# ---- uart_receiver ----
**uart_receiver: register map, names as in the netlist**

Other sequential cells in the stronger gray, the rest of the logic in the fainter gray.
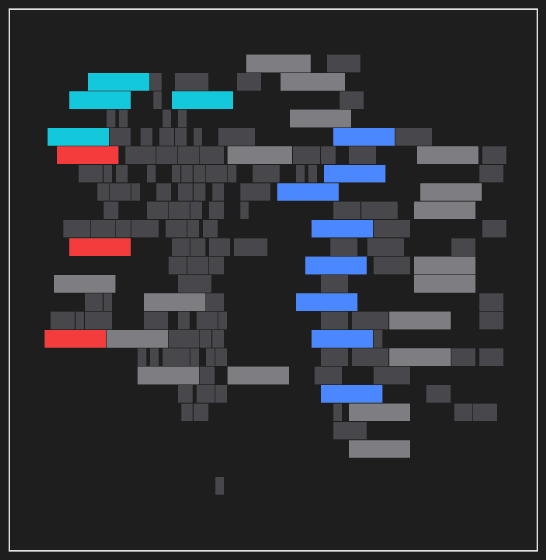

### config.mk
export PLATFORM = sky130hd
export DESIGN_NAME = uart_receiver
export DESIGN_NICKNAME = d
export VERILOG_FILES = /design/src/rtl/uart_pkg.sv /design/src/rtl/uart_rx_sync.sv /design/src/rtl/uart_receiver.sv
export SDC_FILE = /design/constraint.sdc
export NUM_CORES = 1
export LEC_CHECK = 0
export ABC_CLOCK_PERIOD_IN_PS = 5350
export CAP_MARGIN = 20
export CORE_AREA = 4 4 74 76
export CTS_CLUSTER_SIZE = 20
export DETAILED_ROUTE_END_ITERATION = 6
export DIE_AREA = 0 0 78 80
export SLEW_MARGIN = 0
export SYNTH_ARGS = -nofsm -noshare
export SYNTH_HDL_FRONTEND = slang
export SYNTH_HIERARCHICAL = 1
export SYNTH_SLANG_ARGS = --single-unit
### constraint.sdc
create_clock -name clk -period 5.35 [get_ports clk]
set_clock_uncertainty 0.15 [all_clocks]
set_input_delay 0.535 -clock clk [delete_from_list [all_inputs] [get_ports clk]]
set_output_delay 0.535 -clock clk [all_outputs]
set_load 0.02 [all_outputs]
### src/rtl/uart_pkg.sv
// Shared UART definitions: receiver state encoding, default frame geometry, line levels.
package uart_pkg;

  localparam int unsigned UART_DATA_SIZE = 8;
  localparam int unsigned UART_SAMPLE    = 16;
  localparam int unsigned UART_TICK_W    = $clog2(UART_SAMPLE);
  localparam int unsigned UART_BIT_W     = $clog2(UART_DATA_SIZE + 1);

  localparam logic UART_IDLE_LEVEL = 1'b1;

  typedef enum logic [2:0] {
    RX_IDLE,
    RX_START,
    RX_DATA,
    RX_PARITY,
    RX_STOP
  } rx_state_t;

endpackage

### src/rtl/uart_rx_sync.sv
// Two-flop synchronizer for the RX pin plus falling-edge detect qualified by sample_clk.
module uart_rx_sync
  import uart_pkg::*;
(
  input  logic clk,
  input  logic reset_n,
  input  logic sample_clk,
  input  logic serial_data_in,
  output logic rx_s,
  output logic fall_edge
);

  logic meta;
  logic rx_prev;

  always_ff @(posedge clk or negedge reset_n) begin
    if (!reset_n) begin
      meta    <= UART_IDLE_LEVEL;
      rx_s    <= UART_IDLE_LEVEL;
      rx_prev <= UART_IDLE_LEVEL;
    end else begin
      meta <= serial_data_in;
      rx_s <= meta;
      if (sample_clk) rx_prev <= rx_s;
    end
  end

  // Edge is only meaningful on a tick, where rx_prev holds the previous tick's level
  assign fall_edge = sample_clk & rx_prev & ~rx_s;

endmodule

### src/rtl/uart_receiver.sv
// Oversampling UART receiver: start/stop validation, one byte per frame with a 1-cycle valid pulse.
// Optional even-parity bit enabled by defining UART_RX_PARITY_EN.
module uart_receiver
  import uart_pkg::*;
#(
  parameter int unsigned DATA_SIZE = UART_DATA_SIZE,
  parameter int unsigned SAMPLE    = UART_SAMPLE
) (
  input  logic                 clk,
  input  logic                 reset_n,
  input  logic                 sample_clk,
  input  logic                 serial_data_in,
  output logic [DATA_SIZE-1:0] rx_data,
  output logic                 rx_valid,
  output logic                 rx_busy,
  output logic                 frame_error,
  output logic                 parity_error
);

  localparam int unsigned TICK_W = $clog2(SAMPLE);
  localparam int unsigned BIT_W  = $clog2(DATA_SIZE + 1);

  localparam logic [TICK_W-1:0] TICK_HALF = TICK_W'(SAMPLE / 2 - 1);
  localparam logic [TICK_W-1:0] TICK_LAST = TICK_W'(SAMPLE - 1);
  localparam logic [BIT_W-1:0]  BIT_LAST  = BIT_W'(DATA_SIZE - 1);

  logic                 rx_s;
  logic                 fall_edge;
  rx_state_t            state;
  logic [TICK_W-1:0]    tick_cnt;
  logic [BIT_W-1:0]     bit_cnt;
  logic [DATA_SIZE-1:0] shift_reg;
`ifdef UART_RX_PARITY_EN
  logic                 par_bad;
`endif

  uart_rx_sync u_sync (
    .clk            (clk),
    .reset_n        (reset_n),
    .sample_clk     (sample_clk),
    .serial_data_in (serial_data_in),
    .rx_s           (rx_s),
    .fall_edge      (fall_edge)
  );

  // Receive FSM: state and counters move on sample_clk, pulse outputs clear every clk
  always_ff @(posedge clk or negedge reset_n) begin
    if (!reset_n) begin
      state       <= RX_IDLE;
      tick_cnt    <= '0;
      bit_cnt     <= '0;
      shift_reg   <= '0;
      rx_data     <= '0;
      rx_valid    <= 1'b0;
      rx_busy     <= 1'b0;
      frame_error <= 1'b0;
`ifdef UART_RX_PARITY_EN
      par_bad      <= 1'b0;
      parity_error <= 1'b0;
`endif
    end else begin
      rx_valid    <= 1'b0;
      frame_error <= 1'b0;
`ifdef UART_RX_PARITY_EN
      parity_error <= 1'b0;
`endif
      if (sample_clk) begin
        case (state)
          RX_IDLE: begin
            if (fall_edge) begin
              state    <= RX_START;
              tick_cnt <= '0;
              rx_busy  <= 1'b1;
            end
          end
          RX_START: begin
            if (tick_cnt == TICK_HALF) begin
              tick_cnt <= '0;
              if (!rx_s) begin
                state   <= RX_DATA;
                bit_cnt <= '0;
              end else begin
                state   <= RX_IDLE;
                rx_busy <= 1'b0;
              end
            end else begin
              tick_cnt <= tick_cnt + TICK_W'(1);
            end
          end
          RX_DATA: begin
            if (tick_cnt == TICK_LAST) begin
              tick_cnt  <= '0;
              shift_reg <= {rx_s, shift_reg[DATA_SIZE-1:1]};
              bit_cnt   <= bit_cnt + BIT_W'(1);
              if (bit_cnt == BIT_LAST) begin
`ifdef UART_RX_PARITY_EN
                state <= RX_PARITY;
`else
                state <= RX_STOP;
`endif
              end
            end else begin
              tick_cnt <= tick_cnt + TICK_W'(1);
            end
          end
`ifdef UART_RX_PARITY_EN
          RX_PARITY: begin
            if (tick_cnt == TICK_LAST) begin
              tick_cnt <= '0;
              par_bad  <= (^shift_reg) ^ rx_s;
              state    <= RX_STOP;
            end else begin
              tick_cnt <= tick_cnt + TICK_W'(1);
            end
          end
`endif
          RX_STOP: begin
            if (tick_cnt == TICK_LAST) begin
              tick_cnt <= '0;
              state    <= RX_IDLE;
              rx_busy  <= 1'b0;
              if (!rx_s) begin
                frame_error <= 1'b1;
`ifdef UART_RX_PARITY_EN
              end else if (par_bad) begin
                parity_error <= 1'b1;
`endif
              end else begin
                rx_data  <= shift_reg;
                rx_valid <= 1'b1;
              end
            end else begin
              tick_cnt <= tick_cnt + TICK_W'(1);
            end
          end
          default: begin
            state   <= RX_IDLE;
            rx_busy <= 1'b0;
          end
        endcase
      end
    end
  end

`ifndef UART_RX_PARITY_EN
  assign parity_error = 1'b0;
`endif

endmodule

# ---- cld_seq_ctrl ----
$ cat config.mk
export PLATFORM = sky130hd
export DESIGN_NAME = cld_seq_ctrl
export DESIGN_NICKNAME = d
export VERILOG_FILES = /design/src/rtl/cld_seq_ctrl_pkg.sv /design/src/rtl/cld_seq_ctrl_cld.sv /design/src/rtl/cld_seq_ctrl.sv
export SDC_FILE = /design/constraint.sdc
export NUM_CORES = 1
export LEC_CHECK = 0
export CAP_MARGIN = 20
export CORE_MARGIN = 3
export CORE_UTILIZATION = 35
export DETAILED_ROUTE_END_ITERATION = 16
export HOLD_SLACK_MARGIN = 0.15
export PLACE_DENSITY = 0.65
export SYNTH_ARGS = -nofsm -noshare
export SYNTH_HDL_FRONTEND = slang
export SYNTH_SLANG_ARGS = --single-unit
$ cat constraint.sdc
create_clock -name clk -period 3.15 [get_ports clk]
set_input_delay 0.7875 -clock clk [delete_from_list [all_inputs] [get_ports clk]]
set_output_delay 0.7875 -clock clk [all_outputs]
set_load 0.03 [all_outputs]
$ cat src/rtl/cld_seq_ctrl_pkg.sv
// Shared types and constants for the slice-serial adder sequencer.
package cld_seq_ctrl_pkg;

   localparam int unsigned SLICE_W = 4;

   typedef enum logic [1:0] {
      IDLE = 2'd0,
      RUN  = 2'd1,
      DONE = 2'd2
   } state_t;

   // Operand slice presented to the shared 4-bit adder
   typedef struct packed {
      logic [SLICE_W-1:0] a;
      logic [SLICE_W-1:0] b;
      logic               cin;
   } slice_in_t;

endpackage

$ cat src/rtl/cld_seq_ctrl_cld.sv
// 4-bit carry-lookahead adder shared by the sequencer.
module cld_seq_ctrl_cld
   import cld_seq_ctrl_pkg::*;
(
   input  logic [SLICE_W-1:0] A,
   input  logic [SLICE_W-1:0] B,
   input  logic               Cin,
   output logic [SLICE_W-1:0] S,
   output logic               Cout
);

   logic [SLICE_W-1:0] p;
   logic [SLICE_W-1:0] g;
   logic [SLICE_W:0]   c;

   assign p = A ^ B;
   assign g = A & B;

   // All carries computed in parallel from generate/propagate terms
   assign c[0] = Cin;
   assign c[1] = g[0] | (p[0] & Cin);
   assign c[2] = g[1] | (p[1] & g[0]) | (p[1] & p[0] & Cin);
   assign c[3] = g[2] | (p[2] & g[1]) | (p[2] & p[1] & g[0])
               | (p[2] & p[1] & p[0] & Cin);
   assign c[4] = g[3] | (p[3] & g[2]) | (p[3] & p[2] & g[1])
               | (p[3] & p[2] & p[1] & g[0])
               | (p[3] & p[2] & p[1] & p[0] & Cin);

   assign S    = p ^ c[SLICE_W-1:0];
   assign Cout = c[SLICE_W];

endmodule

$ cat src/rtl/cld_seq_ctrl.sv
// Wide adder built by stepping one shared 4-bit CLA across the operands,
// LSB slice first, with the carry chained through a register.
module cld_seq_ctrl
   import cld_seq_ctrl_pkg::*;
#(
   parameter int unsigned WIDTH = 16
) (
   input  logic             clk,
   input  logic             rst_n,
   input  logic             in_valid,
   output logic             in_ready,
   input  logic [WIDTH-1:0] A,
   input  logic [WIDTH-1:0] B,
   input  logic             Cin,
   output logic             out_valid,
   input  logic             out_ready,
   output logic [WIDTH-1:0] S,
   output logic             Cout,
   output logic             busy
);

   localparam int unsigned NSLICE = WIDTH / SLICE_W;
   localparam int unsigned IDX_W  = (NSLICE > 1) ? $clog2(NSLICE) : 1;

   state_t             state_q;
   state_t             state_d;
   logic [IDX_W-1:0]   idx_q;
   logic [WIDTH-1:0]   op_a_q;
   logic [WIDTH-1:0]   op_b_q;
   logic               carry_q;
   logic [WIDTH-1:0]   s_q;
   logic               cout_q;
   slice_in_t          slice;
   logic [SLICE_W-1:0] cld_s;
   logic               cld_cout;
   logic               last_slice;

   assign in_ready   = (state_q == IDLE);
   assign out_valid  = (state_q == DONE);
   assign busy       = (state_q != IDLE);
   assign S          = s_q;
   assign Cout       = cout_q;
   assign last_slice = (32'(idx_q) == NSLICE - 1);

   // Slice select; out-of-range index parks the adder inputs at zero
   always_comb begin
      slice = '0;
      if (32'(idx_q) < NSLICE) begin
         slice.a   = op_a_q[SLICE_W*32'(idx_q) +: SLICE_W];
         slice.b   = op_b_q[SLICE_W*32'(idx_q) +: SLICE_W];
         slice.cin = carry_q;
      end
   end

   cld_seq_ctrl_cld cld (
      .A    (slice.a),
      .B    (slice.b),
      .Cin  (slice.cin),
      .S    (cld_s),
      .Cout (cld_cout)
   );

   always_ff @(posedge clk or negedge rst_n) begin
      if (!rst_n) state_q <= IDLE;
      else        state_q <= state_d;
   end

   always_comb begin
      state_d = state_q;
      unique case (state_q)
         IDLE:    if (in_valid)   state_d = RUN;
         RUN:     if (last_slice) state_d = DONE;
         DONE:    if (out_ready)  state_d = IDLE;
         default: state_d = IDLE;
      endcase
   end

   // Operand capture and per-slice accumulation of sum and carry
   always_ff @(posedge clk or negedge rst_n) begin
      if (!rst_n) begin
         op_a_q  <= '0;
         op_b_q  <= '0;
         carry_q <= 1'b0;
         idx_q   <= '0;
         s_q     <= '0;
         cout_q  <= 1'b0;
      end else begin
         unique case (state_q)
            IDLE: begin
               if (in_valid) begin
                  op_a_q  <= A;
                  op_b_q  <= B;
                  carry_q <= Cin;
                  idx_q   <= '0;
               end
            end
            RUN: begin
               s_q[SLICE_W*32'(idx_q) +: SLICE_W] <= cld_s;
               carry_q <= cld_cout;
               if (last_slice) begin
                  cout_q <= cld_cout;
                  idx_q  <= '0;
               end else begin
                  idx_q  <= idx_q + IDX_W'(1);
               end
            end
            default: ;
         endcase
      end
   end

endmodule

**uart_receiver: clock network drawn from the DEF**

Scale bar: 20 um.
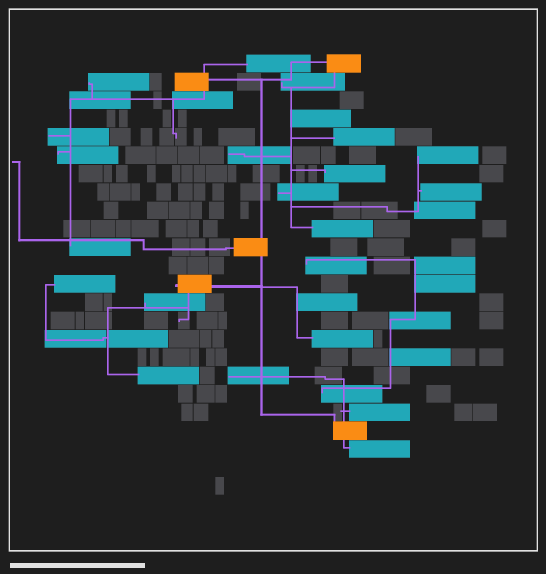
purple -> clock wires  # length 467 um
cyan -> flip-flops  # count 33
orange -> cells driving clock nets  # count 5
routed clock nets = 6

## Picture notes: 'register map, names as in the netlist' of uart_receiver
cyan -> tick_cnt  # flops 4, where top left
blue -> shift_reg  # flops 8
red -> state  # flops 3
not colored = 18

==> run notes, uart_receiver <==
Here are the numbers from the latest Yosys + OpenROAD run.

The utilization after layout came out at 39.6%. The met2 layer wire length in the routed design came out at 1.43 mm. The top layer reached by signal wires is met4.

Tracing the worst setup path back leads to its startpoint at state[1]$_DFFE_PN0P_. The area of the synthesized netlist per yosys stat is 1600 um^2. Detailed placement ended at an HPWL of 2.12 mm. The number of antenna violations at the first check in global routing came out at 0. The routability-driven placement congestion ratio is about 0.83. The met3 global-route usage is 4.06%. The final-stage net count is 156. Among all stages on the critical path, the maximum delay recorded is approximately 0.55 ns. The floorplan step defined a die boundary enclosing around 6200 um^2. The detailed-route via count came out at about 1100. The run finished with clean final reports. The net count after synthesis came out at 141. After filler insertion, the fill cell instance count of the layout stands at 451. For reference, the final report shows the hold violation count at 0.
==> uart_receiver: where the power goes <==
part           switching, mW  internal, mW  total, mW  leakage (nW)
clock network         0.0881        0.0900      0.178        0.0450
logic                  0.139         0.107      0.246         0.373
registers             0.0596         0.284      0.344         0.442
total                  0.286         0.482      0.768         0.859
==> uart_receiver: cells by family (layout without fill, tap and decap cells) <==
kind of cell	after synthesis	count (layout)	synth area share, %
other cells	1	1	0.234
compound gates	21	21	9.06
buf+inv	11	27	3.90
mux	22	22	17.5
simple gates	41	41	13.7
fa+ha+maj	3	3	2.19
flops	33	33	51.8
xor+xnor	3	3	1.64
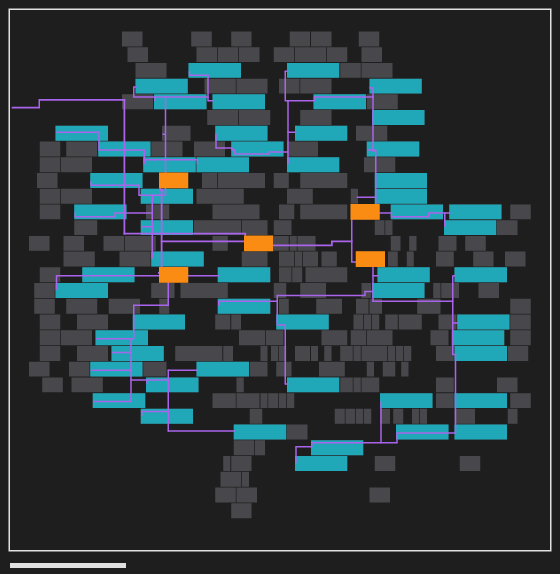
**Above:** cld_seq_ctrl (clock network drawn from the DEF).
Scale bar: 20 um.
cyan -> flip-flops  # count 54
orange -> cells driving clock nets  # count 5
purple -> clock wires  # length 600 um
routed clock nets = 6

==> run notes, cld_seq_ctrl <==
Here are the numbers from the latest Yosys + OpenROAD run.

The run finished with clean final reports. The clock edge transition at the registers on the reported setup and hold paths came out at 0.10 ns. The number of warnings printed during yosys synthesis came out at 0. The most used flip-flop cell after synthesis is sky130_fd_sc_hd__dfrtp_1.

The number of clock buffers inserted by TritonCTS came out at 5. The layout has 7 clock buffers. The area fraction in mux cells came out at roughly a quarter. The number of warning messages in the logs is 31. The capture endpoint of the worst hold path is S[3]$_DFFE_PN0P_.

The die outline area is around 8700 um^2. Synthesis produced a netlist whose cell count is 191. The total internal power came out at approximately 2.2 mW. Ranked by total area, the top cell class in this layout is registers. Counting tap cells, the placed design contains a total of 343 instances. The worst-case setup slack after placement came out at 0.350 ns. The global-route met1 utilization is around 17%.

The most critical hold endpoint after final layout shows a slack of 0.491 ns. The cell count of the worst reg-to-reg path is 7. The clock group total power came out at 390 uW.

The tree is rooted in a sky130_fd_sc_hd__clkbuf_8. The fraction of power consumed by the clock network came out at 10.4%. The global route total overflow is 0. Traced cell by cell, the critical path runs through buf_4, mux4_2, ha_1, o21ai_0, nor2_1, o31ai_1, o21ai_0.

Adding up every negative setup slack in the final design gives 0 ns. The number of buffers and inverters on the critical path is 1. Once the floorplan was initialized, standard cells occupied 36.5% of the core. The number of diodes added for antenna fixing is 0. The highest supply drop recorded on VDD is 564 uV. The leakage power total is 1.54 nW. For reference, the most critical setup path is categorized as flop to flop. The OpenROAD report gives the critical path a data arrival time of 2.94 ns. The combined area of all synthesized cells came out at between 2000 and 3000 um^2. The global routing usage summed across all routing layers came out at 12.4%. The core footprint is 7330 um^2. The pre-antenna-repair detailed-routing pass consisted of 4 iterations.

The number of synthesized flops with an enable pin came out at 0. The share of synthesized cell area in and, or, nand and nor gates came out at 8.61%. The number of cells upsized or downsized after cts came out at 0. Of the total synthesized cell area, the portion taken by XOR and XNOR cells is less than 1%. The count of hold buffers inserted by post-cts repair is 0. After the flow finishes, the layout carries non-filler instances totaling 351.

The number of endpoints with negative hold slack in the final report is 0.
==> cld_seq_ctrl: metrics by stage <==
stage               cell area (um^2)  utilization [%]
floorplan                       2670                -
global placement                3310             45.2
detailed placement              3310             45.2
CTS                             3410             46.5
global route                    3410             46.5
finish                          3410             46.5
==> cld_seq_ctrl: per-layer routing <==
layer	vias to the layer above	share of wire [%]
li1	810	-
met1	808	48
met2	41	46
met3	5	5.2
met4	0	0.72
met5	-	0
==> cld_seq_ctrl: flip-flops by register name (all words and copies together) (netlist names) <==
signal,cells
S,16
carry_q,1
state_q,2
Cout,1
idx_q,2
op_b_q,16
op_a_q,16

## Gallery

Logic cells by family.
shot_01.png
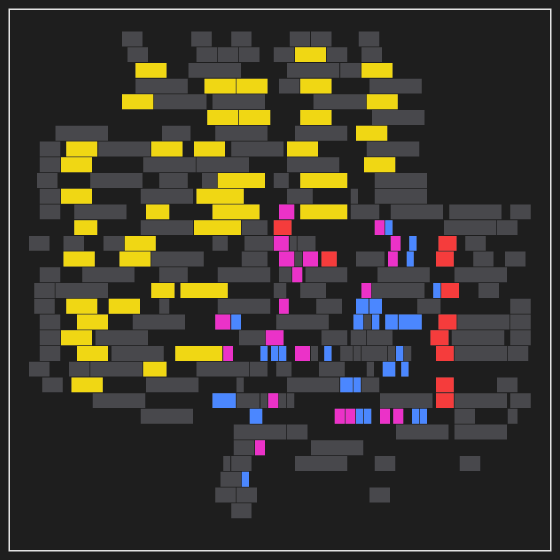
shot_02.png
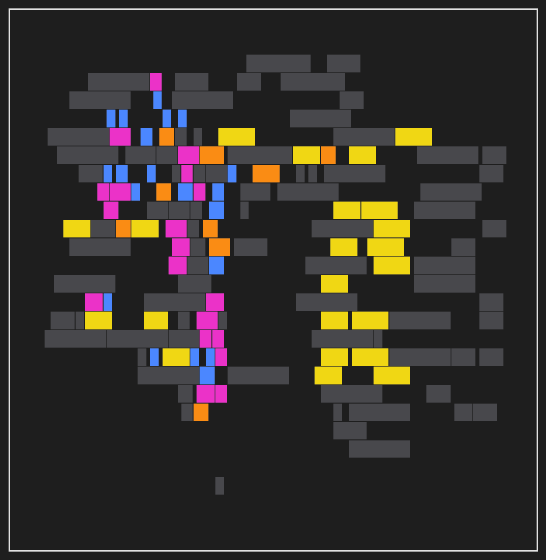
- shot_01.png = cld_seq_ctrl
- shot_02.png = uart_receiver


# ---- estimate_seq ----
**estimate_seq: clock routing**

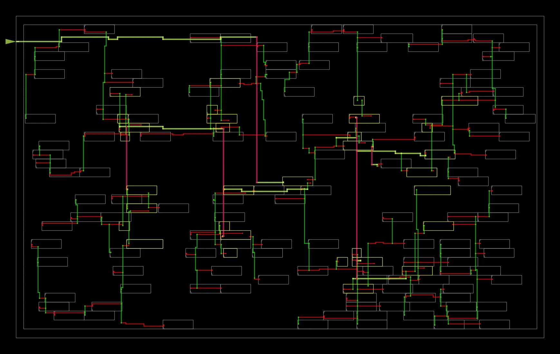

File: src/rtl/estimate_seq.sv
// rtl/estimate_seq.sv - command/address sequencer for the binary-neuron estimate core
module estimate_seq #(
  parameter int              AW        = 10,
  parameter int              CW        = 8,
  parameter logic [AW-1:0]   BIAS_BASE = 10'h380,
  parameter logic [AW-1:0]   NORM_BASE = 10'h3C0
) (
  input  logic          clk,
  input  logic          rst_n,
  input  logic          start,
  input  logic [CW-1:0] n_acc,
  input  logic [CW-1:0] n_pool,
  input  logic [CW-1:0] n_out,
  input  logic          stall,
  output logic          busy,
  output logic          done,
  output logic [AW-1:0] d_addr,
  output logic [AW-1:0] p_addr,
  output logic [2:0]    com_1,
  output logic          activ_vld,
  output logic [CW-1:0] activ_idx
);

  typedef enum logic [2:0] {IDLE, INI, ACC, POOL, NORM, ACTV, DRAIN} state_t;

  state_t        state, state_nxt;
  logic [CW-1:0] k_lat, p_lat, n_lat;
  logic [CW-1:0] k_cnt, w_cnt, n_cnt;
  logic [AW-1:0] dptr;      // running feature address w*K+k
  logic [AW-1:0] pbase;     // running weight base n*K
  logic [1:0]    drain_cnt;
  logic          zero_done;
  logic [2:0]    av;
  logic [CW-1:0] ai [3];

  logic          issue, start_ok, start_zero;
  logic          k_last, w_last, n_last;
  logic [2:0]    cmd;
  logic [AW-1:0] n_ext;

  assign k_last = (k_cnt == k_lat - CW'(1));
  assign w_last = (w_cnt == p_lat - CW'(1));
  assign n_last = (n_cnt == n_lat - CW'(1));
  assign n_ext  = AW'(n_cnt);

  assign busy      = (state != IDLE);
  assign done      = zero_done | ((state == DRAIN) && (drain_cnt == 2'd2));
  assign activ_vld = av[2];
  assign activ_idx = ai[2];

  // Next-state, issue qualifier and command decode for the current state
  always_comb begin
    state_nxt  = state;
    cmd        = 3'd7;
    issue      = 1'b0;
    start_ok   = 1'b0;
    start_zero = 1'b0;
    case (state)
      IDLE: begin
        if (start) begin
          if (n_acc != '0 && n_pool != '0 && n_out != '0) begin
            start_ok  = 1'b1;
            state_nxt = INI;
          end else begin
            start_zero = 1'b1;
          end
        end
      end
      INI: begin
        cmd   = 3'd0;
        issue = !stall;
        if (issue) state_nxt = ACC;
      end
      ACC: begin
        cmd   = 3'd1;
        issue = !stall;
        if (issue && k_last) state_nxt = POOL;
      end
      POOL: begin
        cmd   = 3'd2;
        issue = !stall;
        if (issue) state_nxt = w_last ? NORM : ACC;
      end
      NORM: begin
        cmd   = 3'd3;
        issue = !stall;
        if (issue) state_nxt = ACTV;
      end
      ACTV: begin
        cmd   = 3'd4;
        issue = !stall;
        if (issue) state_nxt = n_last ? DRAIN : INI;
      end
      DRAIN: begin
        if (drain_cnt == 2'd2) state_nxt = IDLE;
      end
      default: state_nxt = IDLE;
    endcase
  end

  // State register
  always_ff @(posedge clk or negedge rst_n) begin
    if (!rst_n) state <= IDLE;
    else        state <= state_nxt;
  end

  // Counters and the address registers, loaded with the address of the state being entered
  always_ff @(posedge clk or negedge rst_n) begin
    if (!rst_n) begin
      k_lat     <= '0;
      p_lat     <= '0;
      n_lat     <= '0;
      k_cnt     <= '0;
      w_cnt     <= '0;
      n_cnt     <= '0;
      dptr      <= '0;
      pbase     <= '0;
      drain_cnt <= '0;
      zero_done <= 1'b0;
      d_addr    <= '0;
      p_addr    <= '0;
    end else begin
      zero_done <= start_zero;
      drain_cnt <= (state == DRAIN) ? drain_cnt + 2'd1 : 2'd0;
      if (start_ok) begin
        k_lat  <= n_acc;
        p_lat  <= n_pool;
        n_lat  <= n_out;
        n_cnt  <= '0;
        pbase  <= '0;
        d_addr <= BIAS_BASE;
      end
      if (issue) begin
        case (state)
          INI: begin
            k_cnt  <= '0;
            w_cnt  <= '0;
            dptr   <= '0;
            d_addr <= '0;
            p_addr <= pbase;
          end
          ACC: begin
            dptr <= dptr + AW'(1);
            if (k_last) begin
              d_addr <= BIAS_BASE + n_ext;
            end else begin
              k_cnt  <= k_cnt + CW'(1);
              d_addr <= dptr + AW'(1);
              p_addr <= pbase + AW'(k_cnt) + AW'(1);
            end
          end
          POOL: begin
            if (w_last) begin
              p_addr <= NORM_BASE + n_ext;
            end else begin
              w_cnt  <= w_cnt + CW'(1);
              k_cnt  <= '0;
              d_addr <= dptr;
              p_addr <= pbase;
            end
          end
          ACTV: begin
            if (!n_last) begin
              n_cnt  <= n_cnt + CW'(1);
              pbase  <= pbase + AW'(k_lat);
              d_addr <= BIAS_BASE + n_ext + AW'(1);
            end
          end
          default: ;
        endcase
      end
    end
  end

  // Command register: one cycle behind issue to line up with synchronous memory reads
  always_ff @(posedge clk or negedge rst_n) begin
    if (!rst_n) com_1 <= 3'd7;
    else        com_1 <= issue ? cmd : 3'd7;
  end

  // Activation strobe pipeline; runs freely so stall cannot lose a pending result
  always_ff @(posedge clk or negedge rst_n) begin
    if (!rst_n) begin
      av    <= '0;
      ai[0] <= '0;
      ai[1] <= '0;
      ai[2] <= '0;
    end else begin
      av    <= {av[1:0], issue && (state == ACTV)};
      ai[0] <= n_cnt;
      ai[1] <= ai[0];
      ai[2] <= ai[1];
    end
  end

endmodule

File: config.mk
export PLATFORM = sky130hd
export DESIGN_NAME = estimate_seq
export DESIGN_NICKNAME = d
export VERILOG_FILES = /design/src/rtl/estimate_seq.sv
export SDC_FILE = /design/constraint.sdc
export NUM_CORES = 1
export LEC_CHECK = 0
export CAP_MARGIN = 20
export CORE_ASPECT_RATIO = 0.6
export CORE_MARGIN = 2
export CORE_UTILIZATION = 50
export DETAILED_ROUTE_END_ITERATION = 7
export GPL_TIMING_DRIVEN = 0
export PLACE_DENSITY = 0.7
export SYNTH_ARGS = -nofsm -noshare
export SYNTH_HDL_FRONTEND = slang
export SYNTH_SLANG_ARGS = --single-unit
File: constraint.sdc
create_clock -name clk -period 3.3 [get_ports clk]
set_clock_uncertainty 0.05 [all_clocks]
set_input_delay 0.495 -clock clk [delete_from_list [all_inputs] [get_ports clk]]
set_output_delay 0.495 -clock clk [all_outputs]
set_load 0.02 [all_outputs]
# ---- pipeline_ctrl_flat ----
### src/rtl/pipeline_if.sv
// Handshake bundle between the pipeline sequencer and the fetch/stage/hazard logic around it.
// master = sequencer side, slave = datapath/environment side.
interface pipeline_if #(
    parameter int STAGES = 5,
    parameter int XLEN   = 32,
    parameter int CW     = 6
);
    logic              fetch_req;
    logic [XLEN-1:0]   fetch_pc;
    logic              fetch_ready;
    logic              load_use;
    logic              branch_taken;
    logic [XLEN-1:0]   branch_target;
    logic              mc_start;
    logic [CW-1:0]     mc_cycles;
    logic              dmem_wait;
    logic              halt;
    logic [STAGES-1:0] stage_en;
    logic [STAGES-1:0] stage_valid;
    logic              mc_busy;
    logic              halted;
    logic [63:0]       retired;

    modport master (
        output fetch_req, fetch_pc, stage_en, stage_valid, mc_busy, halted, retired,
        input  fetch_ready, load_use, branch_taken, branch_target, mc_start, mc_cycles,
               dmem_wait, halt
    );

    modport slave (
        input  fetch_req, fetch_pc, stage_en, stage_valid, mc_busy, halted, retired,
        output fetch_ready, load_use, branch_taken, branch_target, mc_start, mc_cycles,
               dmem_wait, halt
    );
endinterface

### src/rtl/pipeline_ctrl.sv
// Pipeline sequencer: owns the PC, per-stage valid bits and stage enables, and resolves
// stall/flush/bubble/multicycle/halt interactions for an in-order core of STAGES stages.
module pipeline_ctrl #(
    parameter int              STAGES   = 5,
    parameter int              XLEN     = 32,
    parameter int              MC_MAX   = 34,
    parameter logic [XLEN-1:0] RESET_PC = '0
) (
    input  logic     clk,
    input  logic     resetn,
    pipeline_if.master bus
);
    localparam int CW = $clog2(MC_MAX + 1);

    typedef enum logic [1:0] {RUN, MC_WAIT, DRAIN, HALTED} state_t;

    state_t            state_reg;
    logic [STAGES-1:0] valid_reg;
    logic [STAGES-1:0] valid_next;
    logic [STAGES-1:0] en;
    logic [XLEN-1:0]   pc_reg;
    logic [CW-1:0]     cnt_reg;
    logic              mc_active_reg;
    logic [63:0]       retired_reg;

    logic              fetching;
    logic              mc_hold;
    logic              redirect;
    logic              lu_stall;
    logic              mc_go;
    logic              mc_done;
    logic              mc_active_next;
    logic              fetch_take;
    logic [CW-1:0]     mc_load;

    assign fetching = (state_reg == RUN) || (state_reg == MC_WAIT);
    assign mc_hold  = mc_active_reg && (cnt_reg != '0);
    // A redirect only acts once execute is actually advancing.
    assign redirect = bus.branch_taken && valid_reg[2] && !bus.dmem_wait && !mc_hold;
    assign lu_stall = bus.load_use && valid_reg[1] && !bus.dmem_wait && !mc_hold && !redirect;
    assign mc_go    = bus.mc_start && valid_reg[2] && !bus.dmem_wait && !mc_active_reg
                      && (state_reg != HALTED);
    assign mc_done  = mc_active_reg && (cnt_reg == '0) && !bus.dmem_wait;
    assign mc_active_next = mc_go || (mc_active_reg && !mc_done);
    assign mc_load  = (bus.mc_cycles == '0) ? '0 : bus.mc_cycles - CW'(1);
    assign fetch_take = en[0] && fetching && bus.fetch_ready && !redirect;

    // A stage whose upstream neighbour is frozen while it advances receives a bubble.
    genvar gi;
    generate
        for (gi = 0; gi < STAGES; gi++) begin : g_stage
            if (gi <= 1) begin : g_front
                assign en[gi] = !bus.dmem_wait && !mc_hold && !lu_stall;
            end else if (gi == 2) begin : g_exec
                assign en[gi] = !bus.dmem_wait && !mc_hold;
            end else begin : g_tail
                assign en[gi] = !bus.dmem_wait;
            end

            if (gi == 0) begin : g_v0
                assign valid_next[gi] = en[gi] ? fetch_take : valid_reg[gi];
            end else if (gi <= 2) begin : g_vflush
                assign valid_next[gi] = en[gi] ? (en[gi-1] && valid_reg[gi-1] && !redirect)
                                               : valid_reg[gi];
            end else begin : g_vtail
                assign valid_next[gi] = en[gi] ? (en[gi-1] && valid_reg[gi-1]) : valid_reg[gi];
            end
        end
    endgenerate

    always_ff @(posedge clk or negedge resetn) begin
        if (!resetn) begin
            state_reg     <= RUN;
            valid_reg     <= '0;
            pc_reg        <= RESET_PC;
            cnt_reg       <= '0;
            mc_active_reg <= 1'b0;
            retired_reg   <= '0;
        end else begin
            valid_reg <= valid_next;

            if (redirect)
                pc_reg <= bus.branch_target;
            else if (fetch_take)
                pc_reg <= pc_reg + XLEN'(4);

            if (valid_reg[STAGES-1] && en[STAGES-1])
                retired_reg <= retired_reg + 64'd1;

            if (mc_go) begin
                mc_active_reg <= 1'b1;
                cnt_reg       <= mc_load;
            end else if (mc_done) begin
                mc_active_reg <= 1'b0;
            end else if (mc_active_reg && !bus.dmem_wait) begin
                cnt_reg <= cnt_reg - CW'(1);
            end

            // HALTED is entered on the same edge the pipe empties, so halted tracks stage_valid==0.
            case (state_reg)
                RUN:     if (bus.halt) state_reg <= DRAIN;
                         else if (mc_go) state_reg <= MC_WAIT;
                MC_WAIT: if (bus.halt) state_reg <= DRAIN;
                         else if (mc_done) state_reg <= RUN;
                DRAIN:   if ((valid_next == '0) && !mc_active_next) state_reg <= HALTED;
                default: state_reg <= HALTED;
            endcase
        end
    end

    assign bus.fetch_req   = fetching;
    assign bus.fetch_pc    = pc_reg;
    assign bus.stage_en    = resetn ? en : '0;
    assign bus.stage_valid = valid_reg;
    assign bus.mc_busy     = mc_active_reg;
    assign bus.halted      = (state_reg == HALTED);
    assign bus.retired     = retired_reg;
endmodule

### src/flat_wrapper.sv
// flat-port wrapper written by rule: the top's interface ports become plain ports
module pipeline_ctrl_flat 
#(
    parameter int              STAGES   = 5,
    parameter int              XLEN     = 32,
    parameter int              MC_MAX   = 34,
    parameter logic [XLEN-1:0] RESET_PC = '0
)
  (clk, resetn, bus_fetch_req, bus_fetch_pc, bus_stage_en, bus_stage_valid, bus_mc_busy, bus_halted, bus_retired, bus_fetch_ready, bus_load_use, bus_branch_taken, bus_branch_target, bus_mc_start, bus_mc_cycles, bus_dmem_wait, bus_halt);
  pipeline_if #(.STAGES(STAGES), .XLEN(XLEN), .CW((6))) bus_i ();
  input  logic clk;
  input  logic resetn;
  output wire logic [$bits(bus_i.fetch_req)-1:0] bus_fetch_req;
  output wire logic [$bits(bus_i.fetch_pc)-1:0] bus_fetch_pc;
  output wire logic [$bits(bus_i.stage_en)-1:0] bus_stage_en;
  output wire logic [$bits(bus_i.stage_valid)-1:0] bus_stage_valid;
  output wire logic [$bits(bus_i.mc_busy)-1:0] bus_mc_busy;
  output wire logic [$bits(bus_i.halted)-1:0] bus_halted;
  output wire logic [$bits(bus_i.retired)-1:0] bus_retired;
  input wire logic [$bits(bus_i.fetch_ready)-1:0] bus_fetch_ready;
  input wire logic [$bits(bus_i.load_use)-1:0] bus_load_use;
  input wire logic [$bits(bus_i.branch_taken)-1:0] bus_branch_taken;
  input wire logic [$bits(bus_i.branch_target)-1:0] bus_branch_target;
  input wire logic [$bits(bus_i.mc_start)-1:0] bus_mc_start;
  input wire logic [$bits(bus_i.mc_cycles)-1:0] bus_mc_cycles;
  input wire logic [$bits(bus_i.dmem_wait)-1:0] bus_dmem_wait;
  input wire logic [$bits(bus_i.halt)-1:0] bus_halt;
  assign bus_fetch_req = bus_i.fetch_req;
  assign bus_fetch_pc = bus_i.fetch_pc;
  assign bus_stage_en = bus_i.stage_en;
  assign bus_stage_valid = bus_i.stage_valid;
  assign bus_mc_busy = bus_i.mc_busy;
  assign bus_halted = bus_i.halted;
  assign bus_retired = bus_i.retired;
  assign bus_i.fetch_ready = bus_fetch_ready;
  assign bus_i.load_use = bus_load_use;
  assign bus_i.branch_taken = bus_branch_taken;
  assign bus_i.branch_target = bus_branch_target;
  assign bus_i.mc_start = bus_mc_start;
  assign bus_i.mc_cycles = bus_mc_cycles;
  assign bus_i.dmem_wait = bus_dmem_wait;
  assign bus_i.halt = bus_halt;
  pipeline_ctrl #(.STAGES(STAGES), .XLEN(XLEN), .MC_MAX(MC_MAX), .RESET_PC(RESET_PC)) u_core (.clk(clk), .resetn(resetn), .bus(bus_i));
endmodule
### config.mk
export PLATFORM = sky130hd
export DESIGN_NAME = pipeline_ctrl_flat
export DESIGN_NICKNAME = d
export VERILOG_FILES = /design/src/rtl/pipeline_if.sv /design/src/rtl/pipeline_ctrl.sv /design/src/flat_wrapper.sv
export SDC_FILE = /design/constraint.sdc
export NUM_CORES = 1
export LEC_CHECK = 0
export CORE_ASPECT_RATIO = 1.75
export CORE_MARGIN = 2
export CORE_UTILIZATION = 35
export DETAILED_ROUTE_END_ITERATION = 8
export PLACE_DENSITY = 0.7
export SKIP_LAST_GASP = 1
export SYNTH_ARGS = -nofsm -noshare
export SYNTH_HDL_FRONTEND = slang
export SYNTH_SLANG_ARGS = --single-unit
### constraint.sdc
create_clock -name clk -period 2.81 [get_ports clk]
set_input_delay 0.562 -clock clk [delete_from_list [all_inputs] [get_ports clk]]
set_output_delay 0.562 -clock clk [all_outputs]
set_load 0.1 [all_outputs]
# ---- clk_div_bank ----
File: src/rtl/clk_div_bank.sv
// Bank of independent 50%-duty clock dividers with handshake configuration.
// Reconfiguring a running channel takes effect only at its high-to-low point, so no runt phases occur.
module clk_div_bank #(
  parameter int NUM_CH = 4,
  parameter int DIV_W  = 8,
  parameter int CH_W   = 2
) (
  input  logic              clk_in,
  input  logic              rst_n,
  input  logic              cfg_valid,
  output logic              cfg_ready,
  input  logic [CH_W-1:0]   cfg_ch,
  input  logic [DIV_W-1:0]  cfg_div,
  input  logic              cfg_en,
  output logic [NUM_CH-1:0] clk_out,
  output logic [NUM_CH-1:0] tick,
  output logic [NUM_CH-1:0] pend
);

  logic [NUM_CH-1:0] en_q, en_d;
  logic [NUM_CH-1:0] clk_q, clk_d;
  logic [NUM_CH-1:0] tick_q, tick_d;
  logic [NUM_CH-1:0] pend_q, pend_d;
  logic [NUM_CH-1:0] pen_q, pen_d;
  logic [DIV_W-1:0]  div_q [NUM_CH];
  logic [DIV_W-1:0]  div_d [NUM_CH];
  logic [DIV_W-1:0]  cnt_q [NUM_CH];
  logic [DIV_W-1:0]  cnt_d [NUM_CH];
  logic [DIV_W-1:0]  pdiv_q[NUM_CH];
  logic [DIV_W-1:0]  pdiv_d[NUM_CH];
  logic              accept;

  // Out-of-range channel selects never match, so they stay ready and are dropped.
  always_comb begin
    cfg_ready = 1'b1;
    for (int i = 0; i < NUM_CH; i++) begin
      if (cfg_ch == CH_W'(i)) cfg_ready = ~pend_q[i];
    end
  end

  assign accept = cfg_valid & cfg_ready;

  always_comb begin
    en_d   = en_q;
    clk_d  = clk_q;
    tick_d = '0;
    pend_d = pend_q;
    pen_d  = pen_q;
    for (int i = 0; i < NUM_CH; i++) begin
      div_d[i]  = div_q[i];
      cnt_d[i]  = cnt_q[i];
      pdiv_d[i] = pdiv_q[i];
      if (en_q[i]) begin
        if (cnt_q[i] == div_q[i]) begin
          cnt_d[i] = '0;
          if (clk_q[i] && pend_q[i]) begin
            clk_d[i]  = 1'b0;
            div_d[i]  = pdiv_q[i];
            en_d[i]   = pen_q[i];
            pend_d[i] = 1'b0;
          end else begin
            clk_d[i]  = ~clk_q[i];
            tick_d[i] = ~clk_q[i];
          end
        end else begin
          cnt_d[i] = cnt_q[i] + DIV_W'(1);
        end
        // A running channel only queues the new setting; cfg_ready guarantees pend_q was clear.
        if (accept && cfg_ch == CH_W'(i)) begin
          pend_d[i] = 1'b1;
          pdiv_d[i] = cfg_div;
          pen_d[i]  = cfg_en;
        end
      end else begin
        cnt_d[i] = '0;
        clk_d[i] = 1'b0;
        if (accept && cfg_ch == CH_W'(i)) begin
          div_d[i] = cfg_div;
          en_d[i]  = cfg_en;
        end
      end
    end
  end

  always_ff @(posedge clk_in or negedge rst_n) begin
    if (!rst_n) begin
      en_q   <= '0;
      clk_q  <= '0;
      tick_q <= '0;
      pend_q <= '0;
      pen_q  <= '0;
      for (int i = 0; i < NUM_CH; i++) begin
        div_q[i]  <= '0;
        cnt_q[i]  <= '0;
        pdiv_q[i] <= '0;
      end
    end else begin
      en_q   <= en_d;
      clk_q  <= clk_d;
      tick_q <= tick_d;
      pend_q <= pend_d;
      pen_q  <= pen_d;
      for (int i = 0; i < NUM_CH; i++) begin
        div_q[i]  <= div_d[i];
        cnt_q[i]  <= cnt_d[i];
        pdiv_q[i] <= pdiv_d[i];
      end
    end
  end

  assign clk_out = clk_q;
  assign tick    = tick_q;
  assign pend    = pend_q;

endmodule
File: config.mk
export PLATFORM = sky130hd
export DESIGN_NAME = clk_div_bank
export DESIGN_NICKNAME = d
export VERILOG_FILES = /design/src/rtl/clk_div_bank.sv
export SDC_FILE = /design/constraint.sdc
export NUM_CORES = 1
export LEC_CHECK = 0
export CORE_MARGIN = 2
export CORE_UTILIZATION = 25
export CTS_CLUSTER_SIZE = 25
export DETAILED_ROUTE_END_ITERATION = 16
export GPL_TIMING_DRIVEN = 0
export SETUP_SLACK_MARGIN = 0.05
export SKIP_CTS_REPAIR_TIMING = 1
export SLEW_MARGIN = 40
export SYNTH_ARGS = -nofsm -noshare
export SYNTH_HDL_FRONTEND = slang
export SYNTH_SLANG_ARGS = --single-unit
File: constraint.sdc
create_clock -name clk_in -period 2.45 [get_ports clk_in]
set_clock_uncertainty 0.2 [all_clocks]
set_input_delay 0.245 -clock clk_in [delete_from_list [all_inputs] [get_ports clk_in]]
set_output_delay 0.245 -clock clk_in [all_outputs]
set_load 0.005 [all_outputs]
**estimate_seq: drive-strength map**

Scale bar: 50 um.
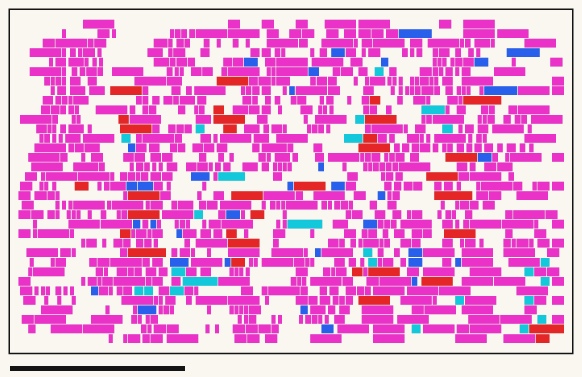
red -> drive 6 and up  # cells 33, share 3.6%
magenta -> drive 1 or less  # cells 815, share 90%
cyan -> drive 3 to 4  # cells 25, share 2.8%
blue -> drive 2  # cells 34, share 3.7%

Notes on 'clock routing' of estimate_seq above:
power of the clock network: 2.01 mW
insertion delay at the late pin of the worst-skew pair: 0.42 ns
Num Clock Sinks: 124
clk_buf instances: 17
sequential cells: 124

==> run notes, estimate_seq <==
Here are the numbers from the latest Yosys + OpenROAD run.

The flow ran to the end, and the final reports show no timing, DRC or antenna violations. The horizontal die dimension reported for this design is 160 um. The flip-flop count of the largest register after layout came out at 16. The sum of negative setup slack came out at 0 ns. The family with the most delay on the worst path is AND-OR/OR-AND gates. The worst VDD IR drop from the latest analysis is about 360 uV. The met3 global-route usage is 7.14%.

The deepest clock path buffer count is 2. Per the detail_route report, the via count comes to 6702. The number of distinct library cells after synthesis came out at 78. The met2 layer wire length in the routed design is ~9.6 mm.

The area of all placed cells without fillers came out at 8960 um^2. The ratio of cells with drive above 1 in the final layout is 10.1%. The utilization after layout came out at 62.1%. The layout overhead on the synthesized area is 22.0%. In the synthesized netlist, the dominant kind of combinational cell is simple AND/OR/NAND/NOR gates. The worst-case setup slack after placement came out at -0.294 ns. STA classifies the critical path endpoint as a flop.

The number of non-clock buffers is 115. The largest net degree at the start of global routing came out at 89. The biggest fanout along the worst timing path is 5. For the pin with the worst max-slew slack, the measured transition is between 0.8 and 0.9 ns.
-- estimate_seq: power groups by stage --
| stage | Sequential (mW) | Combinational [mW] | Clock (mW) |
|---|---|---|---|
| after global routing | 2.21 | 3.02 | 2.12 |
| after CTS | 2.16 | 2.63 | 2.04 |
| final | 2.17 | 2.79 | 2.01 |
| after global placement | 2.17 | 2.52 | 0 |
| after detailed placement | 2.19 | 2.60 | 0 |
| after floorplan | 2.19 | 1.68 | 0 |
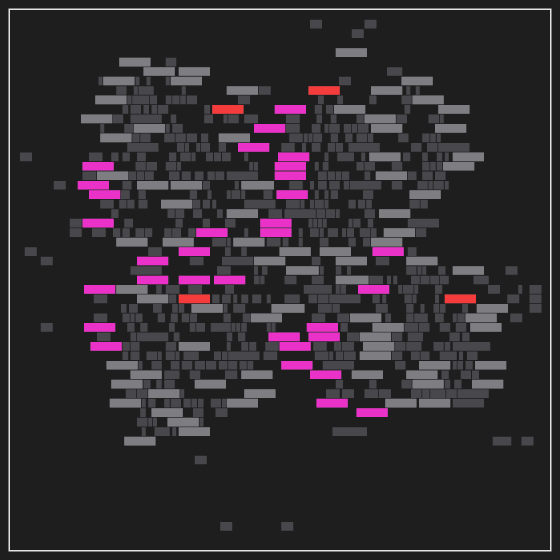
**Above:** clk_div_bank (register map, names as in the netlist).
Other sequential cells in the stronger gray, the rest of the logic in the fainter gray.
red -> clk_out  # flops 4
magenta -> pdiv_q  # flops 32, where middle

==> run notes, clk_div_bank <==
Here are the numbers from the latest Yosys + OpenROAD run.

The number of endpoints with negative hold slack in the final report is 0. The global routing usage summed across all routing layers is 12.2%. The global routing report lists met3 layer usage as 3.48%. The repair_antennas step left the layout with diodes totalling 0. The routability-driven placement congestion ratio is 0.797. The power in combinational cells is about 600 uW. The fraction of power spent switching nets came out at about a quarter. The number of I/O port buffers is 26. The run finished with clean final reports. The detailed route wirelength on metal3 is about 760 um.

The number of antenna violations at the first check in global routing was 0. The portion of synthesized cell area occupied by the leading cell type came out at 50.9%. Synthesis produced 531 cells. Dividing the final minimum period by the clock period gives 96.4%. The completed layout was analyzed and its total power is 5.12 mW.

The net switching power of the design is 1.29 mW. The total clock sinks is 116. Note, the detailed placer reported a final HPWL of between 9 and 10 mm. The average size of a mapped cell came out at 10.7 um^2. The row count is 55. The clock group total power came out at 2.28 mW. The worst hold slack after final layout came out at 0.106 ns. The number of warning messages in the logs is 26. The chip height came out at approximately 160 um.
clk_div_bank: state kept, by name, indices dropped and copies added (netlist names):
name	cells
en_q	4
pdiv_q	32
clk_out	4
div_q	32
pend	4
pen_q	4
tick	4
cnt_q	32
clk_div_bank: area by class of cell:
class / count / area (um^2) / share of cell area, %
flip-flops and latches: 116 / 2910 / 41.7
inverters: 9 / 33.8 / 0.485
clock inverters: 5 / 52.6 / 0.754
clock buffers: 24 / 482 / 6.91
plain buffers: 31 / 123 / 1.76
multi-input cells: 375 / 2680 / 38.4
repair buffers: 32 / 335 / 4.81
well taps: 285 / 357 / 5.12
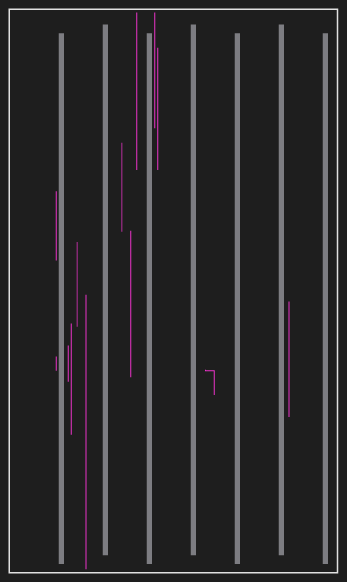
**Above:** pipeline_ctrl_flat (the metal 4 layer).
Supply wires on this layer in gray.
wire length on this layer = 419 um
nets with wire on the layer = 11
share of all routed wire = 2.8%

==> run notes, pipeline_ctrl_flat <==
Here are the numbers from the latest Yosys + OpenROAD run.

The start-to-end type of the worst setup path is flop to primary output. The register-to-register path setup slack is 0.53 ns. In the final routing, the length of wire on met1 measures 5.65 mm. The row count is 61.

For the pin with the worst max-slew slack, the measured transition is 0.783 ns. The register area is 2750 um^2. The clock latency at the later pin of the worst-skew pair is 0.35 ns. The routed design uses 8.40 mm of met2 wire. In this design, the largest share of critical-path delay is due to AND-OR/OR-AND gates. The met3 global-route usage came out at 2.54%. The worst setup path is launched from a flop. The cell accounting for the most synthesized area is sky130_fd_sc_hd__dfrtp_1.

The tightest slew margin relative to the limit is 47.8%. In the post-route analysis, the smallest setup slack over all paths is 0.226 ns. The net switching power of the design is 3.16 mW. The worst stage delay on the critical path came out at 0.41 ns.

Per STA, the endpoint of the critical path is bus_stage_en[1]. The count of boundary I/O pins is 155. The share of final layout cell area taken by non-clock buffers is 20.0%.

The power group with the highest consumption is combinational cells. The die is 173 um tall. The filler cell count in the final layout came out at 1469. Total global-route track usage over all layers is 17.6%.

The cell count of the worst reg-to-reg path is 8. The die outline width came out at 101 um. After detailed routing, no signal wire sits above met4. After floorplanning, the die was sized to cover 17500 um^2. Synthesis produced a netlist with a net count of 647.

Setup repair after global routing left no endpoint under its margin. The floorplan step records an initial core utilization of 35.9%. Per report_power, the sequential group accounts for 34.0% of the total. The final-stage net count is 824. The core footprint came out at 16000 um^2. STA puts the critical path data arrival time at 2.02 ns. The total clock sinks came out at 110. The leakage power total is 3.61 nW.

The clock group total power came out at 1.48 mW. The flip-flop count of the largest register after layout is about 64. The flow ran to the end, and the final reports show no timing, DRC or antenna violations.
[pipeline_ctrl_flat: cell usage in the layout, fill, tap and decap left out, drive strengths merged, types with 4 or more instances in the layout]
cell type      Yosys  routed
o22a               4       4
and3               7       7
inv               24      26
nand3             26      26
a31oi             12      12
nor3              31      31
a21oi             28      28
xnor2             33      33
dfrtp            110     110
ha                 5       5
and2               6       6
o31ai              4       4
xor2              55      55
or4                4       4
or3                8       8
nor2              70      70
nor4               6       6
clkdlybuf4s50      0      44
clkbuf             9       9
buf                8     138
nand2             54      54
nand4             41      41
o21ai             12      12

==> screenshots <==
Clock network drawn from the DEF.
Plate I
Scale bar: 20 um.
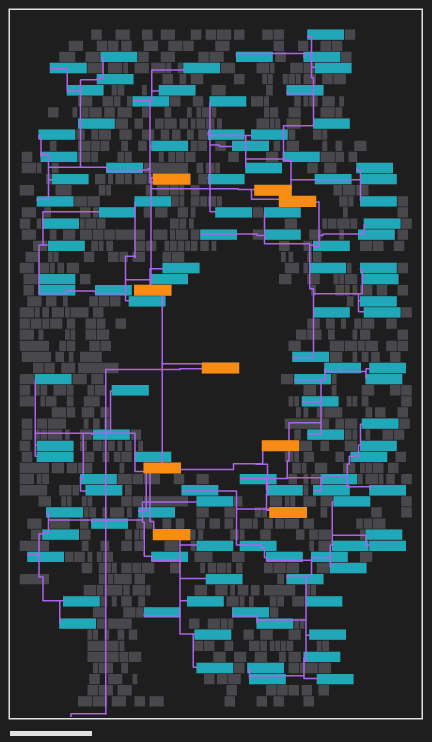
Plate II
Scale bar: 50 um.
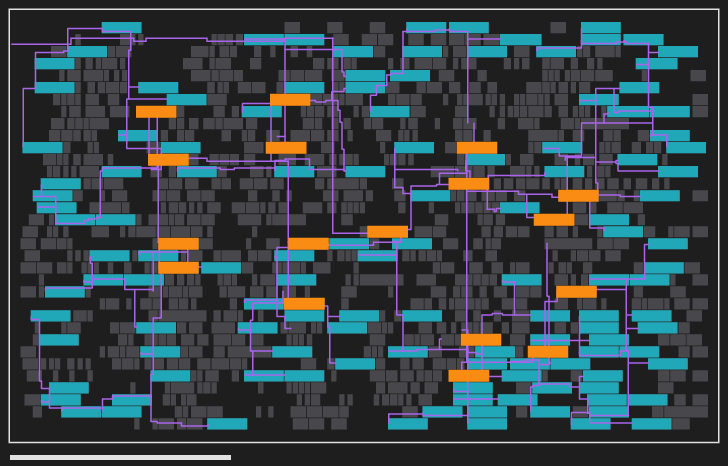
Plate III
Scale bar: 50 um.
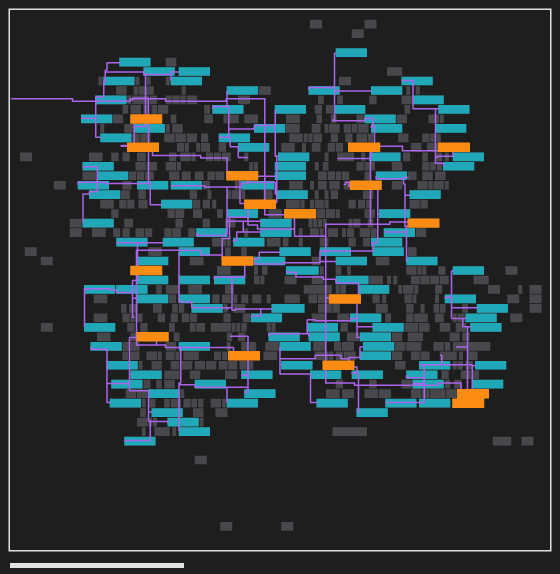
Plate II is estimate_seq.
Plate III is clk_div_bank.
Plate I is pipeline_ctrl_flat.


# ---- mix_columns ----
==> config.mk <==
export PLATFORM = sky130hd
export DESIGN_NAME = mix_columns
export DESIGN_NICKNAME = d
export VERILOG_FILES = /design/src/rtl/aes_pkg.sv /design/src/rtl/mix_single_column.sv /design/src/rtl/mix_columns.sv
export SDC_FILE = /design/constraint.sdc
export NUM_CORES = 1
export LEC_CHECK = 0
export ABC_AREA = 1
export CORE_ASPECT_RATIO = 0.5
export CORE_MARGIN = 4
export CORE_UTILIZATION = 35
export DETAILED_ROUTE_END_ITERATION = 8
export MAX_ROUTING_LAYER = met4
export PLACE_DENSITY = 0.62
export SYNTH_ARGS = -nofsm -noshare
export SYNTH_HDL_FRONTEND = slang
export SYNTH_HIERARCHICAL = 1
export SYNTH_SLANG_ARGS = --single-unit
==> constraint.sdc <==
create_clock -name clk -period 1.8 [get_ports clk]
set_clock_uncertainty 0.2 [all_clocks]
set_input_delay 0.36 -clock clk [delete_from_list [all_inputs] [get_ports clk]]
set_output_delay 0.36 -clock clk [all_outputs]
set_load 0.03 [all_outputs]
==> src/rtl/aes_pkg.sv <==
// ============================================================================
// Module      : aes_pkg
// Description : Shared AES types and GF(2^8) constant multipliers used by the
//               MixColumns / InvMixColumns datapath.
// Revision    : 1.0 - initial release
// ============================================================================
`default_nettype none

package aes_pkg;

   typedef logic [127:0] state_t;
   typedef logic [31:0]  col_t;
   typedef logic [7:0]   byte_t;

   // Low byte of the reduction polynomial x^8+x^4+x^3+x+1
   localparam byte_t AES_POLY = 8'h1B;

   function automatic byte_t xtime(input byte_t x);
      return {x[6:0], 1'b0} ^ (x[7] ? AES_POLY : 8'h00);
   endfunction

   function automatic byte_t gmul3(input byte_t x);
      return xtime(x) ^ x;
   endfunction

   function automatic byte_t gmul9(input byte_t x);
      return xtime(xtime(xtime(x))) ^ x;
   endfunction

   function automatic byte_t gmul11(input byte_t x);
      return xtime(xtime(xtime(x))) ^ xtime(x) ^ x;
   endfunction

   function automatic byte_t gmul13(input byte_t x);
      return xtime(xtime(xtime(x))) ^ xtime(xtime(x)) ^ x;
   endfunction

   function automatic byte_t gmul14(input byte_t x);
      return xtime(xtime(xtime(x))) ^ xtime(xtime(x)) ^ xtime(x);
   endfunction

endpackage : aes_pkg

`default_nettype wire

==> src/rtl/mix_single_column.sv <==
// ============================================================================
// Module      : mix_single_column
// Description : Combinational multiply of one 32-bit AES column by the
//               MixColumns (INVERSE=0) or InvMixColumns (INVERSE=1) matrix.
// Revision    : 1.0 - initial release
// ============================================================================
`default_nettype none

module mix_single_column
   import aes_pkg::*;
#(
   parameter bit INVERSE = 1'b0
) (
   input  col_t col_in,
   output col_t col_out
);

   byte_t w_a [4];
   byte_t w_b [4];

   // Row 0 is the most significant byte of the column
   assign w_a[0] = col_in[31:24];
   assign w_a[1] = col_in[23:16];
   assign w_a[2] = col_in[15:8];
   assign w_a[3] = col_in[7:0];

   // The matrix is circulant: row r uses the row-0 coefficients rotated by r
   for (genvar r = 0; r < 4; r++) begin : g_row
      localparam int c_k1 = (r + 1) % 4;
      localparam int c_k2 = (r + 2) % 4;
      localparam int c_k3 = (r + 3) % 4;
      if (INVERSE) begin : g_inv
         assign w_b[r] = gmul14(w_a[r])    ^ gmul11(w_a[c_k1])
                       ^ gmul13(w_a[c_k2]) ^ gmul9(w_a[c_k3]);
      end else begin : g_fwd
         assign w_b[r] = xtime(w_a[r]) ^ gmul3(w_a[c_k1])
                       ^ w_a[c_k2]     ^ w_a[c_k3];
      end
   end

   assign col_out = {w_b[0], w_b[1], w_b[2], w_b[3]};

endmodule : mix_single_column

`default_nettype wire

==> src/rtl/mix_columns.sv <==
// ============================================================================
// Module      : mix_columns
// Description : Registered AES MixColumns / InvMixColumns stage, one state per
//               cycle with a single cycle of latency.
// Revision    : 1.0 - initial release
// ============================================================================
`default_nettype none

module mix_columns
   import aes_pkg::*;
#(
   parameter bit INVERSE = 1'b0
) (
   input  logic         clk,
   input  logic         rst_n,
   input  logic         in_valid,
   input  logic [127:0] in_data,
   output logic         out_valid,
   output logic [127:0] out_data
);

   col_t   w_col_in  [4];
   col_t   w_col_out [4];
   state_t w_mixed;
   state_t r_out_data;
   logic   r_out_valid;

   // Column 0 occupies the most significant word of the state
   for (genvar c = 0; c < 4; c++) begin : g_col
      assign w_col_in[c] = in_data[127-32*c -: 32];

      mix_single_column #(
         .INVERSE (INVERSE)
      ) u_col (
         .col_in  (w_col_in[c]),
         .col_out (w_col_out[c])
      );

      assign w_mixed[127-32*c -: 32] = w_col_out[c];
   end

   // Data only loads on a valid cycle so idle-cycle garbage never reaches out_data
   always_ff @(posedge clk) begin
      if (!rst_n) begin
         r_out_data  <= '0;
         r_out_valid <= 1'b0;
      end else begin
         r_out_valid <= in_valid;
         if (in_valid) begin
            r_out_data <= w_mixed;
         end
      end
   end

   assign out_valid = r_out_valid;
   assign out_data  = r_out_data;

endmodule : mix_columns

`default_nettype wire

# ---- nand_chain_seq_flat ----
[src/rtl/nand_chain_seq_if.sv]
// Operand/result handshake bundle for nand_chain_seq: the producer/consumer side
// uses the master modport, the controller uses the slave modport.
interface nand_chain_seq_if #(
  parameter int N_STAGES = 3,
  parameter int WIDTH    = 1
) ();
  logic                           in_valid;
  logic                           in_ready;
  logic [(N_STAGES+1)*WIDTH-1:0]  operands;
  logic                           abort;
  logic                           out_valid;
  logic                           out_ready;
  logic [WIDTH-1:0]               result;
  logic [3:0]                     stage;
  logic                           busy;

  modport master (
    output in_valid, operands, abort, out_ready,
    input  in_ready, out_valid, result, stage, busy
  );

  modport slave (
    input  in_valid, operands, abort, out_ready,
    output in_ready, out_valid, result, stage, busy
  );
endinterface

[src/rtl/nand_chain_seq.sv]
// Multi-cycle NAND chain: one shared bitwise NAND evaluates one stage per clock.
// Define NAND_CHAIN_SEQ_TRACE_EN to add the per-stage trace output.
module nand_chain_seq #(
  parameter int N_STAGES = 3,
  parameter int WIDTH    = 1
) (
  input  logic                      clk,
  input  logic                      rst,
  nand_chain_seq_if.slave           bus
`ifdef NAND_CHAIN_SEQ_TRACE_EN
  ,
  output logic [N_STAGES*WIDTH-1:0] trace
`endif
);

  typedef enum logic [1:0] {IDLE, RUN, DONE} state_t;

  localparam logic [3:0] LAST_STAGE = 4'(N_STAGES - 1);

  state_t                         state_reg, state_next;
  logic [(N_STAGES+1)*WIDTH-1:0]  op_reg;
  logic [WIDTH-1:0]               acc_reg;
  logic [WIDTH-1:0]               result_reg;
  logic [3:0]                     stage_reg;

  logic [WIDTH-1:0]               op_slice [16];
  logic [WIDTH-1:0]               nand_lhs, nand_rhs, nand_val;
  logic [3:0]                     rhs_idx;
  logic                           accept;
  logic                           last_stage;

  // Operand lanes padded to 16 entries so the stage-indexed mux never leaves the array.
  genvar gi;
  generate
    for (gi = 0; gi < 16; gi++) begin : g_slice
      if (gi <= N_STAGES) begin : g_used
        assign op_slice[gi] = op_reg[gi*WIDTH +: WIDTH];
      end else begin : g_pad
        assign op_slice[gi] = '0;
      end
    end
  endgenerate

  assign accept     = (state_reg == IDLE) && bus.in_valid;
  assign last_stage = (stage_reg == LAST_STAGE);
  assign rhs_idx    = stage_reg + 4'd1;
  assign nand_lhs   = (stage_reg == 4'd0) ? op_slice[0] : acc_reg;
  assign nand_rhs   = op_slice[rhs_idx];
  assign nand_val   = ~(nand_lhs & nand_rhs);

  always_ff @(posedge clk or posedge rst) begin
    if (rst) begin
      state_reg <= IDLE;
    end else begin
      state_reg <= state_next;
    end
  end

  // abort outranks both stage advance and the output handshake.
  always_comb begin
    state_next = state_reg;
    case (state_reg)
      IDLE: if (bus.in_valid) state_next = RUN;
      RUN: begin
        if (bus.abort)       state_next = IDLE;
        else if (last_stage) state_next = DONE;
      end
      DONE: begin
        if (bus.abort)          state_next = IDLE;
        else if (bus.out_ready) state_next = IDLE;
      end
      default: state_next = IDLE;
    endcase
  end

  always_ff @(posedge clk or posedge rst) begin
    if (rst) begin
      op_reg     <= '0;
      acc_reg    <= '0;
      result_reg <= '0;
      stage_reg  <= 4'd0;
    end else begin
      case (state_reg)
        IDLE: begin
          if (bus.in_valid) begin
            op_reg    <= bus.operands;
            stage_reg <= 4'd0;
          end
        end
        RUN: begin
          if (bus.abort) begin
            acc_reg   <= '0;
            stage_reg <= 4'd0;
          end else begin
            acc_reg <= nand_val;
            if (last_stage) begin
              result_reg <= nand_val;
              stage_reg  <= 4'd0;
            end else begin
              stage_reg <= stage_reg + 4'd1;
            end
          end
        end
        DONE: begin
          if (bus.abort) acc_reg <= '0;
        end
        default: ;
      endcase
    end
  end

  assign bus.in_ready  = (state_reg == IDLE);
  assign bus.out_valid = (state_reg == DONE);
  assign bus.busy      = (state_reg != IDLE);
  assign bus.result    = result_reg;
  assign bus.stage     = (state_reg == RUN) ? stage_reg : 4'd0;

`ifdef NAND_CHAIN_SEQ_TRACE_EN
  logic [N_STAGES*WIDTH-1:0] trace_reg;

  // Each slice is captured on the edge that computes its stage; abort freezes it.
  always_ff @(posedge clk or posedge rst) begin
    if (rst) begin
      trace_reg <= '0;
    end else if (accept) begin
      trace_reg <= '0;
    end else if (state_reg == RUN && !bus.abort) begin
      for (int k = 0; k < N_STAGES; k++) begin
        if (stage_reg == 4'(k)) trace_reg[k*WIDTH +: WIDTH] <= nand_val;
      end
    end
  end

  assign trace = trace_reg;
`endif

endmodule

[src/flat_wrapper.sv]
// flat-port wrapper written by rule: the top's interface ports become plain ports
module nand_chain_seq_flat 
#(
  parameter int N_STAGES = 3,
  parameter int WIDTH    = 1
)
  (clk, rst, bus_in_valid, bus_operands, bus_abort, bus_out_ready, bus_in_ready, bus_out_valid, bus_result, bus_stage, bus_busy);
  nand_chain_seq_if #(.N_STAGES(N_STAGES), .WIDTH(WIDTH)) bus_i ();
  input  logic clk;
  input  logic rst;
  input wire logic [$bits(bus_i.in_valid)-1:0] bus_in_valid;
  input wire logic [$bits(bus_i.operands)-1:0] bus_operands;
  input wire logic [$bits(bus_i.abort)-1:0] bus_abort;
  input wire logic [$bits(bus_i.out_ready)-1:0] bus_out_ready;
  output wire logic [$bits(bus_i.in_ready)-1:0] bus_in_ready;
  output wire logic [$bits(bus_i.out_valid)-1:0] bus_out_valid;
  output wire logic [$bits(bus_i.result)-1:0] bus_result;
  output wire logic [$bits(bus_i.stage)-1:0] bus_stage;
  output wire logic [$bits(bus_i.busy)-1:0] bus_busy;
  assign bus_i.in_valid = bus_in_valid;
  assign bus_i.operands = bus_operands;
  assign bus_i.abort = bus_abort;
  assign bus_i.out_ready = bus_out_ready;
  assign bus_in_ready = bus_i.in_ready;
  assign bus_out_valid = bus_i.out_valid;
  assign bus_result = bus_i.result;
  assign bus_stage = bus_i.stage;
  assign bus_busy = bus_i.busy;
  nand_chain_seq #(.N_STAGES(N_STAGES), .WIDTH(WIDTH)) u_core (.clk(clk), .rst(rst), .bus(bus_i));
endmodule
[config.mk]
export PLATFORM = sky130hd
export DESIGN_NAME = nand_chain_seq_flat
export DESIGN_NICKNAME = d
export VERILOG_FILES = /design/src/rtl/nand_chain_seq_if.sv /design/src/rtl/nand_chain_seq.sv /design/src/flat_wrapper.sv
export SDC_FILE = /design/constraint.sdc
export NUM_CORES = 1
export LEC_CHECK = 0
export CELL_PAD_IN_SITES_DETAIL_PLACEMENT = 1
export CELL_PAD_IN_SITES_GLOBAL_PLACEMENT = 2
export CORE_MARGIN = 10
export CORE_UTILIZATION = 31
export DETAILED_ROUTE_END_ITERATION = 8
export GPL_TIMING_DRIVEN = 1
export PLACE_DENSITY = 0.82
export SLEW_MARGIN = 20
export SYNTH_ARGS = -nofsm -noshare
export SYNTH_HDL_FRONTEND = slang
export SYNTH_SLANG_ARGS = --single-unit
[constraint.sdc]
create_clock -name clk -period 3.8 [get_ports clk]
set_input_delay 0.95 -clock clk [delete_from_list [all_inputs] [get_ports clk]]
set_output_delay 0.95 -clock clk [all_outputs]
set_load 0.02 [all_outputs]
# ---- stream_mux4_1 ----
$ cat config.mk
export PLATFORM = sky130hd
export DESIGN_NAME = stream_mux4_1
export DESIGN_NICKNAME = d
export VERILOG_FILES = /design/src/rtl/stream_mux4_1.sv
export SDC_FILE = /design/constraint.sdc
export NUM_CORES = 1
export LEC_CHECK = 0
export CORE_MARGIN = 2
export CORE_UTILIZATION = 26
export DETAILED_ROUTE_END_ITERATION = 8
export PLACE_DENSITY = 0.65
export SLEW_MARGIN = 20
export SYNTH_ARGS = -nofsm -noshare
export SYNTH_HDL_FRONTEND = slang
export SYNTH_SLANG_ARGS = --single-unit
$ cat constraint.sdc
create_clock -name clk -period 2 [get_ports clk]
set_clock_uncertainty 0.1 [all_clocks]
set_input_delay 0.3 -clock clk [delete_from_list [all_inputs] [get_ports clk]]
set_output_delay 0.3 -clock clk [all_outputs]
set_load 0.005 [all_outputs]
$ cat src/rtl/stream_mux4_1.sv
// stream_mux4_1: merges four valid/ready input streams into one registered output stream.
// Each output word is tagged with the index of the channel it came from.
// Arbitration is round-robin by default, or fixed priority (ch0 highest) when FIXED_PRIO=1.
// The output stage is a one-entry register. It reloads in the same cycle it is drained,
// so the block can pass one word per cycle without a bubble.
//
// Ports:
//   clk        clock, all state on the rising edge
//   rst_n      asynchronous active-low reset
//   in_data0-3 per-channel input words
//   in_valid   bit k set: channel k offers in_data<k>
//   in_ready   bit k set: channel k word accepted this cycle (one-hot or zero)
//   out_data   registered merged word
//   out_sel    source channel of out_data
//   out_valid  out_data/out_sel hold a valid word
//   out_ready  downstream accepts the word this cycle
module stream_mux4_1 #(
  parameter int unsigned WIDTH      = 16,
  parameter bit          FIXED_PRIO = 1'b0
) (
  input  logic             clk,
  input  logic             rst_n,
  input  logic [WIDTH-1:0] in_data0,
  input  logic [WIDTH-1:0] in_data1,
  input  logic [WIDTH-1:0] in_data2,
  input  logic [WIDTH-1:0] in_data3,
  input  logic [3:0]       in_valid,
  output logic [3:0]       in_ready,
  output logic [WIDTH-1:0] out_data,
  output logic [1:0]       out_sel,
  output logic             out_valid,
  input  logic             out_ready
);

  typedef enum logic [0:0] {StEmpty, StFull} state_e;

  state_e           state_q, state_d;
  logic [1:0]       last_grant_q, last_grant_d;
  logic [WIDTH-1:0] data_q, data_d;
  logic [1:0]       sel_q, sel_d;

  logic             load;
  logic             grant_vld;
  logic [1:0]       grant_idx;
  logic [1:0]       cand;
  logic             do_grant;
  logic [WIDTH-1:0] grant_data;

  assign out_valid = (state_q == StFull);
  assign out_data  = data_q;
  assign out_sel   = sel_q;

  // Arbiter: pick one valid channel.
  always_comb begin
    grant_vld = 1'b0;
    grant_idx = 2'd0;
    cand      = 2'd0;
    if (FIXED_PRIO) begin
      // Walk downwards so the lowest set index is the one left standing.
      for (int k = 3; k >= 0; k--) begin
        if (in_valid[k]) begin
          grant_vld = 1'b1;
          grant_idx = 2'(k);
        end
      end
    end else begin
      // Search starts one past the last winner. Offset 4 wraps back to the last winner itself.
      for (int off = 1; off <= 4; off++) begin
        cand = last_grant_q + 2'(off);
        if (!grant_vld && in_valid[cand]) begin
          grant_vld = 1'b1;
          grant_idx = cand;
        end
      end
    end
  end

  always_comb begin
    unique case (grant_idx)
      2'd0:    grant_data = in_data0;
      2'd1:    grant_data = in_data1;
      2'd2:    grant_data = in_data2;
      default: grant_data = in_data3;
    endcase
  end

  assign load     = (state_q == StEmpty) | (out_valid & out_ready);
  // Gating with rst_n keeps in_ready low for the whole time reset is asserted.
  assign do_grant = load & grant_vld & rst_n;
  assign in_ready = do_grant ? (4'b0001 << grant_idx) : 4'b0000;

  always_comb begin
    state_d      = state_q;
    last_grant_d = last_grant_q;
    data_d       = data_q;
    sel_d        = sel_q;
    if (do_grant) begin
      state_d = StFull;
      data_d  = grant_data;
      sel_d   = grant_idx;
      if (!FIXED_PRIO) begin
        last_grant_d = grant_idx;
      end
    end else if (out_valid && out_ready) begin
      state_d = StEmpty;
    end
  end

  always_ff @(posedge clk or negedge rst_n) begin
    if (!rst_n) begin
      state_q      <= StEmpty;
      last_grant_q <= 2'd3;
      data_q       <= '0;
      sel_q        <= 2'd0;
    end else begin
      state_q      <= state_d;
      last_grant_q <= last_grant_d;
      data_q       <= data_d;
      sel_q        <= sel_d;
    end
  end

endmodule

**nand_chain_seq_flat: clock routing**

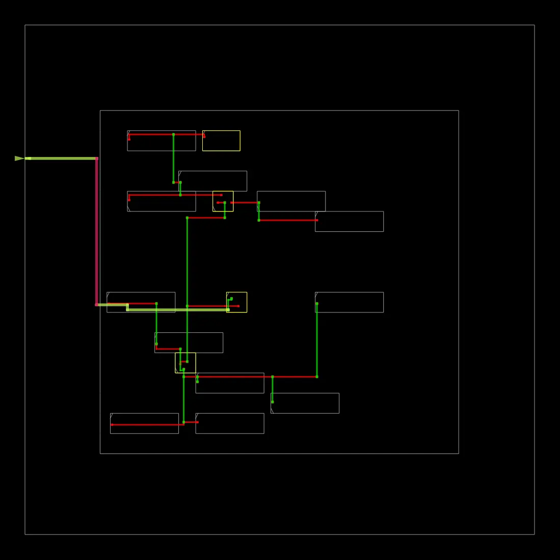
Num Clock Sinks: 12
number of CTS-inserted buffers: 3

==> run notes, nand_chain_seq_flat <==
Here are the numbers from the latest Yosys + OpenROAD run.

The aggregate routed wire length is 1.82 mm. The clock edge transition at the registers on the reported setup and hold paths came out at ~0.090 ns. Measured against its own limit, the worst slew margin works out to around two thirds. The total of clock buffers placed in the layout is 4. The flow reports that combinational logic draws 48.4% of the design power. The number of I/O port buffers is 16. The total number of tap cells came out at 28.

In the layout the commonest cells are sky130_fd_sc_hd__clkdlybuf4s50_1, sky130_fd_sc_hd__nand2_1, sky130_fd_sc_hd__dfrtp_1. The post-route fraction of the period consumed by the critical path came out at 72.2%. The fraction of power consumed by the clock network is 16.3%. Subtracting the final worst setup slack from the clock period gives 2.74 ns. Setup violations remaining at the end of the flow were counted as 0. The initialized floorplan defines 17 standard-cell rows. The worst-case reg-to-reg setup slack stands at approximately 2.2 ns. The flow ran to the end, and the final reports show no timing, DRC or antenna violations. The clock latency at the later pin of the worst-skew pair came out at 0.28 ns. The detailed-route via count is 602. The cell count of the worst reg-to-reg path came out at 6.

For reference, the critical path cell chain is nor2b_1, and2_2, clkdlybuf4s50_1. The synthesis report lists the most area-consuming cells as sky130_fd_sc_hd__dfrtp_1, sky130_fd_sc_hd__mux2_2, sky130_fd_sc_hd__nand2_1, sky130_fd_sc_hd__ha_1, sky130_fd_sc_hd__mux4_1. The synthesized flop and latch total is 12.

By instance count after routing, the leading logic cell type is sky130_fd_sc_hd__clkdlybuf4s50_1. The count of cells in the finished layout, fillers not included, comes to 119. Post-CTS repair changed the size of 0 cells. The final timing report lists a hold violation count of 0. The share of synthesized registers carrying an async set or reset is 100%. STA lists the maximum fanout along the critical path as 6. The final layout report lists a non-clock buffer count of 16.

The most used flip-flop cell after synthesis is sky130_fd_sc_hd__dfrtp_1. The critical path is of the flop to primary output type. The DRC violation total after the first TritonRoute iteration is 4.

The ratio of cells with drive above 1 in the final layout is about 16%. The met2 capacity usage during global routing came out at 14.4%. Summing the sequential cell areas from Yosys gives 41.0% of the chip area. The number of antenna violations at the first check in global routing was 0.
==> nand_chain_seq_flat: logic make-up after synthesis <==
| kind of cell | Yosys count | synth area share [%] |
|---|---|---|
| adders and majority gates | 3 | 5.12 |
| buffers and inverters | 8 | 5.29 |
| DFF | 12 | 41.0 |
| and+or+nand+nor | 32 | 24.6 |
| muxes | 6 | 11.1 |
| AOI/OAI and AO/OA | 11 | 11.8 |
| xor gates and xnor gates | 1 | 1.19 |
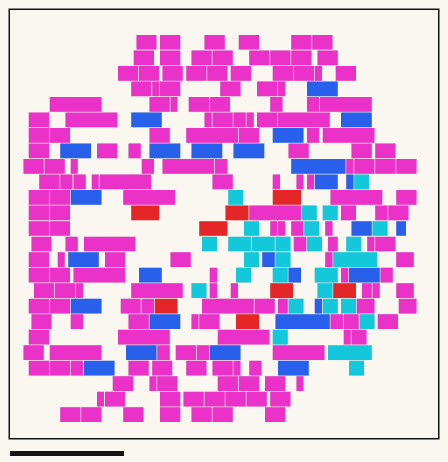
**Above:** stream_mux4_1 (drive-strength map).
Scale bar: 20 um.
red -> drive 6 and up  # cells 8, share 3.3%
cyan -> drive 3 to 4  # cells 28, share 11%
blue -> drive 2  # cells 27, share 11%
magenta -> drive 1 or less  # cells 182, share 74%

==> run notes, stream_mux4_1 <==
Here are the numbers from the latest Yosys + OpenROAD run.

The final-stage net count came out at ~320. The worst stage delay on the critical path came out at 0.59 ns. The largest share of the power goes to combinational cells. At the pin with the least slew margin, the transition time is 0.291 ns.

The tightest slew margin relative to the limit came out at between 80% and 90%. The remaining antenna violation count after routing is 0. Row generation in the floorplan step produced 25 rows. The flow ran to the end, but the final reports show violations. The part of the Yosys area used for sequential elements came out at 40.3%. Setup repair after global routing could not meet its margin everywhere.

Endpoints with negative setup slack in the final report add up to 20. The ratio of cells with drive above 1 in the final layout is roughly 26%. The post-route fraction of the period consumed by the critical path is 106%. The max-capacitance violation count is 0. The final reports fail on negative setup slack. The worst setup margin is -0.123 ns. The detailed-route via count came out at 1468. The cell count of the worst reg-to-reg path is 6. The layout overhead on the synthesized area is 99.0%. The global route total overflow is 0.

The worst-case setup slack after placement is -0.560 ns. The total number of tap cells is 67. The data required time at the worst endpoint is 1.60 ns. The biggest fanout along the worst timing path is 4. The fraction of power consumed by the clock network is 13.6%.

The sequential cell count came out at 21. The number of buffers and inverters on the critical path came out at 2. The script extracted a net switching power of around 640 uW. The filler cell count in the final layout is 449.
## stream_mux4_1: metal layers
layer,vias to the layer above,part of all wire (%),track usage (%)
li1,720,-,-
met1,688,39,20.4
met2,54,53,29.0
met3,6,6.1,3.88
met4,0,1.7,4.96
met5,-,0,0
## stream_mux4_1: registers in the layout, indices dropped and copies added (netlist names)
register	count
out_valid	1
out_sel	2
out_data	16
last_grant_q	2
## stream_mux4_1: through the flow
stage               power, mW  util (%)
CTS                      2.02      53.5
floorplan                1.08         -
detailed placement       1.64      50.5
finish                   2.03      54.5
global route             2.17      54.5
global placement         1.63      50.5
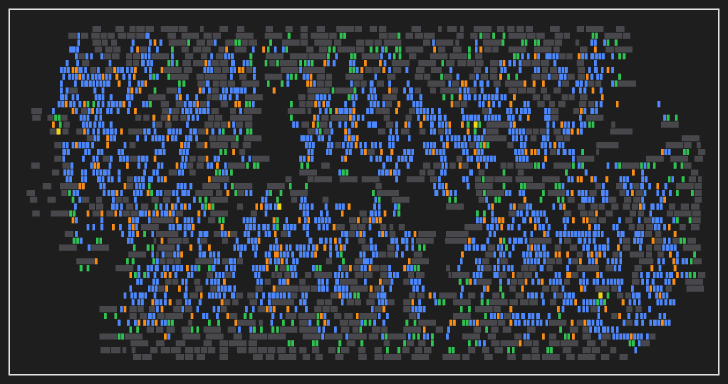
**Above:** mix_columns (logic cells by family).
green -> NOR gates  # cells 284, where all over the die
orange -> inverters  # cells 305, where all over the die
blue -> NAND gates  # cells 1481, where all over the die
yellow -> inverting AOI/OAI gates  # cells 4

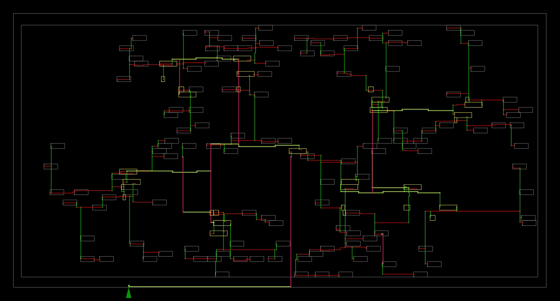
**Above:** mix_columns (clock routing).
number of CTS-inserted buffers: 17
Num Clock Sinks: 129
clk_buf instances: 22
sequential cells: 129

==> run notes, mix_columns <==
Here are the numbers from the latest Yosys + OpenROAD run.

The area of the synthesized netlist per yosys stat came out at 13100 um^2. OpenROAD emitted warnings numbering 26. The leakage power total is 10.7 nW.

For flop-to-flop paths, the worst setup slack is 0.94 ns. Per STA, the startpoint of the critical path is out_data[7]$_SDFFE_PN0P_. The cell sequence reported for the critical path is dlygate4sd2_1. TritonCTS built the clock tree. Among all cell types in the netlist, the one instantiated most often is sky130_fd_sc_hd__nand2_1.

IR analysis of the VDD net gives a maximum drop of 677 uV. The reg-to-reg critical path startpoint is out_data[127]$_SDFFE_PN0P_. In the final layout, the multi-input gates occupy 8600 um^2. The worst setup path is captured at a primary output. The global route total overflow came out at 0. The post-CTS setup-driven buffer insertion count came out at 0. The part of the Yosys area used for sequential elements is around a fifth.

The congestion estimate from routability-driven global placement came to 0.928. For reference, the top cells by area after synthesis are sky130_fd_sc_hd__nand2_1, sky130_fd_sc_hd__dfxtp_1, sky130_fd_sc_hd__nor2_1, sky130_fd_sc_hd__xor2_1, sky130_fd_sc_hd__inv_1. The count of cells in the finished layout, fillers not included, comes to 3382. Overall power consumption after layout is estimated at 11.4 mW. The global-route met1 utilization is 26.0%. The run finished with clean final reports.

The clock edge transition at the registers on the reported setup and hold paths is 0.06 ns. The largest net degree at the start of global routing came out at 45. The first-pass iteration count of the detailed router is 5. The placed standard-cell area is between 15000 and 20000 um^2. The family with the most delay on the worst path is buffers and inverters. The aggregate routed wire length is 43.0 mm.

The first global-routing pass estimated 69.7 mm of wire. For the worst reg-to-reg path, the endpoint reported by OpenROAD is out_data[127]$_SDFFE_PN0P_. The layer with the highest usage after global routing is met2. The max-slew violation count is 0.

The top cell class by occupied area is logic gates. The biggest fanout along the worst timing path is 2. The count of hold buffers inserted by post-cts repair is 0.

For reference, the critical path is captured by out_data[7]. The number of multi-input logic gates came out at 1961. The ratio of cells with drive above 1 in the final layout came out at 13.1%. STA classifies the critical path startpoint as a flop. The sequential share of cell area came out at 14.6%. In the power breakdown, the biggest contributor is combinational cells.

The worst stage delay on the critical path came out at 0.43 ns. The row count is 49. The cell accounting for the most synthesized area is sky130_fd_sc_hd__nand2_1.
mix_columns: cell families (layout without fill, tap and decap cells):
family	Yosys count	count (layout)	share of synthesized area [%]
AOI/OAI and AO/OA	4	4	0.153
DFF	129	129	19.7
other	0	2	0
xor gates and xnor gates	192	192	13.0
and+or+nand+nor	1765	1765	52.1
buffers and inverters	428	806	15.0
mix_columns: registers in the layout (all words and copies together) (netlist names):
register and flops:
out_valid 1, out_data 128

# ---- regfile_wb_arbiter_flat ----
**regfile_wb_arbiter_flat: the metal 4 layer**

Supply wires on this layer in gray.
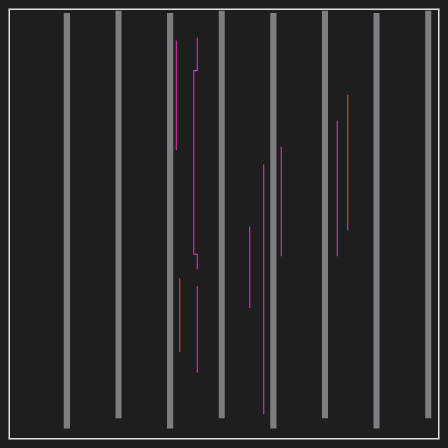

$ cat config.mk
export PLATFORM = sky130hd
export DESIGN_NAME = regfile_wb_arbiter_flat
export DESIGN_NICKNAME = d
export VERILOG_FILES = /design/src/rtl/regfile_wb_arbiter_if.sv /design/src/rtl/regfile_wb_arbiter.sv /design/src/flat_wrapper.sv
export SDC_FILE = /design/constraint.sdc
export NUM_CORES = 1
export LEC_CHECK = 0
export ABC_AREA = 1
export CAP_MARGIN = 20
export CORE_UTILIZATION = 45
export DETAILED_ROUTE_END_ITERATION = 7
export PLACE_DENSITY = 0.74
export SETUP_SLACK_MARGIN = 0.15
export SLEW_MARGIN = 40
export SYNTH_ARGS = -nofsm -noshare
export SYNTH_HDL_FRONTEND = slang
export SYNTH_SLANG_ARGS = --single-unit
$ cat constraint.sdc
create_clock -name clk -period 4.25 [get_ports clk]
set_clock_uncertainty 0.05 [all_clocks]
set_input_delay 0.85 -clock clk [delete_from_list [all_inputs] [get_ports clk]]
set_output_delay 0.85 -clock clk [all_outputs]
set_load 0.01 [all_outputs]
$ cat src/rtl/regfile_wb_arbiter_if.sv
// Writeback bus between the ALU/load sources, the register file write port and the hazard unit.
interface regfile_wb_arbiter_if #(
   parameter int DATA_WIDTH = 32,
   parameter int SEL_WIDTH  = 4,
   parameter int NUM_REGS   = 16
);
   logic                  alu_valid;
   logic                  alu_ready;
   logic [SEL_WIDTH-1:0]  alu_sel;
   logic [DATA_WIDTH-1:0] alu_data;
   logic                  mem_valid;
   logic [SEL_WIDTH-1:0]  mem_sel;
   logic [DATA_WIDTH-1:0] mem_data;
   logic                  mem_fifo_full;
   logic                  rf_write_en;
   logic [SEL_WIDTH-1:0]  rf_write_sel;
   logic [DATA_WIDTH-1:0] rf_write_data;
   logic [NUM_REGS-1:0]   busy_mask;
   logic                  err_overflow;

   modport master (
      output alu_valid, alu_sel, alu_data, mem_valid, mem_sel, mem_data,
      input  alu_ready, mem_fifo_full, rf_write_en, rf_write_sel, rf_write_data,
             busy_mask, err_overflow
   );

   modport slave (
      input  alu_valid, alu_sel, alu_data, mem_valid, mem_sel, mem_data,
      output alu_ready, mem_fifo_full, rf_write_en, rf_write_sel, rf_write_data,
             busy_mask, err_overflow
   );
endinterface

$ cat src/rtl/regfile_wb_arbiter.sv
// Arbitrates the single register-file write port between ALU results and buffered load returns,
// with load priority, a starvation bound for the ALU, and a pending-write mask for the hazard unit.
module regfile_wb_arbiter #(
   parameter int DATA_WIDTH     = 32,
   parameter int SEL_WIDTH      = 4,
   parameter int NUM_REGS       = 16,
   parameter int MEM_FIFO_DEPTH = 2,
   parameter int STARVE_LIMIT   = 3
) (
   input logic               clk,
   input logic               rst,
   regfile_wb_arbiter_if.slave wb
);
   localparam int PTR_W = $clog2(MEM_FIFO_DEPTH);
   localparam int CNT_W = PTR_W + 1;

   typedef enum logic [1:0] {GNT_NONE, GNT_MEM, GNT_ALU} grant_t;

   logic [SEL_WIDTH-1:0]  fifo_sel  [MEM_FIFO_DEPTH];
   logic [DATA_WIDTH-1:0] fifo_data [MEM_FIFO_DEPTH];
   logic [PTR_W-1:0]      wr_ptr, rd_ptr, idx;
   logic [CNT_W-1:0]      count;
   logic [3:0]            starve_cnt;
   grant_t                grant;
   logic                  fifo_full, fifo_empty, pop, push;
   logic [SEL_WIDTH-1:0]  win_sel;
   logic [DATA_WIDTH-1:0] win_data;
   logic [NUM_REGS-1:0]   mask;

   assign fifo_full  = (count == CNT_W'(MEM_FIFO_DEPTH));
   assign fifo_empty = (count == '0);

   always_comb begin
      grant = GNT_NONE;
      if (!rst) begin
         if (!fifo_empty && wb.alu_valid)
            grant = (starve_cnt == 4'(STARVE_LIMIT)) ? GNT_ALU : GNT_MEM;
         else if (!fifo_empty)
            grant = GNT_MEM;
         else if (wb.alu_valid)
            grant = GNT_ALU;
      end
   end

   assign pop  = (grant == GNT_MEM);
   // A pop in the same cycle frees a slot, so a full FIFO can still accept the push.
   assign push = wb.mem_valid && (!fifo_full || pop);

   always_comb begin
      win_sel  = fifo_sel[rd_ptr];
      win_data = fifo_data[rd_ptr];
      if (grant == GNT_ALU) begin
         win_sel  = wb.alu_sel;
         win_data = wb.alu_data;
      end
   end

   assign wb.alu_ready     = (grant == GNT_ALU);
   assign wb.mem_fifo_full = fifo_full;

   always_ff @(posedge clk) begin
      if (push) begin
         fifo_sel[wr_ptr]  <= wb.mem_sel;
         fifo_data[wr_ptr] <= wb.mem_data;
      end
   end

   always_ff @(posedge clk) begin
      if (rst) begin
         wr_ptr           <= '0;
         rd_ptr           <= '0;
         count            <= '0;
         starve_cnt       <= '0;
         wb.err_overflow  <= 1'b0;
         wb.rf_write_en   <= 1'b0;
         wb.rf_write_sel  <= '0;
         wb.rf_write_data <= '0;
      end else begin
         if (push) wr_ptr <= wr_ptr + 1'b1;
         if (pop)  rd_ptr <= rd_ptr + 1'b1;
         case ({push, pop})
            2'b10:   count <= count + 1'b1;
            2'b01:   count <= count - 1'b1;
            default: count <= count;
         endcase
         if (wb.mem_valid && !push) wb.err_overflow <= 1'b1;

         if (wb.alu_valid && grant != GNT_ALU) begin
            if (starve_cnt != 4'(STARVE_LIMIT)) starve_cnt <= starve_cnt + 1'b1;
         end else begin
            starve_cnt <= '0;
         end

         wb.rf_write_en <= 1'b0;
         if (grant != GNT_NONE) begin
            wb.rf_write_en   <= (win_sel != '0);
            wb.rf_write_sel  <= win_sel;
            wb.rf_write_data <= win_data;
         end
      end
   end

   always_comb begin
      mask = '0;
      idx  = '0;
      for (int unsigned k = 0; k < MEM_FIFO_DEPTH; k++) begin
         idx = rd_ptr + PTR_W'(k);
         if (CNT_W'(k) < count) mask[fifo_sel[idx]] = 1'b1;
      end
      if (wb.rf_write_en) mask[wb.rf_write_sel] = 1'b1;
      if (wb.alu_valid)   mask[wb.alu_sel]      = 1'b1;
      mask[0] = 1'b0;
   end

   assign wb.busy_mask = mask;
endmodule
$ cat src/flat_wrapper.sv
// flat-port wrapper written by rule: the top's interface ports become plain ports
module regfile_wb_arbiter_flat 
#(
   parameter int DATA_WIDTH     = 32,
   parameter int SEL_WIDTH      = 4,
   parameter int NUM_REGS       = 16,
   parameter int MEM_FIFO_DEPTH = 2,
   parameter int STARVE_LIMIT   = 3
)
  (clk, rst, wb_alu_valid, wb_alu_sel, wb_alu_data, wb_mem_valid, wb_mem_sel, wb_mem_data, wb_alu_ready, wb_mem_fifo_full, wb_rf_write_en, wb_rf_write_sel, wb_rf_write_data, wb_busy_mask, wb_err_overflow);
  regfile_wb_arbiter_if #(.DATA_WIDTH(DATA_WIDTH), .SEL_WIDTH(SEL_WIDTH), .NUM_REGS(NUM_REGS)) wb_i ();
  input logic clk;
  input logic rst;
  input wire logic [$bits(wb_i.alu_valid)-1:0] wb_alu_valid;
  input wire logic [$bits(wb_i.alu_sel)-1:0] wb_alu_sel;
  input wire logic [$bits(wb_i.alu_data)-1:0] wb_alu_data;
  input wire logic [$bits(wb_i.mem_valid)-1:0] wb_mem_valid;
  input wire logic [$bits(wb_i.mem_sel)-1:0] wb_mem_sel;
  input wire logic [$bits(wb_i.mem_data)-1:0] wb_mem_data;
  output wire logic [$bits(wb_i.alu_ready)-1:0] wb_alu_ready;
  output wire logic [$bits(wb_i.mem_fifo_full)-1:0] wb_mem_fifo_full;
  output wire logic [$bits(wb_i.rf_write_en)-1:0] wb_rf_write_en;
  output wire logic [$bits(wb_i.rf_write_sel)-1:0] wb_rf_write_sel;
  output wire logic [$bits(wb_i.rf_write_data)-1:0] wb_rf_write_data;
  output wire logic [$bits(wb_i.busy_mask)-1:0] wb_busy_mask;
  output wire logic [$bits(wb_i.err_overflow)-1:0] wb_err_overflow;
  assign wb_i.alu_valid = wb_alu_valid;
  assign wb_i.alu_sel = wb_alu_sel;
  assign wb_i.alu_data = wb_alu_data;
  assign wb_i.mem_valid = wb_mem_valid;
  assign wb_i.mem_sel = wb_mem_sel;
  assign wb_i.mem_data = wb_mem_data;
  assign wb_alu_ready = wb_i.alu_ready;
  assign wb_mem_fifo_full = wb_i.mem_fifo_full;
  assign wb_rf_write_en = wb_i.rf_write_en;
  assign wb_rf_write_sel = wb_i.rf_write_sel;
  assign wb_rf_write_data = wb_i.rf_write_data;
  assign wb_busy_mask = wb_i.busy_mask;
  assign wb_err_overflow = wb_i.err_overflow;
  regfile_wb_arbiter #(.DATA_WIDTH(DATA_WIDTH), .SEL_WIDTH(SEL_WIDTH), .NUM_REGS(NUM_REGS), .MEM_FIFO_DEPTH(MEM_FIFO_DEPTH), .STARVE_LIMIT(STARVE_LIMIT)) u_core (.clk(clk), .rst(rst), .wb(wb_i));
endmodule
# ---- mem_access_ctrl ----
File: src/rtl/mem_access_ctrl.sv
// mem_access_ctrl: MEM stage of the 5-stage pipeline.
// Issues loads/stores on a req/ack data-memory bus, stalls the upstream
// stages while a transaction is outstanding, and registers the MEM/WB
// boundary for writeback.
// Optional feature: define MEM_TIMEOUT_EN to abort a WAIT that sees no
// dm_ack within TIMEOUT_CYCLES cycles (mem_err pulse, load data forced to 0).
module mem_access_ctrl #(
    parameter int DW             = 32,
    parameter int AW             = 32,
    parameter int TIMEOUT_CYCLES = 15
) (
    input  logic          clk,
    input  logic          clr,
    input  logic          Mem_Wreg,
    input  logic          Mem_Reg2reg,
    input  logic          Mem_Wmem,
    input  logic [DW-1:0] Mem_Alu_R,
    input  logic [DW-1:0] Mem_D2,
    input  logic [4:0]    Mem_Rd,
    output logic          dm_req,
    output logic          dm_we,
    output logic [AW-1:0] dm_addr,
    output logic [DW-1:0] dm_wdata,
    input  logic          dm_ack,
    input  logic [DW-1:0] dm_rdata,
    output logic          stall,
    output logic          mem_err,
    output logic          Wb_Wreg,
    output logic          Wb_Reg2reg,
    output logic [4:0]    Wb_Rd,
    output logic [DW-1:0] Wb_Alu_R,
    output logic [DW-1:0] Wb_Mem_R
);

    typedef enum logic [1:0] {
        S_IDLE = 2'd0,
        S_WAIT = 2'd1,
        S_DONE = 2'd2
    } state_t;

    state_t        r_state;
    logic [DW-1:0] r_rdata;
    logic          w_mem_op;

    assign w_mem_op = Mem_Wmem | Mem_Reg2reg;

    // Hold upstream while a memory op is detected or outstanding; never during reset.
    assign stall = ~clr & ((r_state == S_WAIT) | ((r_state == S_IDLE) & w_mem_op));

`ifdef MEM_TIMEOUT_EN
    localparam int CW = $clog2(TIMEOUT_CYCLES + 1);
    logic [CW-1:0] r_tcnt;

    // Transaction FSM with bus outputs registered; aborts WAIT after TIMEOUT_CYCLES.
    always_ff @(posedge clk) begin
        if (clr) begin
            r_state  <= S_IDLE;
            dm_req   <= 1'b0;
            dm_we    <= 1'b0;
            dm_addr  <= '0;
            dm_wdata <= '0;
            mem_err  <= 1'b0;
            r_tcnt   <= '0;
        end else begin
            mem_err <= 1'b0;
            case (r_state)
                S_IDLE: begin
                    if (w_mem_op) begin
                        r_state  <= S_WAIT;
                        dm_req   <= 1'b1;
                        dm_we    <= Mem_Wmem;
                        dm_addr  <= Mem_Alu_R[AW-1:0];
                        dm_wdata <= Mem_D2;
                    end
                end
                S_WAIT: begin
                    if (dm_ack) begin
                        dm_req  <= 1'b0;
                        r_tcnt  <= '0;
                        r_state <= S_DONE;
                        if (!dm_we) begin
                            r_rdata <= dm_rdata;
                        end
                    end else if (r_tcnt == CW'(TIMEOUT_CYCLES - 1)) begin
                        dm_req  <= 1'b0;
                        r_rdata <= '0;
                        mem_err <= 1'b1;
                        r_tcnt  <= '0;
                        r_state <= S_DONE;
                    end else begin
                        r_tcnt <= r_tcnt + CW'(1);
                    end
                end
                default: begin
                    r_state <= S_IDLE;
                end
            endcase
        end
    end
`else
    logic w_unused_timeout;
    assign w_unused_timeout = |TIMEOUT_CYCLES;
    assign mem_err = 1'b0;

    // Transaction FSM with bus outputs registered; WAIT lasts until dm_ack.
    always_ff @(posedge clk) begin
        if (clr) begin
            r_state  <= S_IDLE;
            dm_req   <= 1'b0;
            dm_we    <= 1'b0;
            dm_addr  <= '0;
            dm_wdata <= '0;
        end else begin
            case (r_state)
                S_IDLE: begin
                    if (w_mem_op) begin
                        r_state  <= S_WAIT;
                        dm_req   <= 1'b1;
                        dm_we    <= Mem_Wmem;
                        dm_addr  <= Mem_Alu_R[AW-1:0];
                        dm_wdata <= Mem_D2;
                    end
                end
                S_WAIT: begin
                    if (dm_ack) begin
                        dm_req  <= 1'b0;
                        r_state <= S_DONE;
                        if (!dm_we) begin
                            r_rdata <= dm_rdata;
                        end
                    end
                end
                default: begin
                    r_state <= S_IDLE;
                end
            endcase
        end
    end
`endif

    // MEM/WB boundary: pass the instruction through when not stalled, else insert a bubble.
    always_ff @(posedge clk) begin
        if (clr) begin
            Wb_Wreg    <= 1'b0;
            Wb_Reg2reg <= 1'b0;
            Wb_Rd      <= '0;
            Wb_Alu_R   <= '0;
            Wb_Mem_R   <= '0;
        end else if (!stall) begin
            Wb_Wreg    <= Mem_Wreg;
            Wb_Reg2reg <= Mem_Reg2reg;
            Wb_Rd      <= Mem_Rd;
            Wb_Alu_R   <= Mem_Alu_R;
            if (Mem_Reg2reg) begin
                // A load flagged as a store as well retires as a store: no load data.
                Wb_Mem_R <= Mem_Wmem ? '0 : r_rdata;
            end
        end else begin
            Wb_Wreg    <= 1'b0;
            Wb_Reg2reg <= 1'b0;
            Wb_Rd      <= '0;
        end
    end

endmodule

File: config.mk
export PLATFORM = sky130hd
export DESIGN_NAME = mem_access_ctrl
export DESIGN_NICKNAME = d
export VERILOG_FILES = /design/src/rtl/mem_access_ctrl.sv
export SDC_FILE = /design/constraint.sdc
export NUM_CORES = 1
export LEC_CHECK = 0
export ABC_AREA = 1
export ABC_CLOCK_PERIOD_IN_PS = 9810
export CAP_MARGIN = 20
export CELL_PAD_IN_SITES_DETAIL_PLACEMENT = 0
export CELL_PAD_IN_SITES_GLOBAL_PLACEMENT = 2
export CORE_UTILIZATION = 27
export CTS_BUF_LIST = sky130_fd_sc_hd__clkbuf_4
export CTS_CLUSTER_DIAMETER = 150
export DETAILED_ROUTE_END_ITERATION = 10
export PLACE_DENSITY_LB_ADDON = 0.12
export SLEW_MARGIN = 5
export SYNTH_ARGS = -nofsm -noshare
export SYNTH_HDL_FRONTEND = slang
export SYNTH_SLANG_ARGS = --single-unit
File: constraint.sdc
create_clock -name clk -period 9.81 [get_ports clk]
set_input_delay 0.981 -clock clk [delete_from_list [all_inputs] [get_ports clk]]
set_output_delay 0.981 -clock clk [all_outputs]
set_load 0.03 [all_outputs]
# ---- alu_ctrl_seq_flat ----
## config.mk

```make
export PLATFORM = sky130hd
export DESIGN_NAME = alu_ctrl_seq_flat
export DESIGN_NICKNAME = d
export VERILOG_FILES = /design/src/rtl/alu_ctrl_pkg.sv /design/src/rtl/alu_ctrl_seq_if.sv /design/src/rtl/alu_ctrl_decode.sv /design/src/rtl/alu_ctrl_seq.sv /design/src/flat_wrapper.sv
export SDC_FILE = /design/constraint.sdc
export NUM_CORES = 1
export LEC_CHECK = 0
export CAP_MARGIN = 20
export CORE_MARGIN = 5
export CORE_UTILIZATION = 45
export CTS_CLUSTER_SIZE = 20
export DETAILED_ROUTE_END_ITERATION = 16
export DONT_BUFFER_PORTS = 1
export HOLD_SLACK_MARGIN = 0.05
export REMOVE_ABC_BUFFERS = 1
export SYNTH_ARGS = -nofsm -noshare
export SYNTH_HDL_FRONTEND = slang
export SYNTH_SLANG_ARGS = --single-unit
```

## constraint.sdc

```tcl
create_clock -name clk -period 2.2 [get_ports clk]
set_input_delay 0.33 -clock clk [delete_from_list [all_inputs] [get_ports clk]]
set_output_delay 0.33 -clock clk [all_outputs]
set_load 0.02 [all_outputs]
```

## src/rtl/alu_ctrl_pkg.sv

```systemverilog
// Shared encodings for the ALU control sequencer: control codes, MIPS funct
// and opcode values, alu_op classes and FSM states.
// Latency: n/a (constants only). Backpressure: n/a.
package alu_ctrl_pkg;

  // ALU control codes (4 significant bits, zero-extended to CTR_W at the top)
  localparam logic [3:0] CTR_AND  = 4'b0000;
  localparam logic [3:0] CTR_OR   = 4'b0001;
  localparam logic [3:0] CTR_ADD  = 4'b0010;
  localparam logic [3:0] CTR_XOR  = 4'b0011;
  localparam logic [3:0] CTR_NOR  = 4'b0100;
  localparam logic [3:0] CTR_SLTU = 4'b0101;
  localparam logic [3:0] CTR_SUB  = 4'b0110;
  localparam logic [3:0] CTR_SLT  = 4'b0111;
  localparam logic [3:0] CTR_SLL  = 4'b1000;
  localparam logic [3:0] CTR_SRL  = 4'b1001;
  localparam logic [3:0] CTR_SRA  = 4'b1010;
  localparam logic [3:0] CTR_LUI  = 4'b1011;
  localparam logic [3:0] CTR_MUL  = 4'b1100;
  localparam logic [3:0] CTR_DIV  = 4'b1101;

  // R-type funct field
  localparam logic [5:0] F_SLL   = 6'b000000;
  localparam logic [5:0] F_SRL   = 6'b000010;
  localparam logic [5:0] F_SRA   = 6'b000011;
  localparam logic [5:0] F_SLLV  = 6'b000100;
  localparam logic [5:0] F_SRLV  = 6'b000110;
  localparam logic [5:0] F_SRAV  = 6'b000111;
  localparam logic [5:0] F_MULT  = 6'b011000;
  localparam logic [5:0] F_MULTU = 6'b011001;
  localparam logic [5:0] F_DIV   = 6'b011010;
  localparam logic [5:0] F_DIVU  = 6'b011011;
  localparam logic [5:0] F_ADD   = 6'b100000;
  localparam logic [5:0] F_ADDU  = 6'b100001;
  localparam logic [5:0] F_SUB   = 6'b100010;
  localparam logic [5:0] F_SUBU  = 6'b100011;
  localparam logic [5:0] F_AND   = 6'b100100;
  localparam logic [5:0] F_OR    = 6'b100101;
  localparam logic [5:0] F_XOR   = 6'b100110;
  localparam logic [5:0] F_NOR   = 6'b100111;
  localparam logic [5:0] F_SLT   = 6'b101010;
  localparam logic [5:0] F_SLTU  = 6'b101011;

  // I-type opcodes
  localparam logic [5:0] OP_ADDI  = 6'b001000;
  localparam logic [5:0] OP_ADDIU = 6'b001001;
  localparam logic [5:0] OP_SLTI  = 6'b001010;
  localparam logic [5:0] OP_SLTIU = 6'b001011;
  localparam logic [5:0] OP_ANDI  = 6'b001100;
  localparam logic [5:0] OP_ORI   = 6'b001101;
  localparam logic [5:0] OP_XORI  = 6'b001110;
  localparam logic [5:0] OP_LUI   = 6'b001111;

  // alu_op classes from the main control unit
  localparam logic [1:0] ALUOP_MEM = 2'b00;
  localparam logic [1:0] ALUOP_BR  = 2'b01;
  localparam logic [1:0] ALUOP_R   = 2'b10;
  localparam logic [1:0] ALUOP_I   = 2'b11;

  typedef enum logic {
    ST_IDLE    = 1'b0,
    ST_MD_BUSY = 1'b1
  } state_e;

  function automatic int max_int(input int a, input int b);
    return (a > b) ? a : b;
  endfunction

endpackage

```

## src/rtl/alu_ctrl_seq_if.sv

```systemverilog
// Request/response bundle between the main control unit and the sequencer.
// Latency: n/a (wires only). Backpressure: in_valid/in_ready handshake.
// master = requester (drives flush/in_*), slave = alu_ctrl_seq.
interface alu_ctrl_seq_if #(
  parameter int CTR_W = 4
);
  logic             flush;
  logic             in_valid;
  logic             in_ready;
  logic [1:0]       alu_op;
  logic [5:0]       opcode;
  logic [5:0]       func;
  logic             out_valid;
  logic [CTR_W-1:0] out_ctr;
  logic             out_shamt_var;
  logic             out_unsigned;
  logic             out_illegal;
  logic             md_busy;
  logic             md_done;

  modport master (
    output flush, in_valid, alu_op, opcode, func,
    input  in_ready, out_valid, out_ctr, out_shamt_var, out_unsigned,
           out_illegal, md_busy, md_done
  );

  modport slave (
    input  flush, in_valid, alu_op, opcode, func,
    output in_ready, out_valid, out_ctr, out_shamt_var, out_unsigned,
           out_illegal, md_busy, md_done
  );
endinterface

```

## src/rtl/alu_ctrl_decode.sv

```systemverilog
// Combinational ALU control decoder: {alu_op, opcode, func} -> control code+flags.
// Latency: 0 cycles (pure logic). Backpressure: none.
// Ports: alu_op_i/opcode_i/func_i in; ctr_o, shamt_var_o, unsigned_o, illegal_o, is_mul_o, is_div_o out.
module alu_ctrl_decode
  import alu_ctrl_pkg::*;
(
  input  logic [1:0] alu_op_i,
  input  logic [5:0] opcode_i,
  input  logic [5:0] func_i,
  output logic [3:0] ctr_o,
  output logic       shamt_var_o,
  output logic       unsigned_o,
  output logic       illegal_o,
  output logic       is_mul_o,
  output logic       is_div_o
);

  always_comb begin
    // Unrecognised encodings fall through as AND with illegal set
    ctr_o       = CTR_AND;
    shamt_var_o = 1'b0;
    unsigned_o  = 1'b0;
    illegal_o   = 1'b0;
    is_mul_o    = 1'b0;
    is_div_o    = 1'b0;
    case (alu_op_i)
      ALUOP_MEM: ctr_o = CTR_ADD;
      ALUOP_BR:  ctr_o = CTR_SUB;
      ALUOP_R: begin
        case (func_i)
          F_ADD, F_ADDU: ctr_o = CTR_ADD;
          F_SUB, F_SUBU: ctr_o = CTR_SUB;
          F_AND:         ctr_o = CTR_AND;
          F_OR:          ctr_o = CTR_OR;
          F_XOR:         ctr_o = CTR_XOR;
          F_NOR:         ctr_o = CTR_NOR;
          F_SLT:         ctr_o = CTR_SLT;
          F_SLTU:        begin ctr_o = CTR_SLTU; unsigned_o = 1'b1; end
          F_SLL:         ctr_o = CTR_SLL;
          F_SLLV:        begin ctr_o = CTR_SLL; shamt_var_o = 1'b1; end
          F_SRL:         ctr_o = CTR_SRL;
          F_SRLV:        begin ctr_o = CTR_SRL; shamt_var_o = 1'b1; end
          F_SRA:         ctr_o = CTR_SRA;
          F_SRAV:        begin ctr_o = CTR_SRA; shamt_var_o = 1'b1; end
          F_MULT:        begin ctr_o = CTR_MUL; is_mul_o = 1'b1; end
          F_MULTU:       begin ctr_o = CTR_MUL; is_mul_o = 1'b1; unsigned_o = 1'b1; end
          F_DIV:         begin ctr_o = CTR_DIV; is_div_o = 1'b1; end
          F_DIVU:        begin ctr_o = CTR_DIV; is_div_o = 1'b1; unsigned_o = 1'b1; end
          default:       illegal_o = 1'b1;
        endcase
      end
      default: begin // ALUOP_I
        case (opcode_i)
          OP_ADDI, OP_ADDIU: ctr_o = CTR_ADD;
          OP_SLTI:           ctr_o = CTR_SLT;
          OP_SLTIU:          begin ctr_o = CTR_SLTU; unsigned_o = 1'b1; end
          OP_ANDI:           ctr_o = CTR_AND;
          OP_ORI:            ctr_o = CTR_OR;
          OP_XORI:           ctr_o = CTR_XOR;
          OP_LUI:            ctr_o = CTR_LUI;
          default:           illegal_o = 1'b1;
        endcase
      end
    endcase
  end

endmodule

```

## src/rtl/alu_ctrl_seq.sv

```systemverilog
// ALU control sequencer: registered decode behind valid/ready, MULT/DIV busy sequencing.
// Latency: 1 cycle request -> out_valid; md_busy spans MUL_CYCLES/DIV_CYCLES after issue.
// Backpressure: in_ready low while an MD sequence runs; flush aborts it synchronously.
// Ports: clk, rst_n (async active-low), bus (alu_ctrl_seq_if.slave); with ALU_CTRL_PERF_EN
// defined, also perf_issued/perf_md_stall/perf_illegal (PERF_W bits each).
module alu_ctrl_seq
  import alu_ctrl_pkg::*;
#(
  parameter int CTR_W      = 4,
  parameter int MUL_CYCLES = 4,
  parameter int DIV_CYCLES = 32
`ifdef ALU_CTRL_PERF_EN
  ,
  parameter int PERF_W     = 32
`endif
) (
  input  logic          clk,
  input  logic          rst_n,
  alu_ctrl_seq_if.slave bus
`ifdef ALU_CTRL_PERF_EN
  ,
  output logic [PERF_W-1:0] perf_issued,
  output logic [PERF_W-1:0] perf_md_stall,
  output logic [PERF_W-1:0] perf_illegal
`endif
);

  localparam int MAX_CYC = max_int(MUL_CYCLES, DIV_CYCLES);
  localparam int CNT_W   = (MAX_CYC > 1) ? $clog2(MAX_CYC) : 1;

  logic [3:0] dec_ctr;
  logic       dec_shamt_var, dec_unsigned, dec_illegal, dec_is_mul, dec_is_div;

  alu_ctrl_decode u_decode (
    .alu_op_i    (bus.alu_op),
    .opcode_i    (bus.opcode),
    .func_i      (bus.func),
    .ctr_o       (dec_ctr),
    .shamt_var_o (dec_shamt_var),
    .unsigned_o  (dec_unsigned),
    .illegal_o   (dec_illegal),
    .is_mul_o    (dec_is_mul),
    .is_div_o    (dec_is_div)
  );

  state_e           state_q;
  logic [CNT_W-1:0] cnt_q;
  logic             in_ready_q, out_valid_q, md_busy_q, md_done_q;
  logic [CTR_W-1:0] ctr_q;
  logic             shamt_var_q, unsigned_q, illegal_q;

  logic             accept_d;
  logic [CNT_W-1:0] md_load_d;

  // in_ready_q is high exactly in IDLE, so it doubles as the state gate
  assign accept_d  = bus.in_valid && in_ready_q && !bus.flush;
  assign md_load_d = dec_is_div ? CNT_W'(DIV_CYCLES - 1) : CNT_W'(MUL_CYCLES - 1);

  always_ff @(posedge clk or negedge rst_n) begin
    if (!rst_n) begin
      state_q     <= ST_IDLE;
      cnt_q       <= '0;
      in_ready_q  <= 1'b1;
      out_valid_q <= 1'b0;
      md_busy_q   <= 1'b0;
      md_done_q   <= 1'b0;
      ctr_q       <= '0;
      shamt_var_q <= 1'b0;
      unsigned_q  <= 1'b0;
      illegal_q   <= 1'b0;
    end else if (bus.flush) begin
      // Abort: decoded fields keep their last value
      state_q     <= ST_IDLE;
      cnt_q       <= '0;
      in_ready_q  <= 1'b1;
      out_valid_q <= 1'b0;
      md_busy_q   <= 1'b0;
      md_done_q   <= 1'b0;
    end else begin
      out_valid_q <= accept_d;
      md_done_q   <= 1'b0;
      case (state_q)
        ST_IDLE: begin
          if (accept_d) begin
            ctr_q       <= CTR_W'(dec_ctr);
            shamt_var_q <= dec_shamt_var;
            unsigned_q  <= dec_unsigned;
            illegal_q   <= dec_illegal;
            if (dec_is_mul || dec_is_div) begin
              state_q    <= ST_MD_BUSY;
              cnt_q      <= md_load_d;
              md_busy_q  <= 1'b1;
              in_ready_q <= 1'b0;
              // A one-cycle sequence finishes in its first busy cycle
              md_done_q  <= (md_load_d == '0);
            end
          end
        end
        ST_MD_BUSY: begin
          if (cnt_q == '0) begin
            state_q    <= ST_IDLE;
            md_busy_q  <= 1'b0;
            in_ready_q <= 1'b1;
          end else begin
            cnt_q     <= cnt_q - CNT_W'(1);
            // md_done is registered, so raise it as the counter lands on 0
            md_done_q <= (cnt_q == CNT_W'(1));
          end
        end
      endcase
    end
  end

  assign bus.in_ready      = in_ready_q;
  assign bus.out_valid     = out_valid_q;
  assign bus.out_ctr       = ctr_q;
  assign bus.out_shamt_var = shamt_var_q;
  assign bus.out_unsigned  = unsigned_q;
  assign bus.out_illegal   = illegal_q;
  assign bus.md_busy       = md_busy_q;
  assign bus.md_done       = md_done_q;

`ifdef ALU_CTRL_PERF_EN
  logic [PERF_W-1:0] perf_issued_q, perf_md_stall_q, perf_illegal_q;

  // Free-running wrap-around counters; flush does not touch them
  always_ff @(posedge clk or negedge rst_n) begin
    if (!rst_n) begin
      perf_issued_q   <= '0;
      perf_md_stall_q <= '0;
      perf_illegal_q  <= '0;
    end else begin
      if (accept_d)                        perf_issued_q   <= perf_issued_q + PERF_W'(1);
      if (bus.in_valid && !in_ready_q)     perf_md_stall_q <= perf_md_stall_q + PERF_W'(1);
      if (accept_d && dec_illegal)         perf_illegal_q  <= perf_illegal_q + PERF_W'(1);
    end
  end

  assign perf_issued   = perf_issued_q;
  assign perf_md_stall = perf_md_stall_q;
  assign perf_illegal  = perf_illegal_q;
`endif

endmodule

```

## src/flat_wrapper.sv

```systemverilog
// flat-port wrapper written by rule: the top's interface ports become plain ports
module alu_ctrl_seq_flat import alu_ctrl_pkg::*;
#(
  parameter int CTR_W      = 4,
  parameter int MUL_CYCLES = 4,
  parameter int DIV_CYCLES = 32

)
  (clk, rst_n, bus_flush, bus_in_valid, bus_alu_op, bus_opcode, bus_func, bus_in_ready, bus_out_valid, bus_out_ctr, bus_out_shamt_var, bus_out_unsigned, bus_out_illegal, bus_md_busy, bus_md_done);
  alu_ctrl_seq_if #(.CTR_W(CTR_W)) bus_i ();
  input  logic clk;
  input  logic rst_n;
  input wire logic [$bits(bus_i.flush)-1:0] bus_flush;
  input wire logic [$bits(bus_i.in_valid)-1:0] bus_in_valid;
  input wire logic [$bits(bus_i.alu_op)-1:0] bus_alu_op;
  input wire logic [$bits(bus_i.opcode)-1:0] bus_opcode;
  input wire logic [$bits(bus_i.func)-1:0] bus_func;
  output wire logic [$bits(bus_i.in_ready)-1:0] bus_in_ready;
  output wire logic [$bits(bus_i.out_valid)-1:0] bus_out_valid;
  output wire logic [$bits(bus_i.out_ctr)-1:0] bus_out_ctr;
  output wire logic [$bits(bus_i.out_shamt_var)-1:0] bus_out_shamt_var;
  output wire logic [$bits(bus_i.out_unsigned)-1:0] bus_out_unsigned;
  output wire logic [$bits(bus_i.out_illegal)-1:0] bus_out_illegal;
  output wire logic [$bits(bus_i.md_busy)-1:0] bus_md_busy;
  output wire logic [$bits(bus_i.md_done)-1:0] bus_md_done;
  assign bus_i.flush = bus_flush;
  assign bus_i.in_valid = bus_in_valid;
  assign bus_i.alu_op = bus_alu_op;
  assign bus_i.opcode = bus_opcode;
  assign bus_i.func = bus_func;
  assign bus_in_ready = bus_i.in_ready;
  assign bus_out_valid = bus_i.out_valid;
  assign bus_out_ctr = bus_i.out_ctr;
  assign bus_out_shamt_var = bus_i.out_shamt_var;
  assign bus_out_unsigned = bus_i.out_unsigned;
  assign bus_out_illegal = bus_i.out_illegal;
  assign bus_md_busy = bus_i.md_busy;
  assign bus_md_done = bus_i.md_done;
  alu_ctrl_seq #(.CTR_W(CTR_W), .MUL_CYCLES(MUL_CYCLES), .DIV_CYCLES(DIV_CYCLES)) u_core (.clk(clk), .rst_n(rst_n), .bus(bus_i));
endmodule
```


==> screenshots <==
Drive-strength map.
image #1
Scale bar: 50 um.
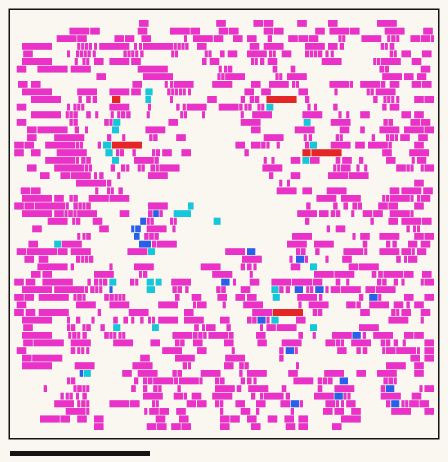
image #2
Scale bar: 20 um.
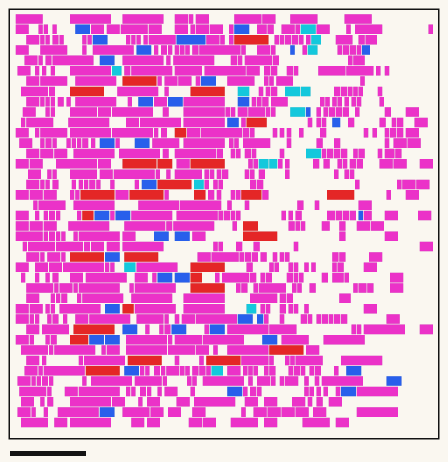
image #3
Scale bar: 20 um.
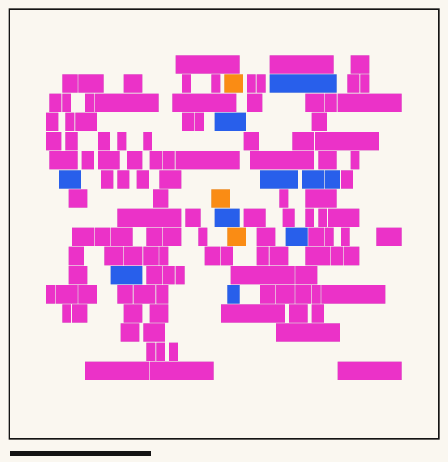
| from | picture |
|---|---|
| mem_access_ctrl | image #1 |
| alu_ctrl_seq_flat | image #3 |
| regfile_wb_arbiter_flat | image #2 |

**alu_ctrl_seq_flat: register map, names as in the netlist**

Other sequential cells in the stronger gray, the rest of the logic in the fainter gray.
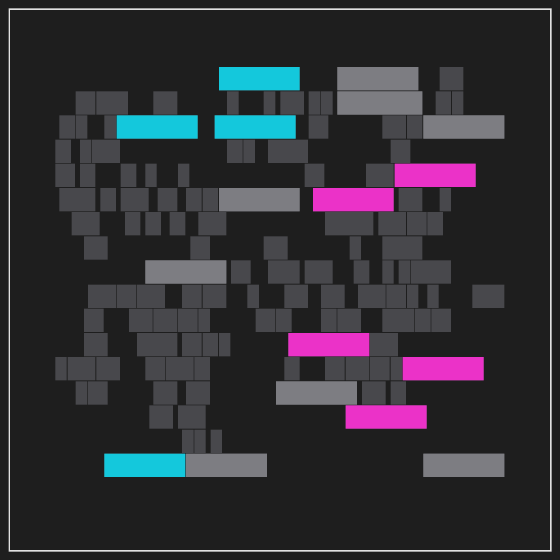
magenta -> u_core.cnt_q  # flops 5
cyan -> u_core.bus.out_ctr  # flops 4

==> run notes, alu_ctrl_seq_flat <==
Here are the numbers from the latest Yosys + OpenROAD run.

The slowest stage of the critical path is the sky130_fd_sc_hd__or4b_1 cell. The register-to-register path setup slack is 0.32 ns. The worst hold slack after final layout is 0.0729 ns. The power in combinational cells is 73.6 uW. Headroom to the max-slew limit came out at 46.6%. Measured in cells, the most critical reg-to-reg path has a length of 6. The combinational gate area is a little under 700 um^2. At the end of routability-driven placement, the weighted congestion stood at 0.811.

The flow ran to the end, and the final reports show no timing, DRC or antenna violations. The share of final layout cell area taken by non-clock buffers came out at less than 1%. The total of clock buffers placed in the layout came out at 3.

Sorting the synthesized cells by how often they occur yields sky130_fd_sc_hd__dfrtp_1, sky130_fd_sc_hd__nand2_1, sky130_fd_sc_hd__a21oi_1, sky130_fd_sc_hd__nor2_1. According to the floorplan log, the row count is 18. The fraction of the core area occupied by cells at floorplan is about 47%.

The total internal power came out at 431 uW. The post-route fraction of the period consumed by the critical path is a little under nine tenths. The portion of synthesized cell area occupied by the leading cell type came out at 34.5%. The clock edge transition at the registers on the reported setup and hold paths is around 0.11 ns.

The number of failing setup endpoints in the final timing report came out at 0. The per-cell routed wire length came out at 16.2 um. In the power breakdown, the biggest contributor is sequential cells. According to the timing report, the critical path is captured at u_core.cnt_q[3]$_DFFE_PN0P_. The global route total overflow came out at 0. The beginning of the worst hold path is bus_flush. The top layer reached by signal wires is met4.

Summing the areas of all and, or, nand and nor instances in the mapped netlist gives 31.5% of the synthesized area. The synthesized instance count is 133. The endpoint of the worst hold path is reported as u_core.cnt_q[1]$_DFFE_PN0P_. The die outline width is 60.8 um. The core footprint is 2480 um^2. The fraction of power spent switching nets is between 20 and 30%. Yosys shows that the main logic family after synthesis is simple AND/OR/NAND/NOR gates. The estimated wirelength of the detail-placed design is slightly below 2 mm.
==> alu_ctrl_seq_flat: state kept, by name (all words and copies together) (netlist names) <==
| name | count |
|---|---|
| u_core.cnt_q | 5 |
| u_core.bus.out_shamt_var | 1 |
| u_core.bus.out_illegal | 1 |
| u_core.bus.md_done | 1 |
| u_core.state_q | 1 |
| u_core.bus.in_ready | 1 |
| u_core.bus.out_unsigned | 1 |
| u_core.bus.out_ctr | 4 |
| u_core.bus.md_busy | 1 |
| u_core.bus.out_valid | 1 |
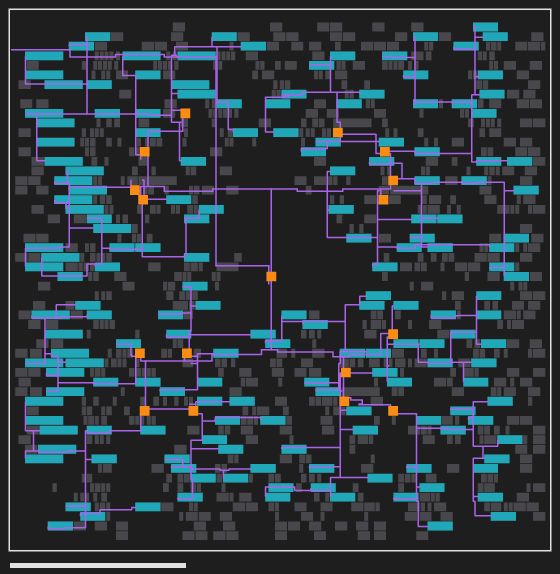
**Above:** mem_access_ctrl (clock network drawn from the DEF).
Scale bar: 50 um.
orange -> cells driving clock nets  # count 17
cyan -> flip-flops  # count 171
purple -> clock wires  # length 2240 um
routed clock nets = 18
flops lie = all over the die

==> run notes, mem_access_ctrl <==
Here are the numbers from the latest Yosys + OpenROAD run.

The number of clock buffers inserted by TritonCTS is 17. The DRC violation total after the first TritonRoute iteration came out at 265. TritonCTS built the clock tree. The most critical min-delay path falls under flop to flop. The placed standard-cell area came out at about 8700 um^2. The number of cells upsized or downsized after cts came out at 0. The capture point of the critical path was reported as stall. Per the placement report, the placed cell count is about 1200. The first-pass iteration count of the detailed router came out at 7. Per the OpenROAD power report, leakage power amounts to 3.64 nW. In this run, synthesis inferred 32 flip-flops with an integrated enable.

The main kind of combinational logic by area is simple AND/OR/NAND/NOR gates. The net count after synthesis is 797. The finished design was reported to have a net count of 1017.

The worst-case vdd ir drop is 71.3 uV. The ratio of cells with drive above 1 in the final layout is between 6 and 7%. The number of antenna violations at the first check in global routing came out at 1.

The library cell used most frequently in the layout, excluding fill and tap cells, is sky130_fd_sc_hd__clkdlybuf4s50_1. The adder-cell area share of the yosys netlist came out at 0%. The number of failing setup endpoints in the final timing report is 0. In the synthesized netlist the dominant register cell turns out to be sky130_fd_sc_hd__dfxtp_1. roughly 400 cells are multi-input combinational gates. The number of distinct library cells after synthesis is 25. Sorting the Yosys area breakdown by cell type puts at the top sky130_fd_sc_hd__dfxtp_1. The run finished with clean final reports.

The met2 capacity usage during global routing is 25.0%. The final weighted congestion recorded by global placement is 0.758. The register area came out at 3740 um^2. The critical path is of the input pin to primary output type.

The pin closest to its max-slew limit shows a slew of between 0.9 and 1 ns. The combinational gate area is 1820 um^2. The worst setup margin came out at 4.21 ns. The count of H-tree levels built during CTS is 4. The final routed DRC violation total is 0. The share of final layout cell area taken by non-clock buffers is 27.5%. The number of I/O port buffers came out at 244.

Leaving out fill and tap cells, the most frequent cells in the layout are sky130_fd_sc_hd__clkdlybuf4s50_1, sky130_fd_sc_hd__dfxtp_1, sky130_fd_sc_hd__nor2_1. The clock arrives with about 0.017 ns of skew. The achievable clock frequency is 179 MHz. The core region is 22100 um^2. The skew report gives the latency at the later pin of the worst-skew pair as 0.54 ns. The number of non-clock buffers is 247.
## mem_access_ctrl: report_power, final
| part | internal (mW) | switching [mW] |
|---|---|---|
| registers | 0.780 | 0.0330 |
| clock network | 0.203 | 0.245 |
| logic | 0.172 | 0.253 |
| total | 1.15 | 0.531 |
## mem_access_ctrl: worst max-delay path, cell delays in order
cell and delay (ns):
sky130_fd_sc_hd__clkdlybuf4s50_1 0.69, sky130_fd_sc_hd__inv_2 0.12, sky130_fd_sc_hd__buf_4 0.71, sky130_fd_sc_hd__nand2_2 0.73, sky130_fd_sc_hd__inv_4 0.56, sky130_fd_sc_hd__clkdlybuf4s50_1 0.75
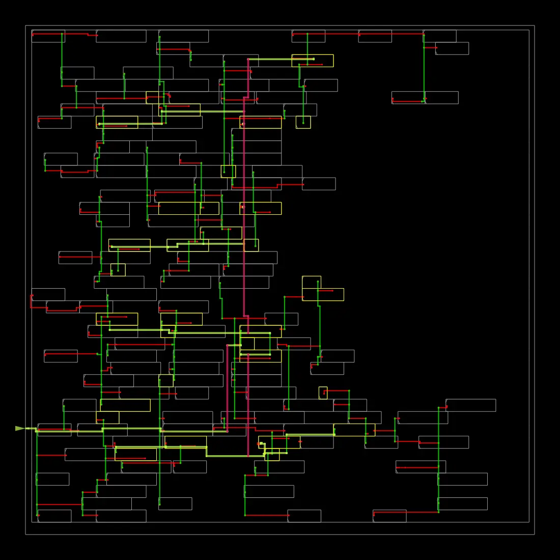
**Above:** regfile_wb_arbiter_flat (clock routing).
insertion delay at the late pin of the worst-skew pair: 0.41 ns
Num Clock Sinks: 119
sequential cells: 119
number of CTS-inserted buffers: 17

About 'the metal 4 layer' of regfile_wb_arbiter_flat:
share of all routed wire = 2.2%
nets with wire on the layer = 8

==> run notes, regfile_wb_arbiter_flat <==
Here are the numbers from the latest Yosys + OpenROAD run.

The flow ran to the end, and the final reports show no timing, DRC or antenna violations. STA shows the worst reg2reg path with a cell count of 8. The worst-case vdd ir drop came out at ~360 uV. Traced cell by cell, the critical path runs through clkdlybuf4s50_1, inv_2, nor2_1, a2bb2oi_1, nand3_1, clkdlybuf4s50_1. By instance count after routing, the leading logic cell type is sky130_fd_sc_hd__nand2_1. After routing, the total negative slack on setup checks comes to 0 ns. The utilization after layout came out at roughly 63%. Of the post-synthesis cell area, the dominant cell type holds 39.3%.

The row count came out at 40. TritonCTS built the clock tree. The global-route wire length before repair is 23.4 mm. The sum of internal, switching and leakage power came out at 4.13 mW. The chip area line in the Yosys stat output reads 5500 um^2. Summing the areas of all compound-gate instances in the mapped netlist gives 4.42% of the synthesized area.

The largest net degree at the start of global routing came out at 41. For the pin with the worst max-slew slack, the measured transition is 0.720 ns. The detailed-route wire length on metal 1 is 6.02 mm. The most common cell type on the critical path is sky130_fd_sc_hd__clkdlybuf4s50_1. Per the detail_route log, met3 wirelength is 948 um. The start-to-end type of the worst setup path is input pin to primary output. The layout overhead on the synthesized area came out at 37.1%. Sequential elements use between 50% and 60% of the synthesized area.

Global routing used 28.6% of the available met1 tracks. The synthesized netlist devotes 23.9% of its cell area to simple gates. The placed standard-cell area is between 6000 and 7000 um^2. Post-synth the commonest register cell is sky130_fd_sc_hd__edfxtp_1. The number of warnings printed during yosys synthesis is 0. At floorplan, the net count of the design was reported as around 700. Counting flops with an async set or reset pin after synthesis yields a share of 0%. The estimated wirelength of the detail-placed design is 10.6 mm.
regfile_wb_arbiter_flat: layout make-up:
type / instances / area, um^2
clock inverters: 13 / 135
well taps: 147 / 184
fillers: 984 / 4430
inverters: 73 / 277
clock buffers: 19 / 464
flip-flops and latches: 119 / 3100
repair buffers: 138 / 1380
multi-input cells: 394 / 2000
regfile_wb_arbiter_flat: power by group:
group          internal (mW)  leakage [nW]  switching (mW)  total, mW
logic                  0.524          1.83           0.637       1.16
registers               1.43          1.06           0.115       1.54
clock network          0.873         0.294           0.549       1.42


## Gallery

The metal 4 layer.
Supply wires on this layer in gray.
(a)
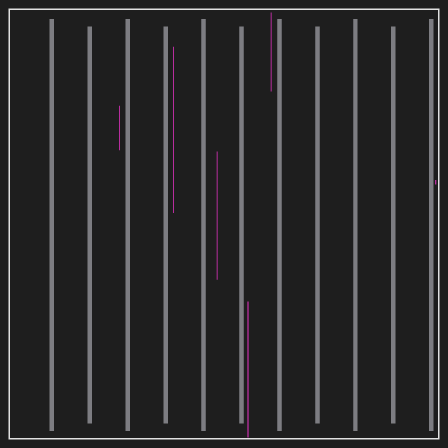
(b)
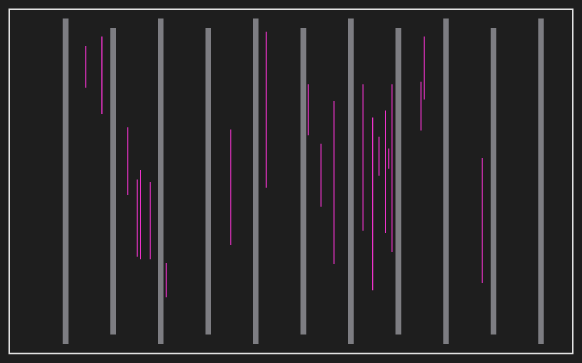
(c)
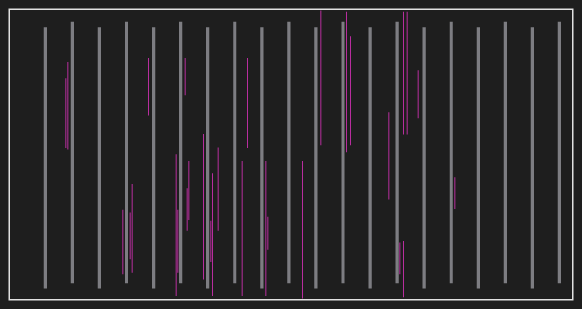
(d)
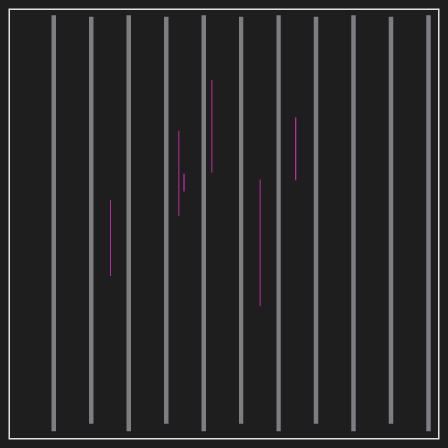
- (d) = clk_div_bank
- (c) = mix_columns
- (a) = mem_access_ctrl
- (b) = estimate_seq

Key to (c):
main direction = vertical
wire length on this layer = 1280 um
nets with wire on the layer = 27


==> gallery <==
Register map, names as in the netlist.
Other sequential cells in the stronger gray, the rest of the logic in the fainter gray.
panel A
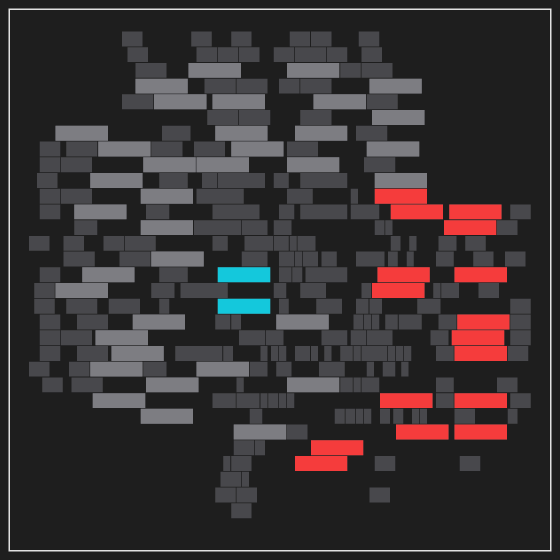
panel B
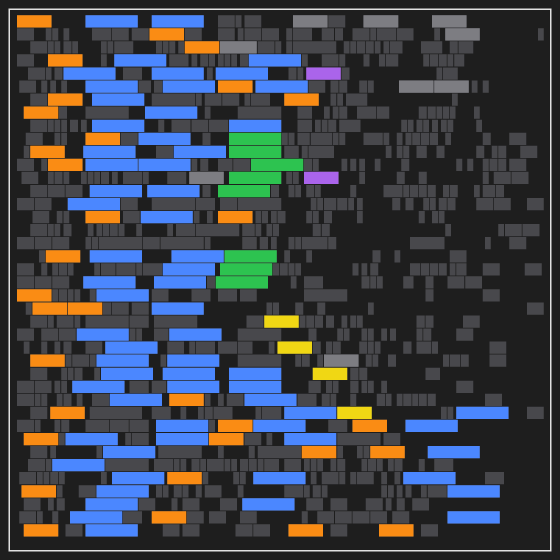
panel C
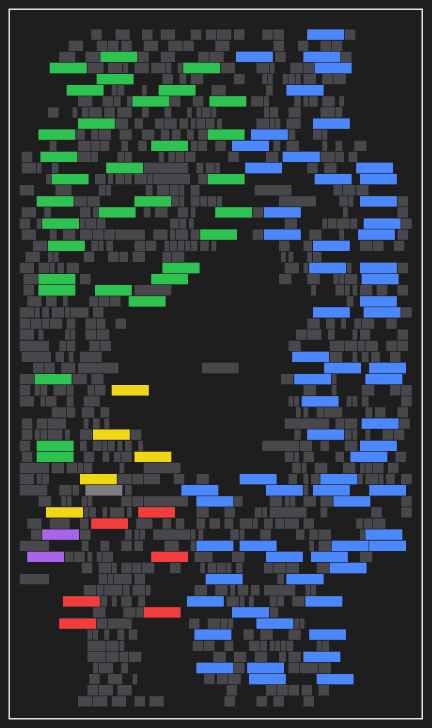
panel D
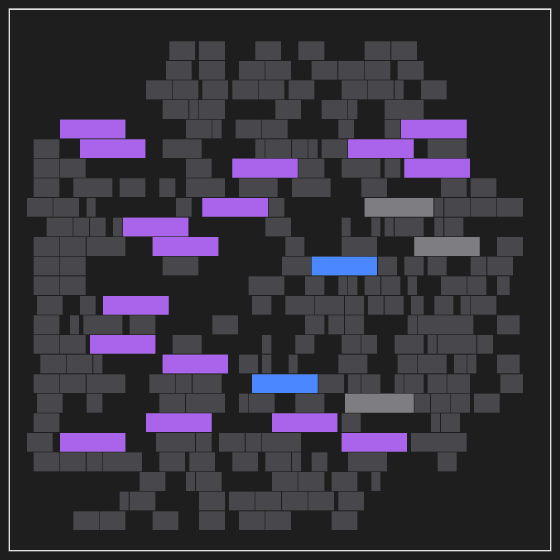
panel E
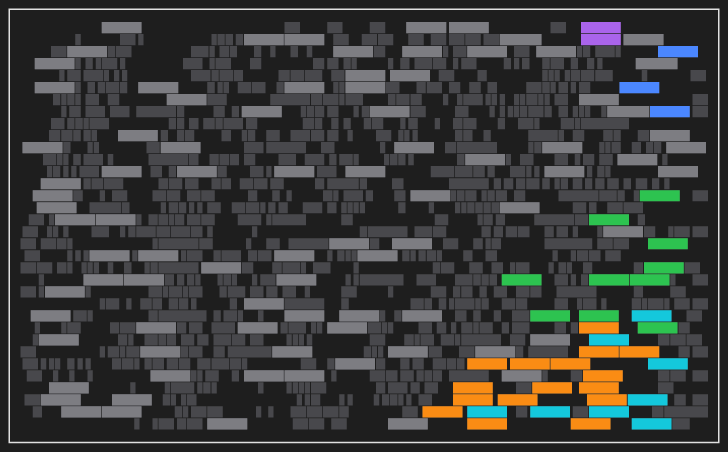
panel F
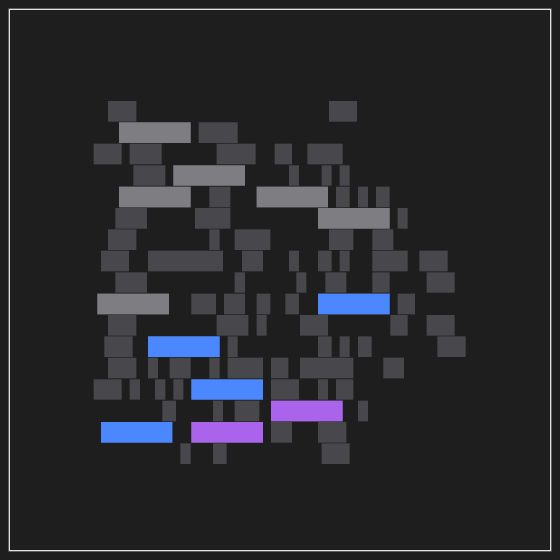
- panel A = cld_seq_ctrl
- panel E = estimate_seq
- panel D = stream_mux4_1
- panel B = regfile_wb_arbiter_flat
- panel C = pipeline_ctrl_flat
- panel F = nand_chain_seq_flat
- fewest cells: panel F

Key to panel F:
purple -> u_core.state_reg  # flops 2
blue -> u_core.stage_reg  # flops 4
not colored = 6

Power figures rest on the tool's default switching activity, not on a simulated workload.
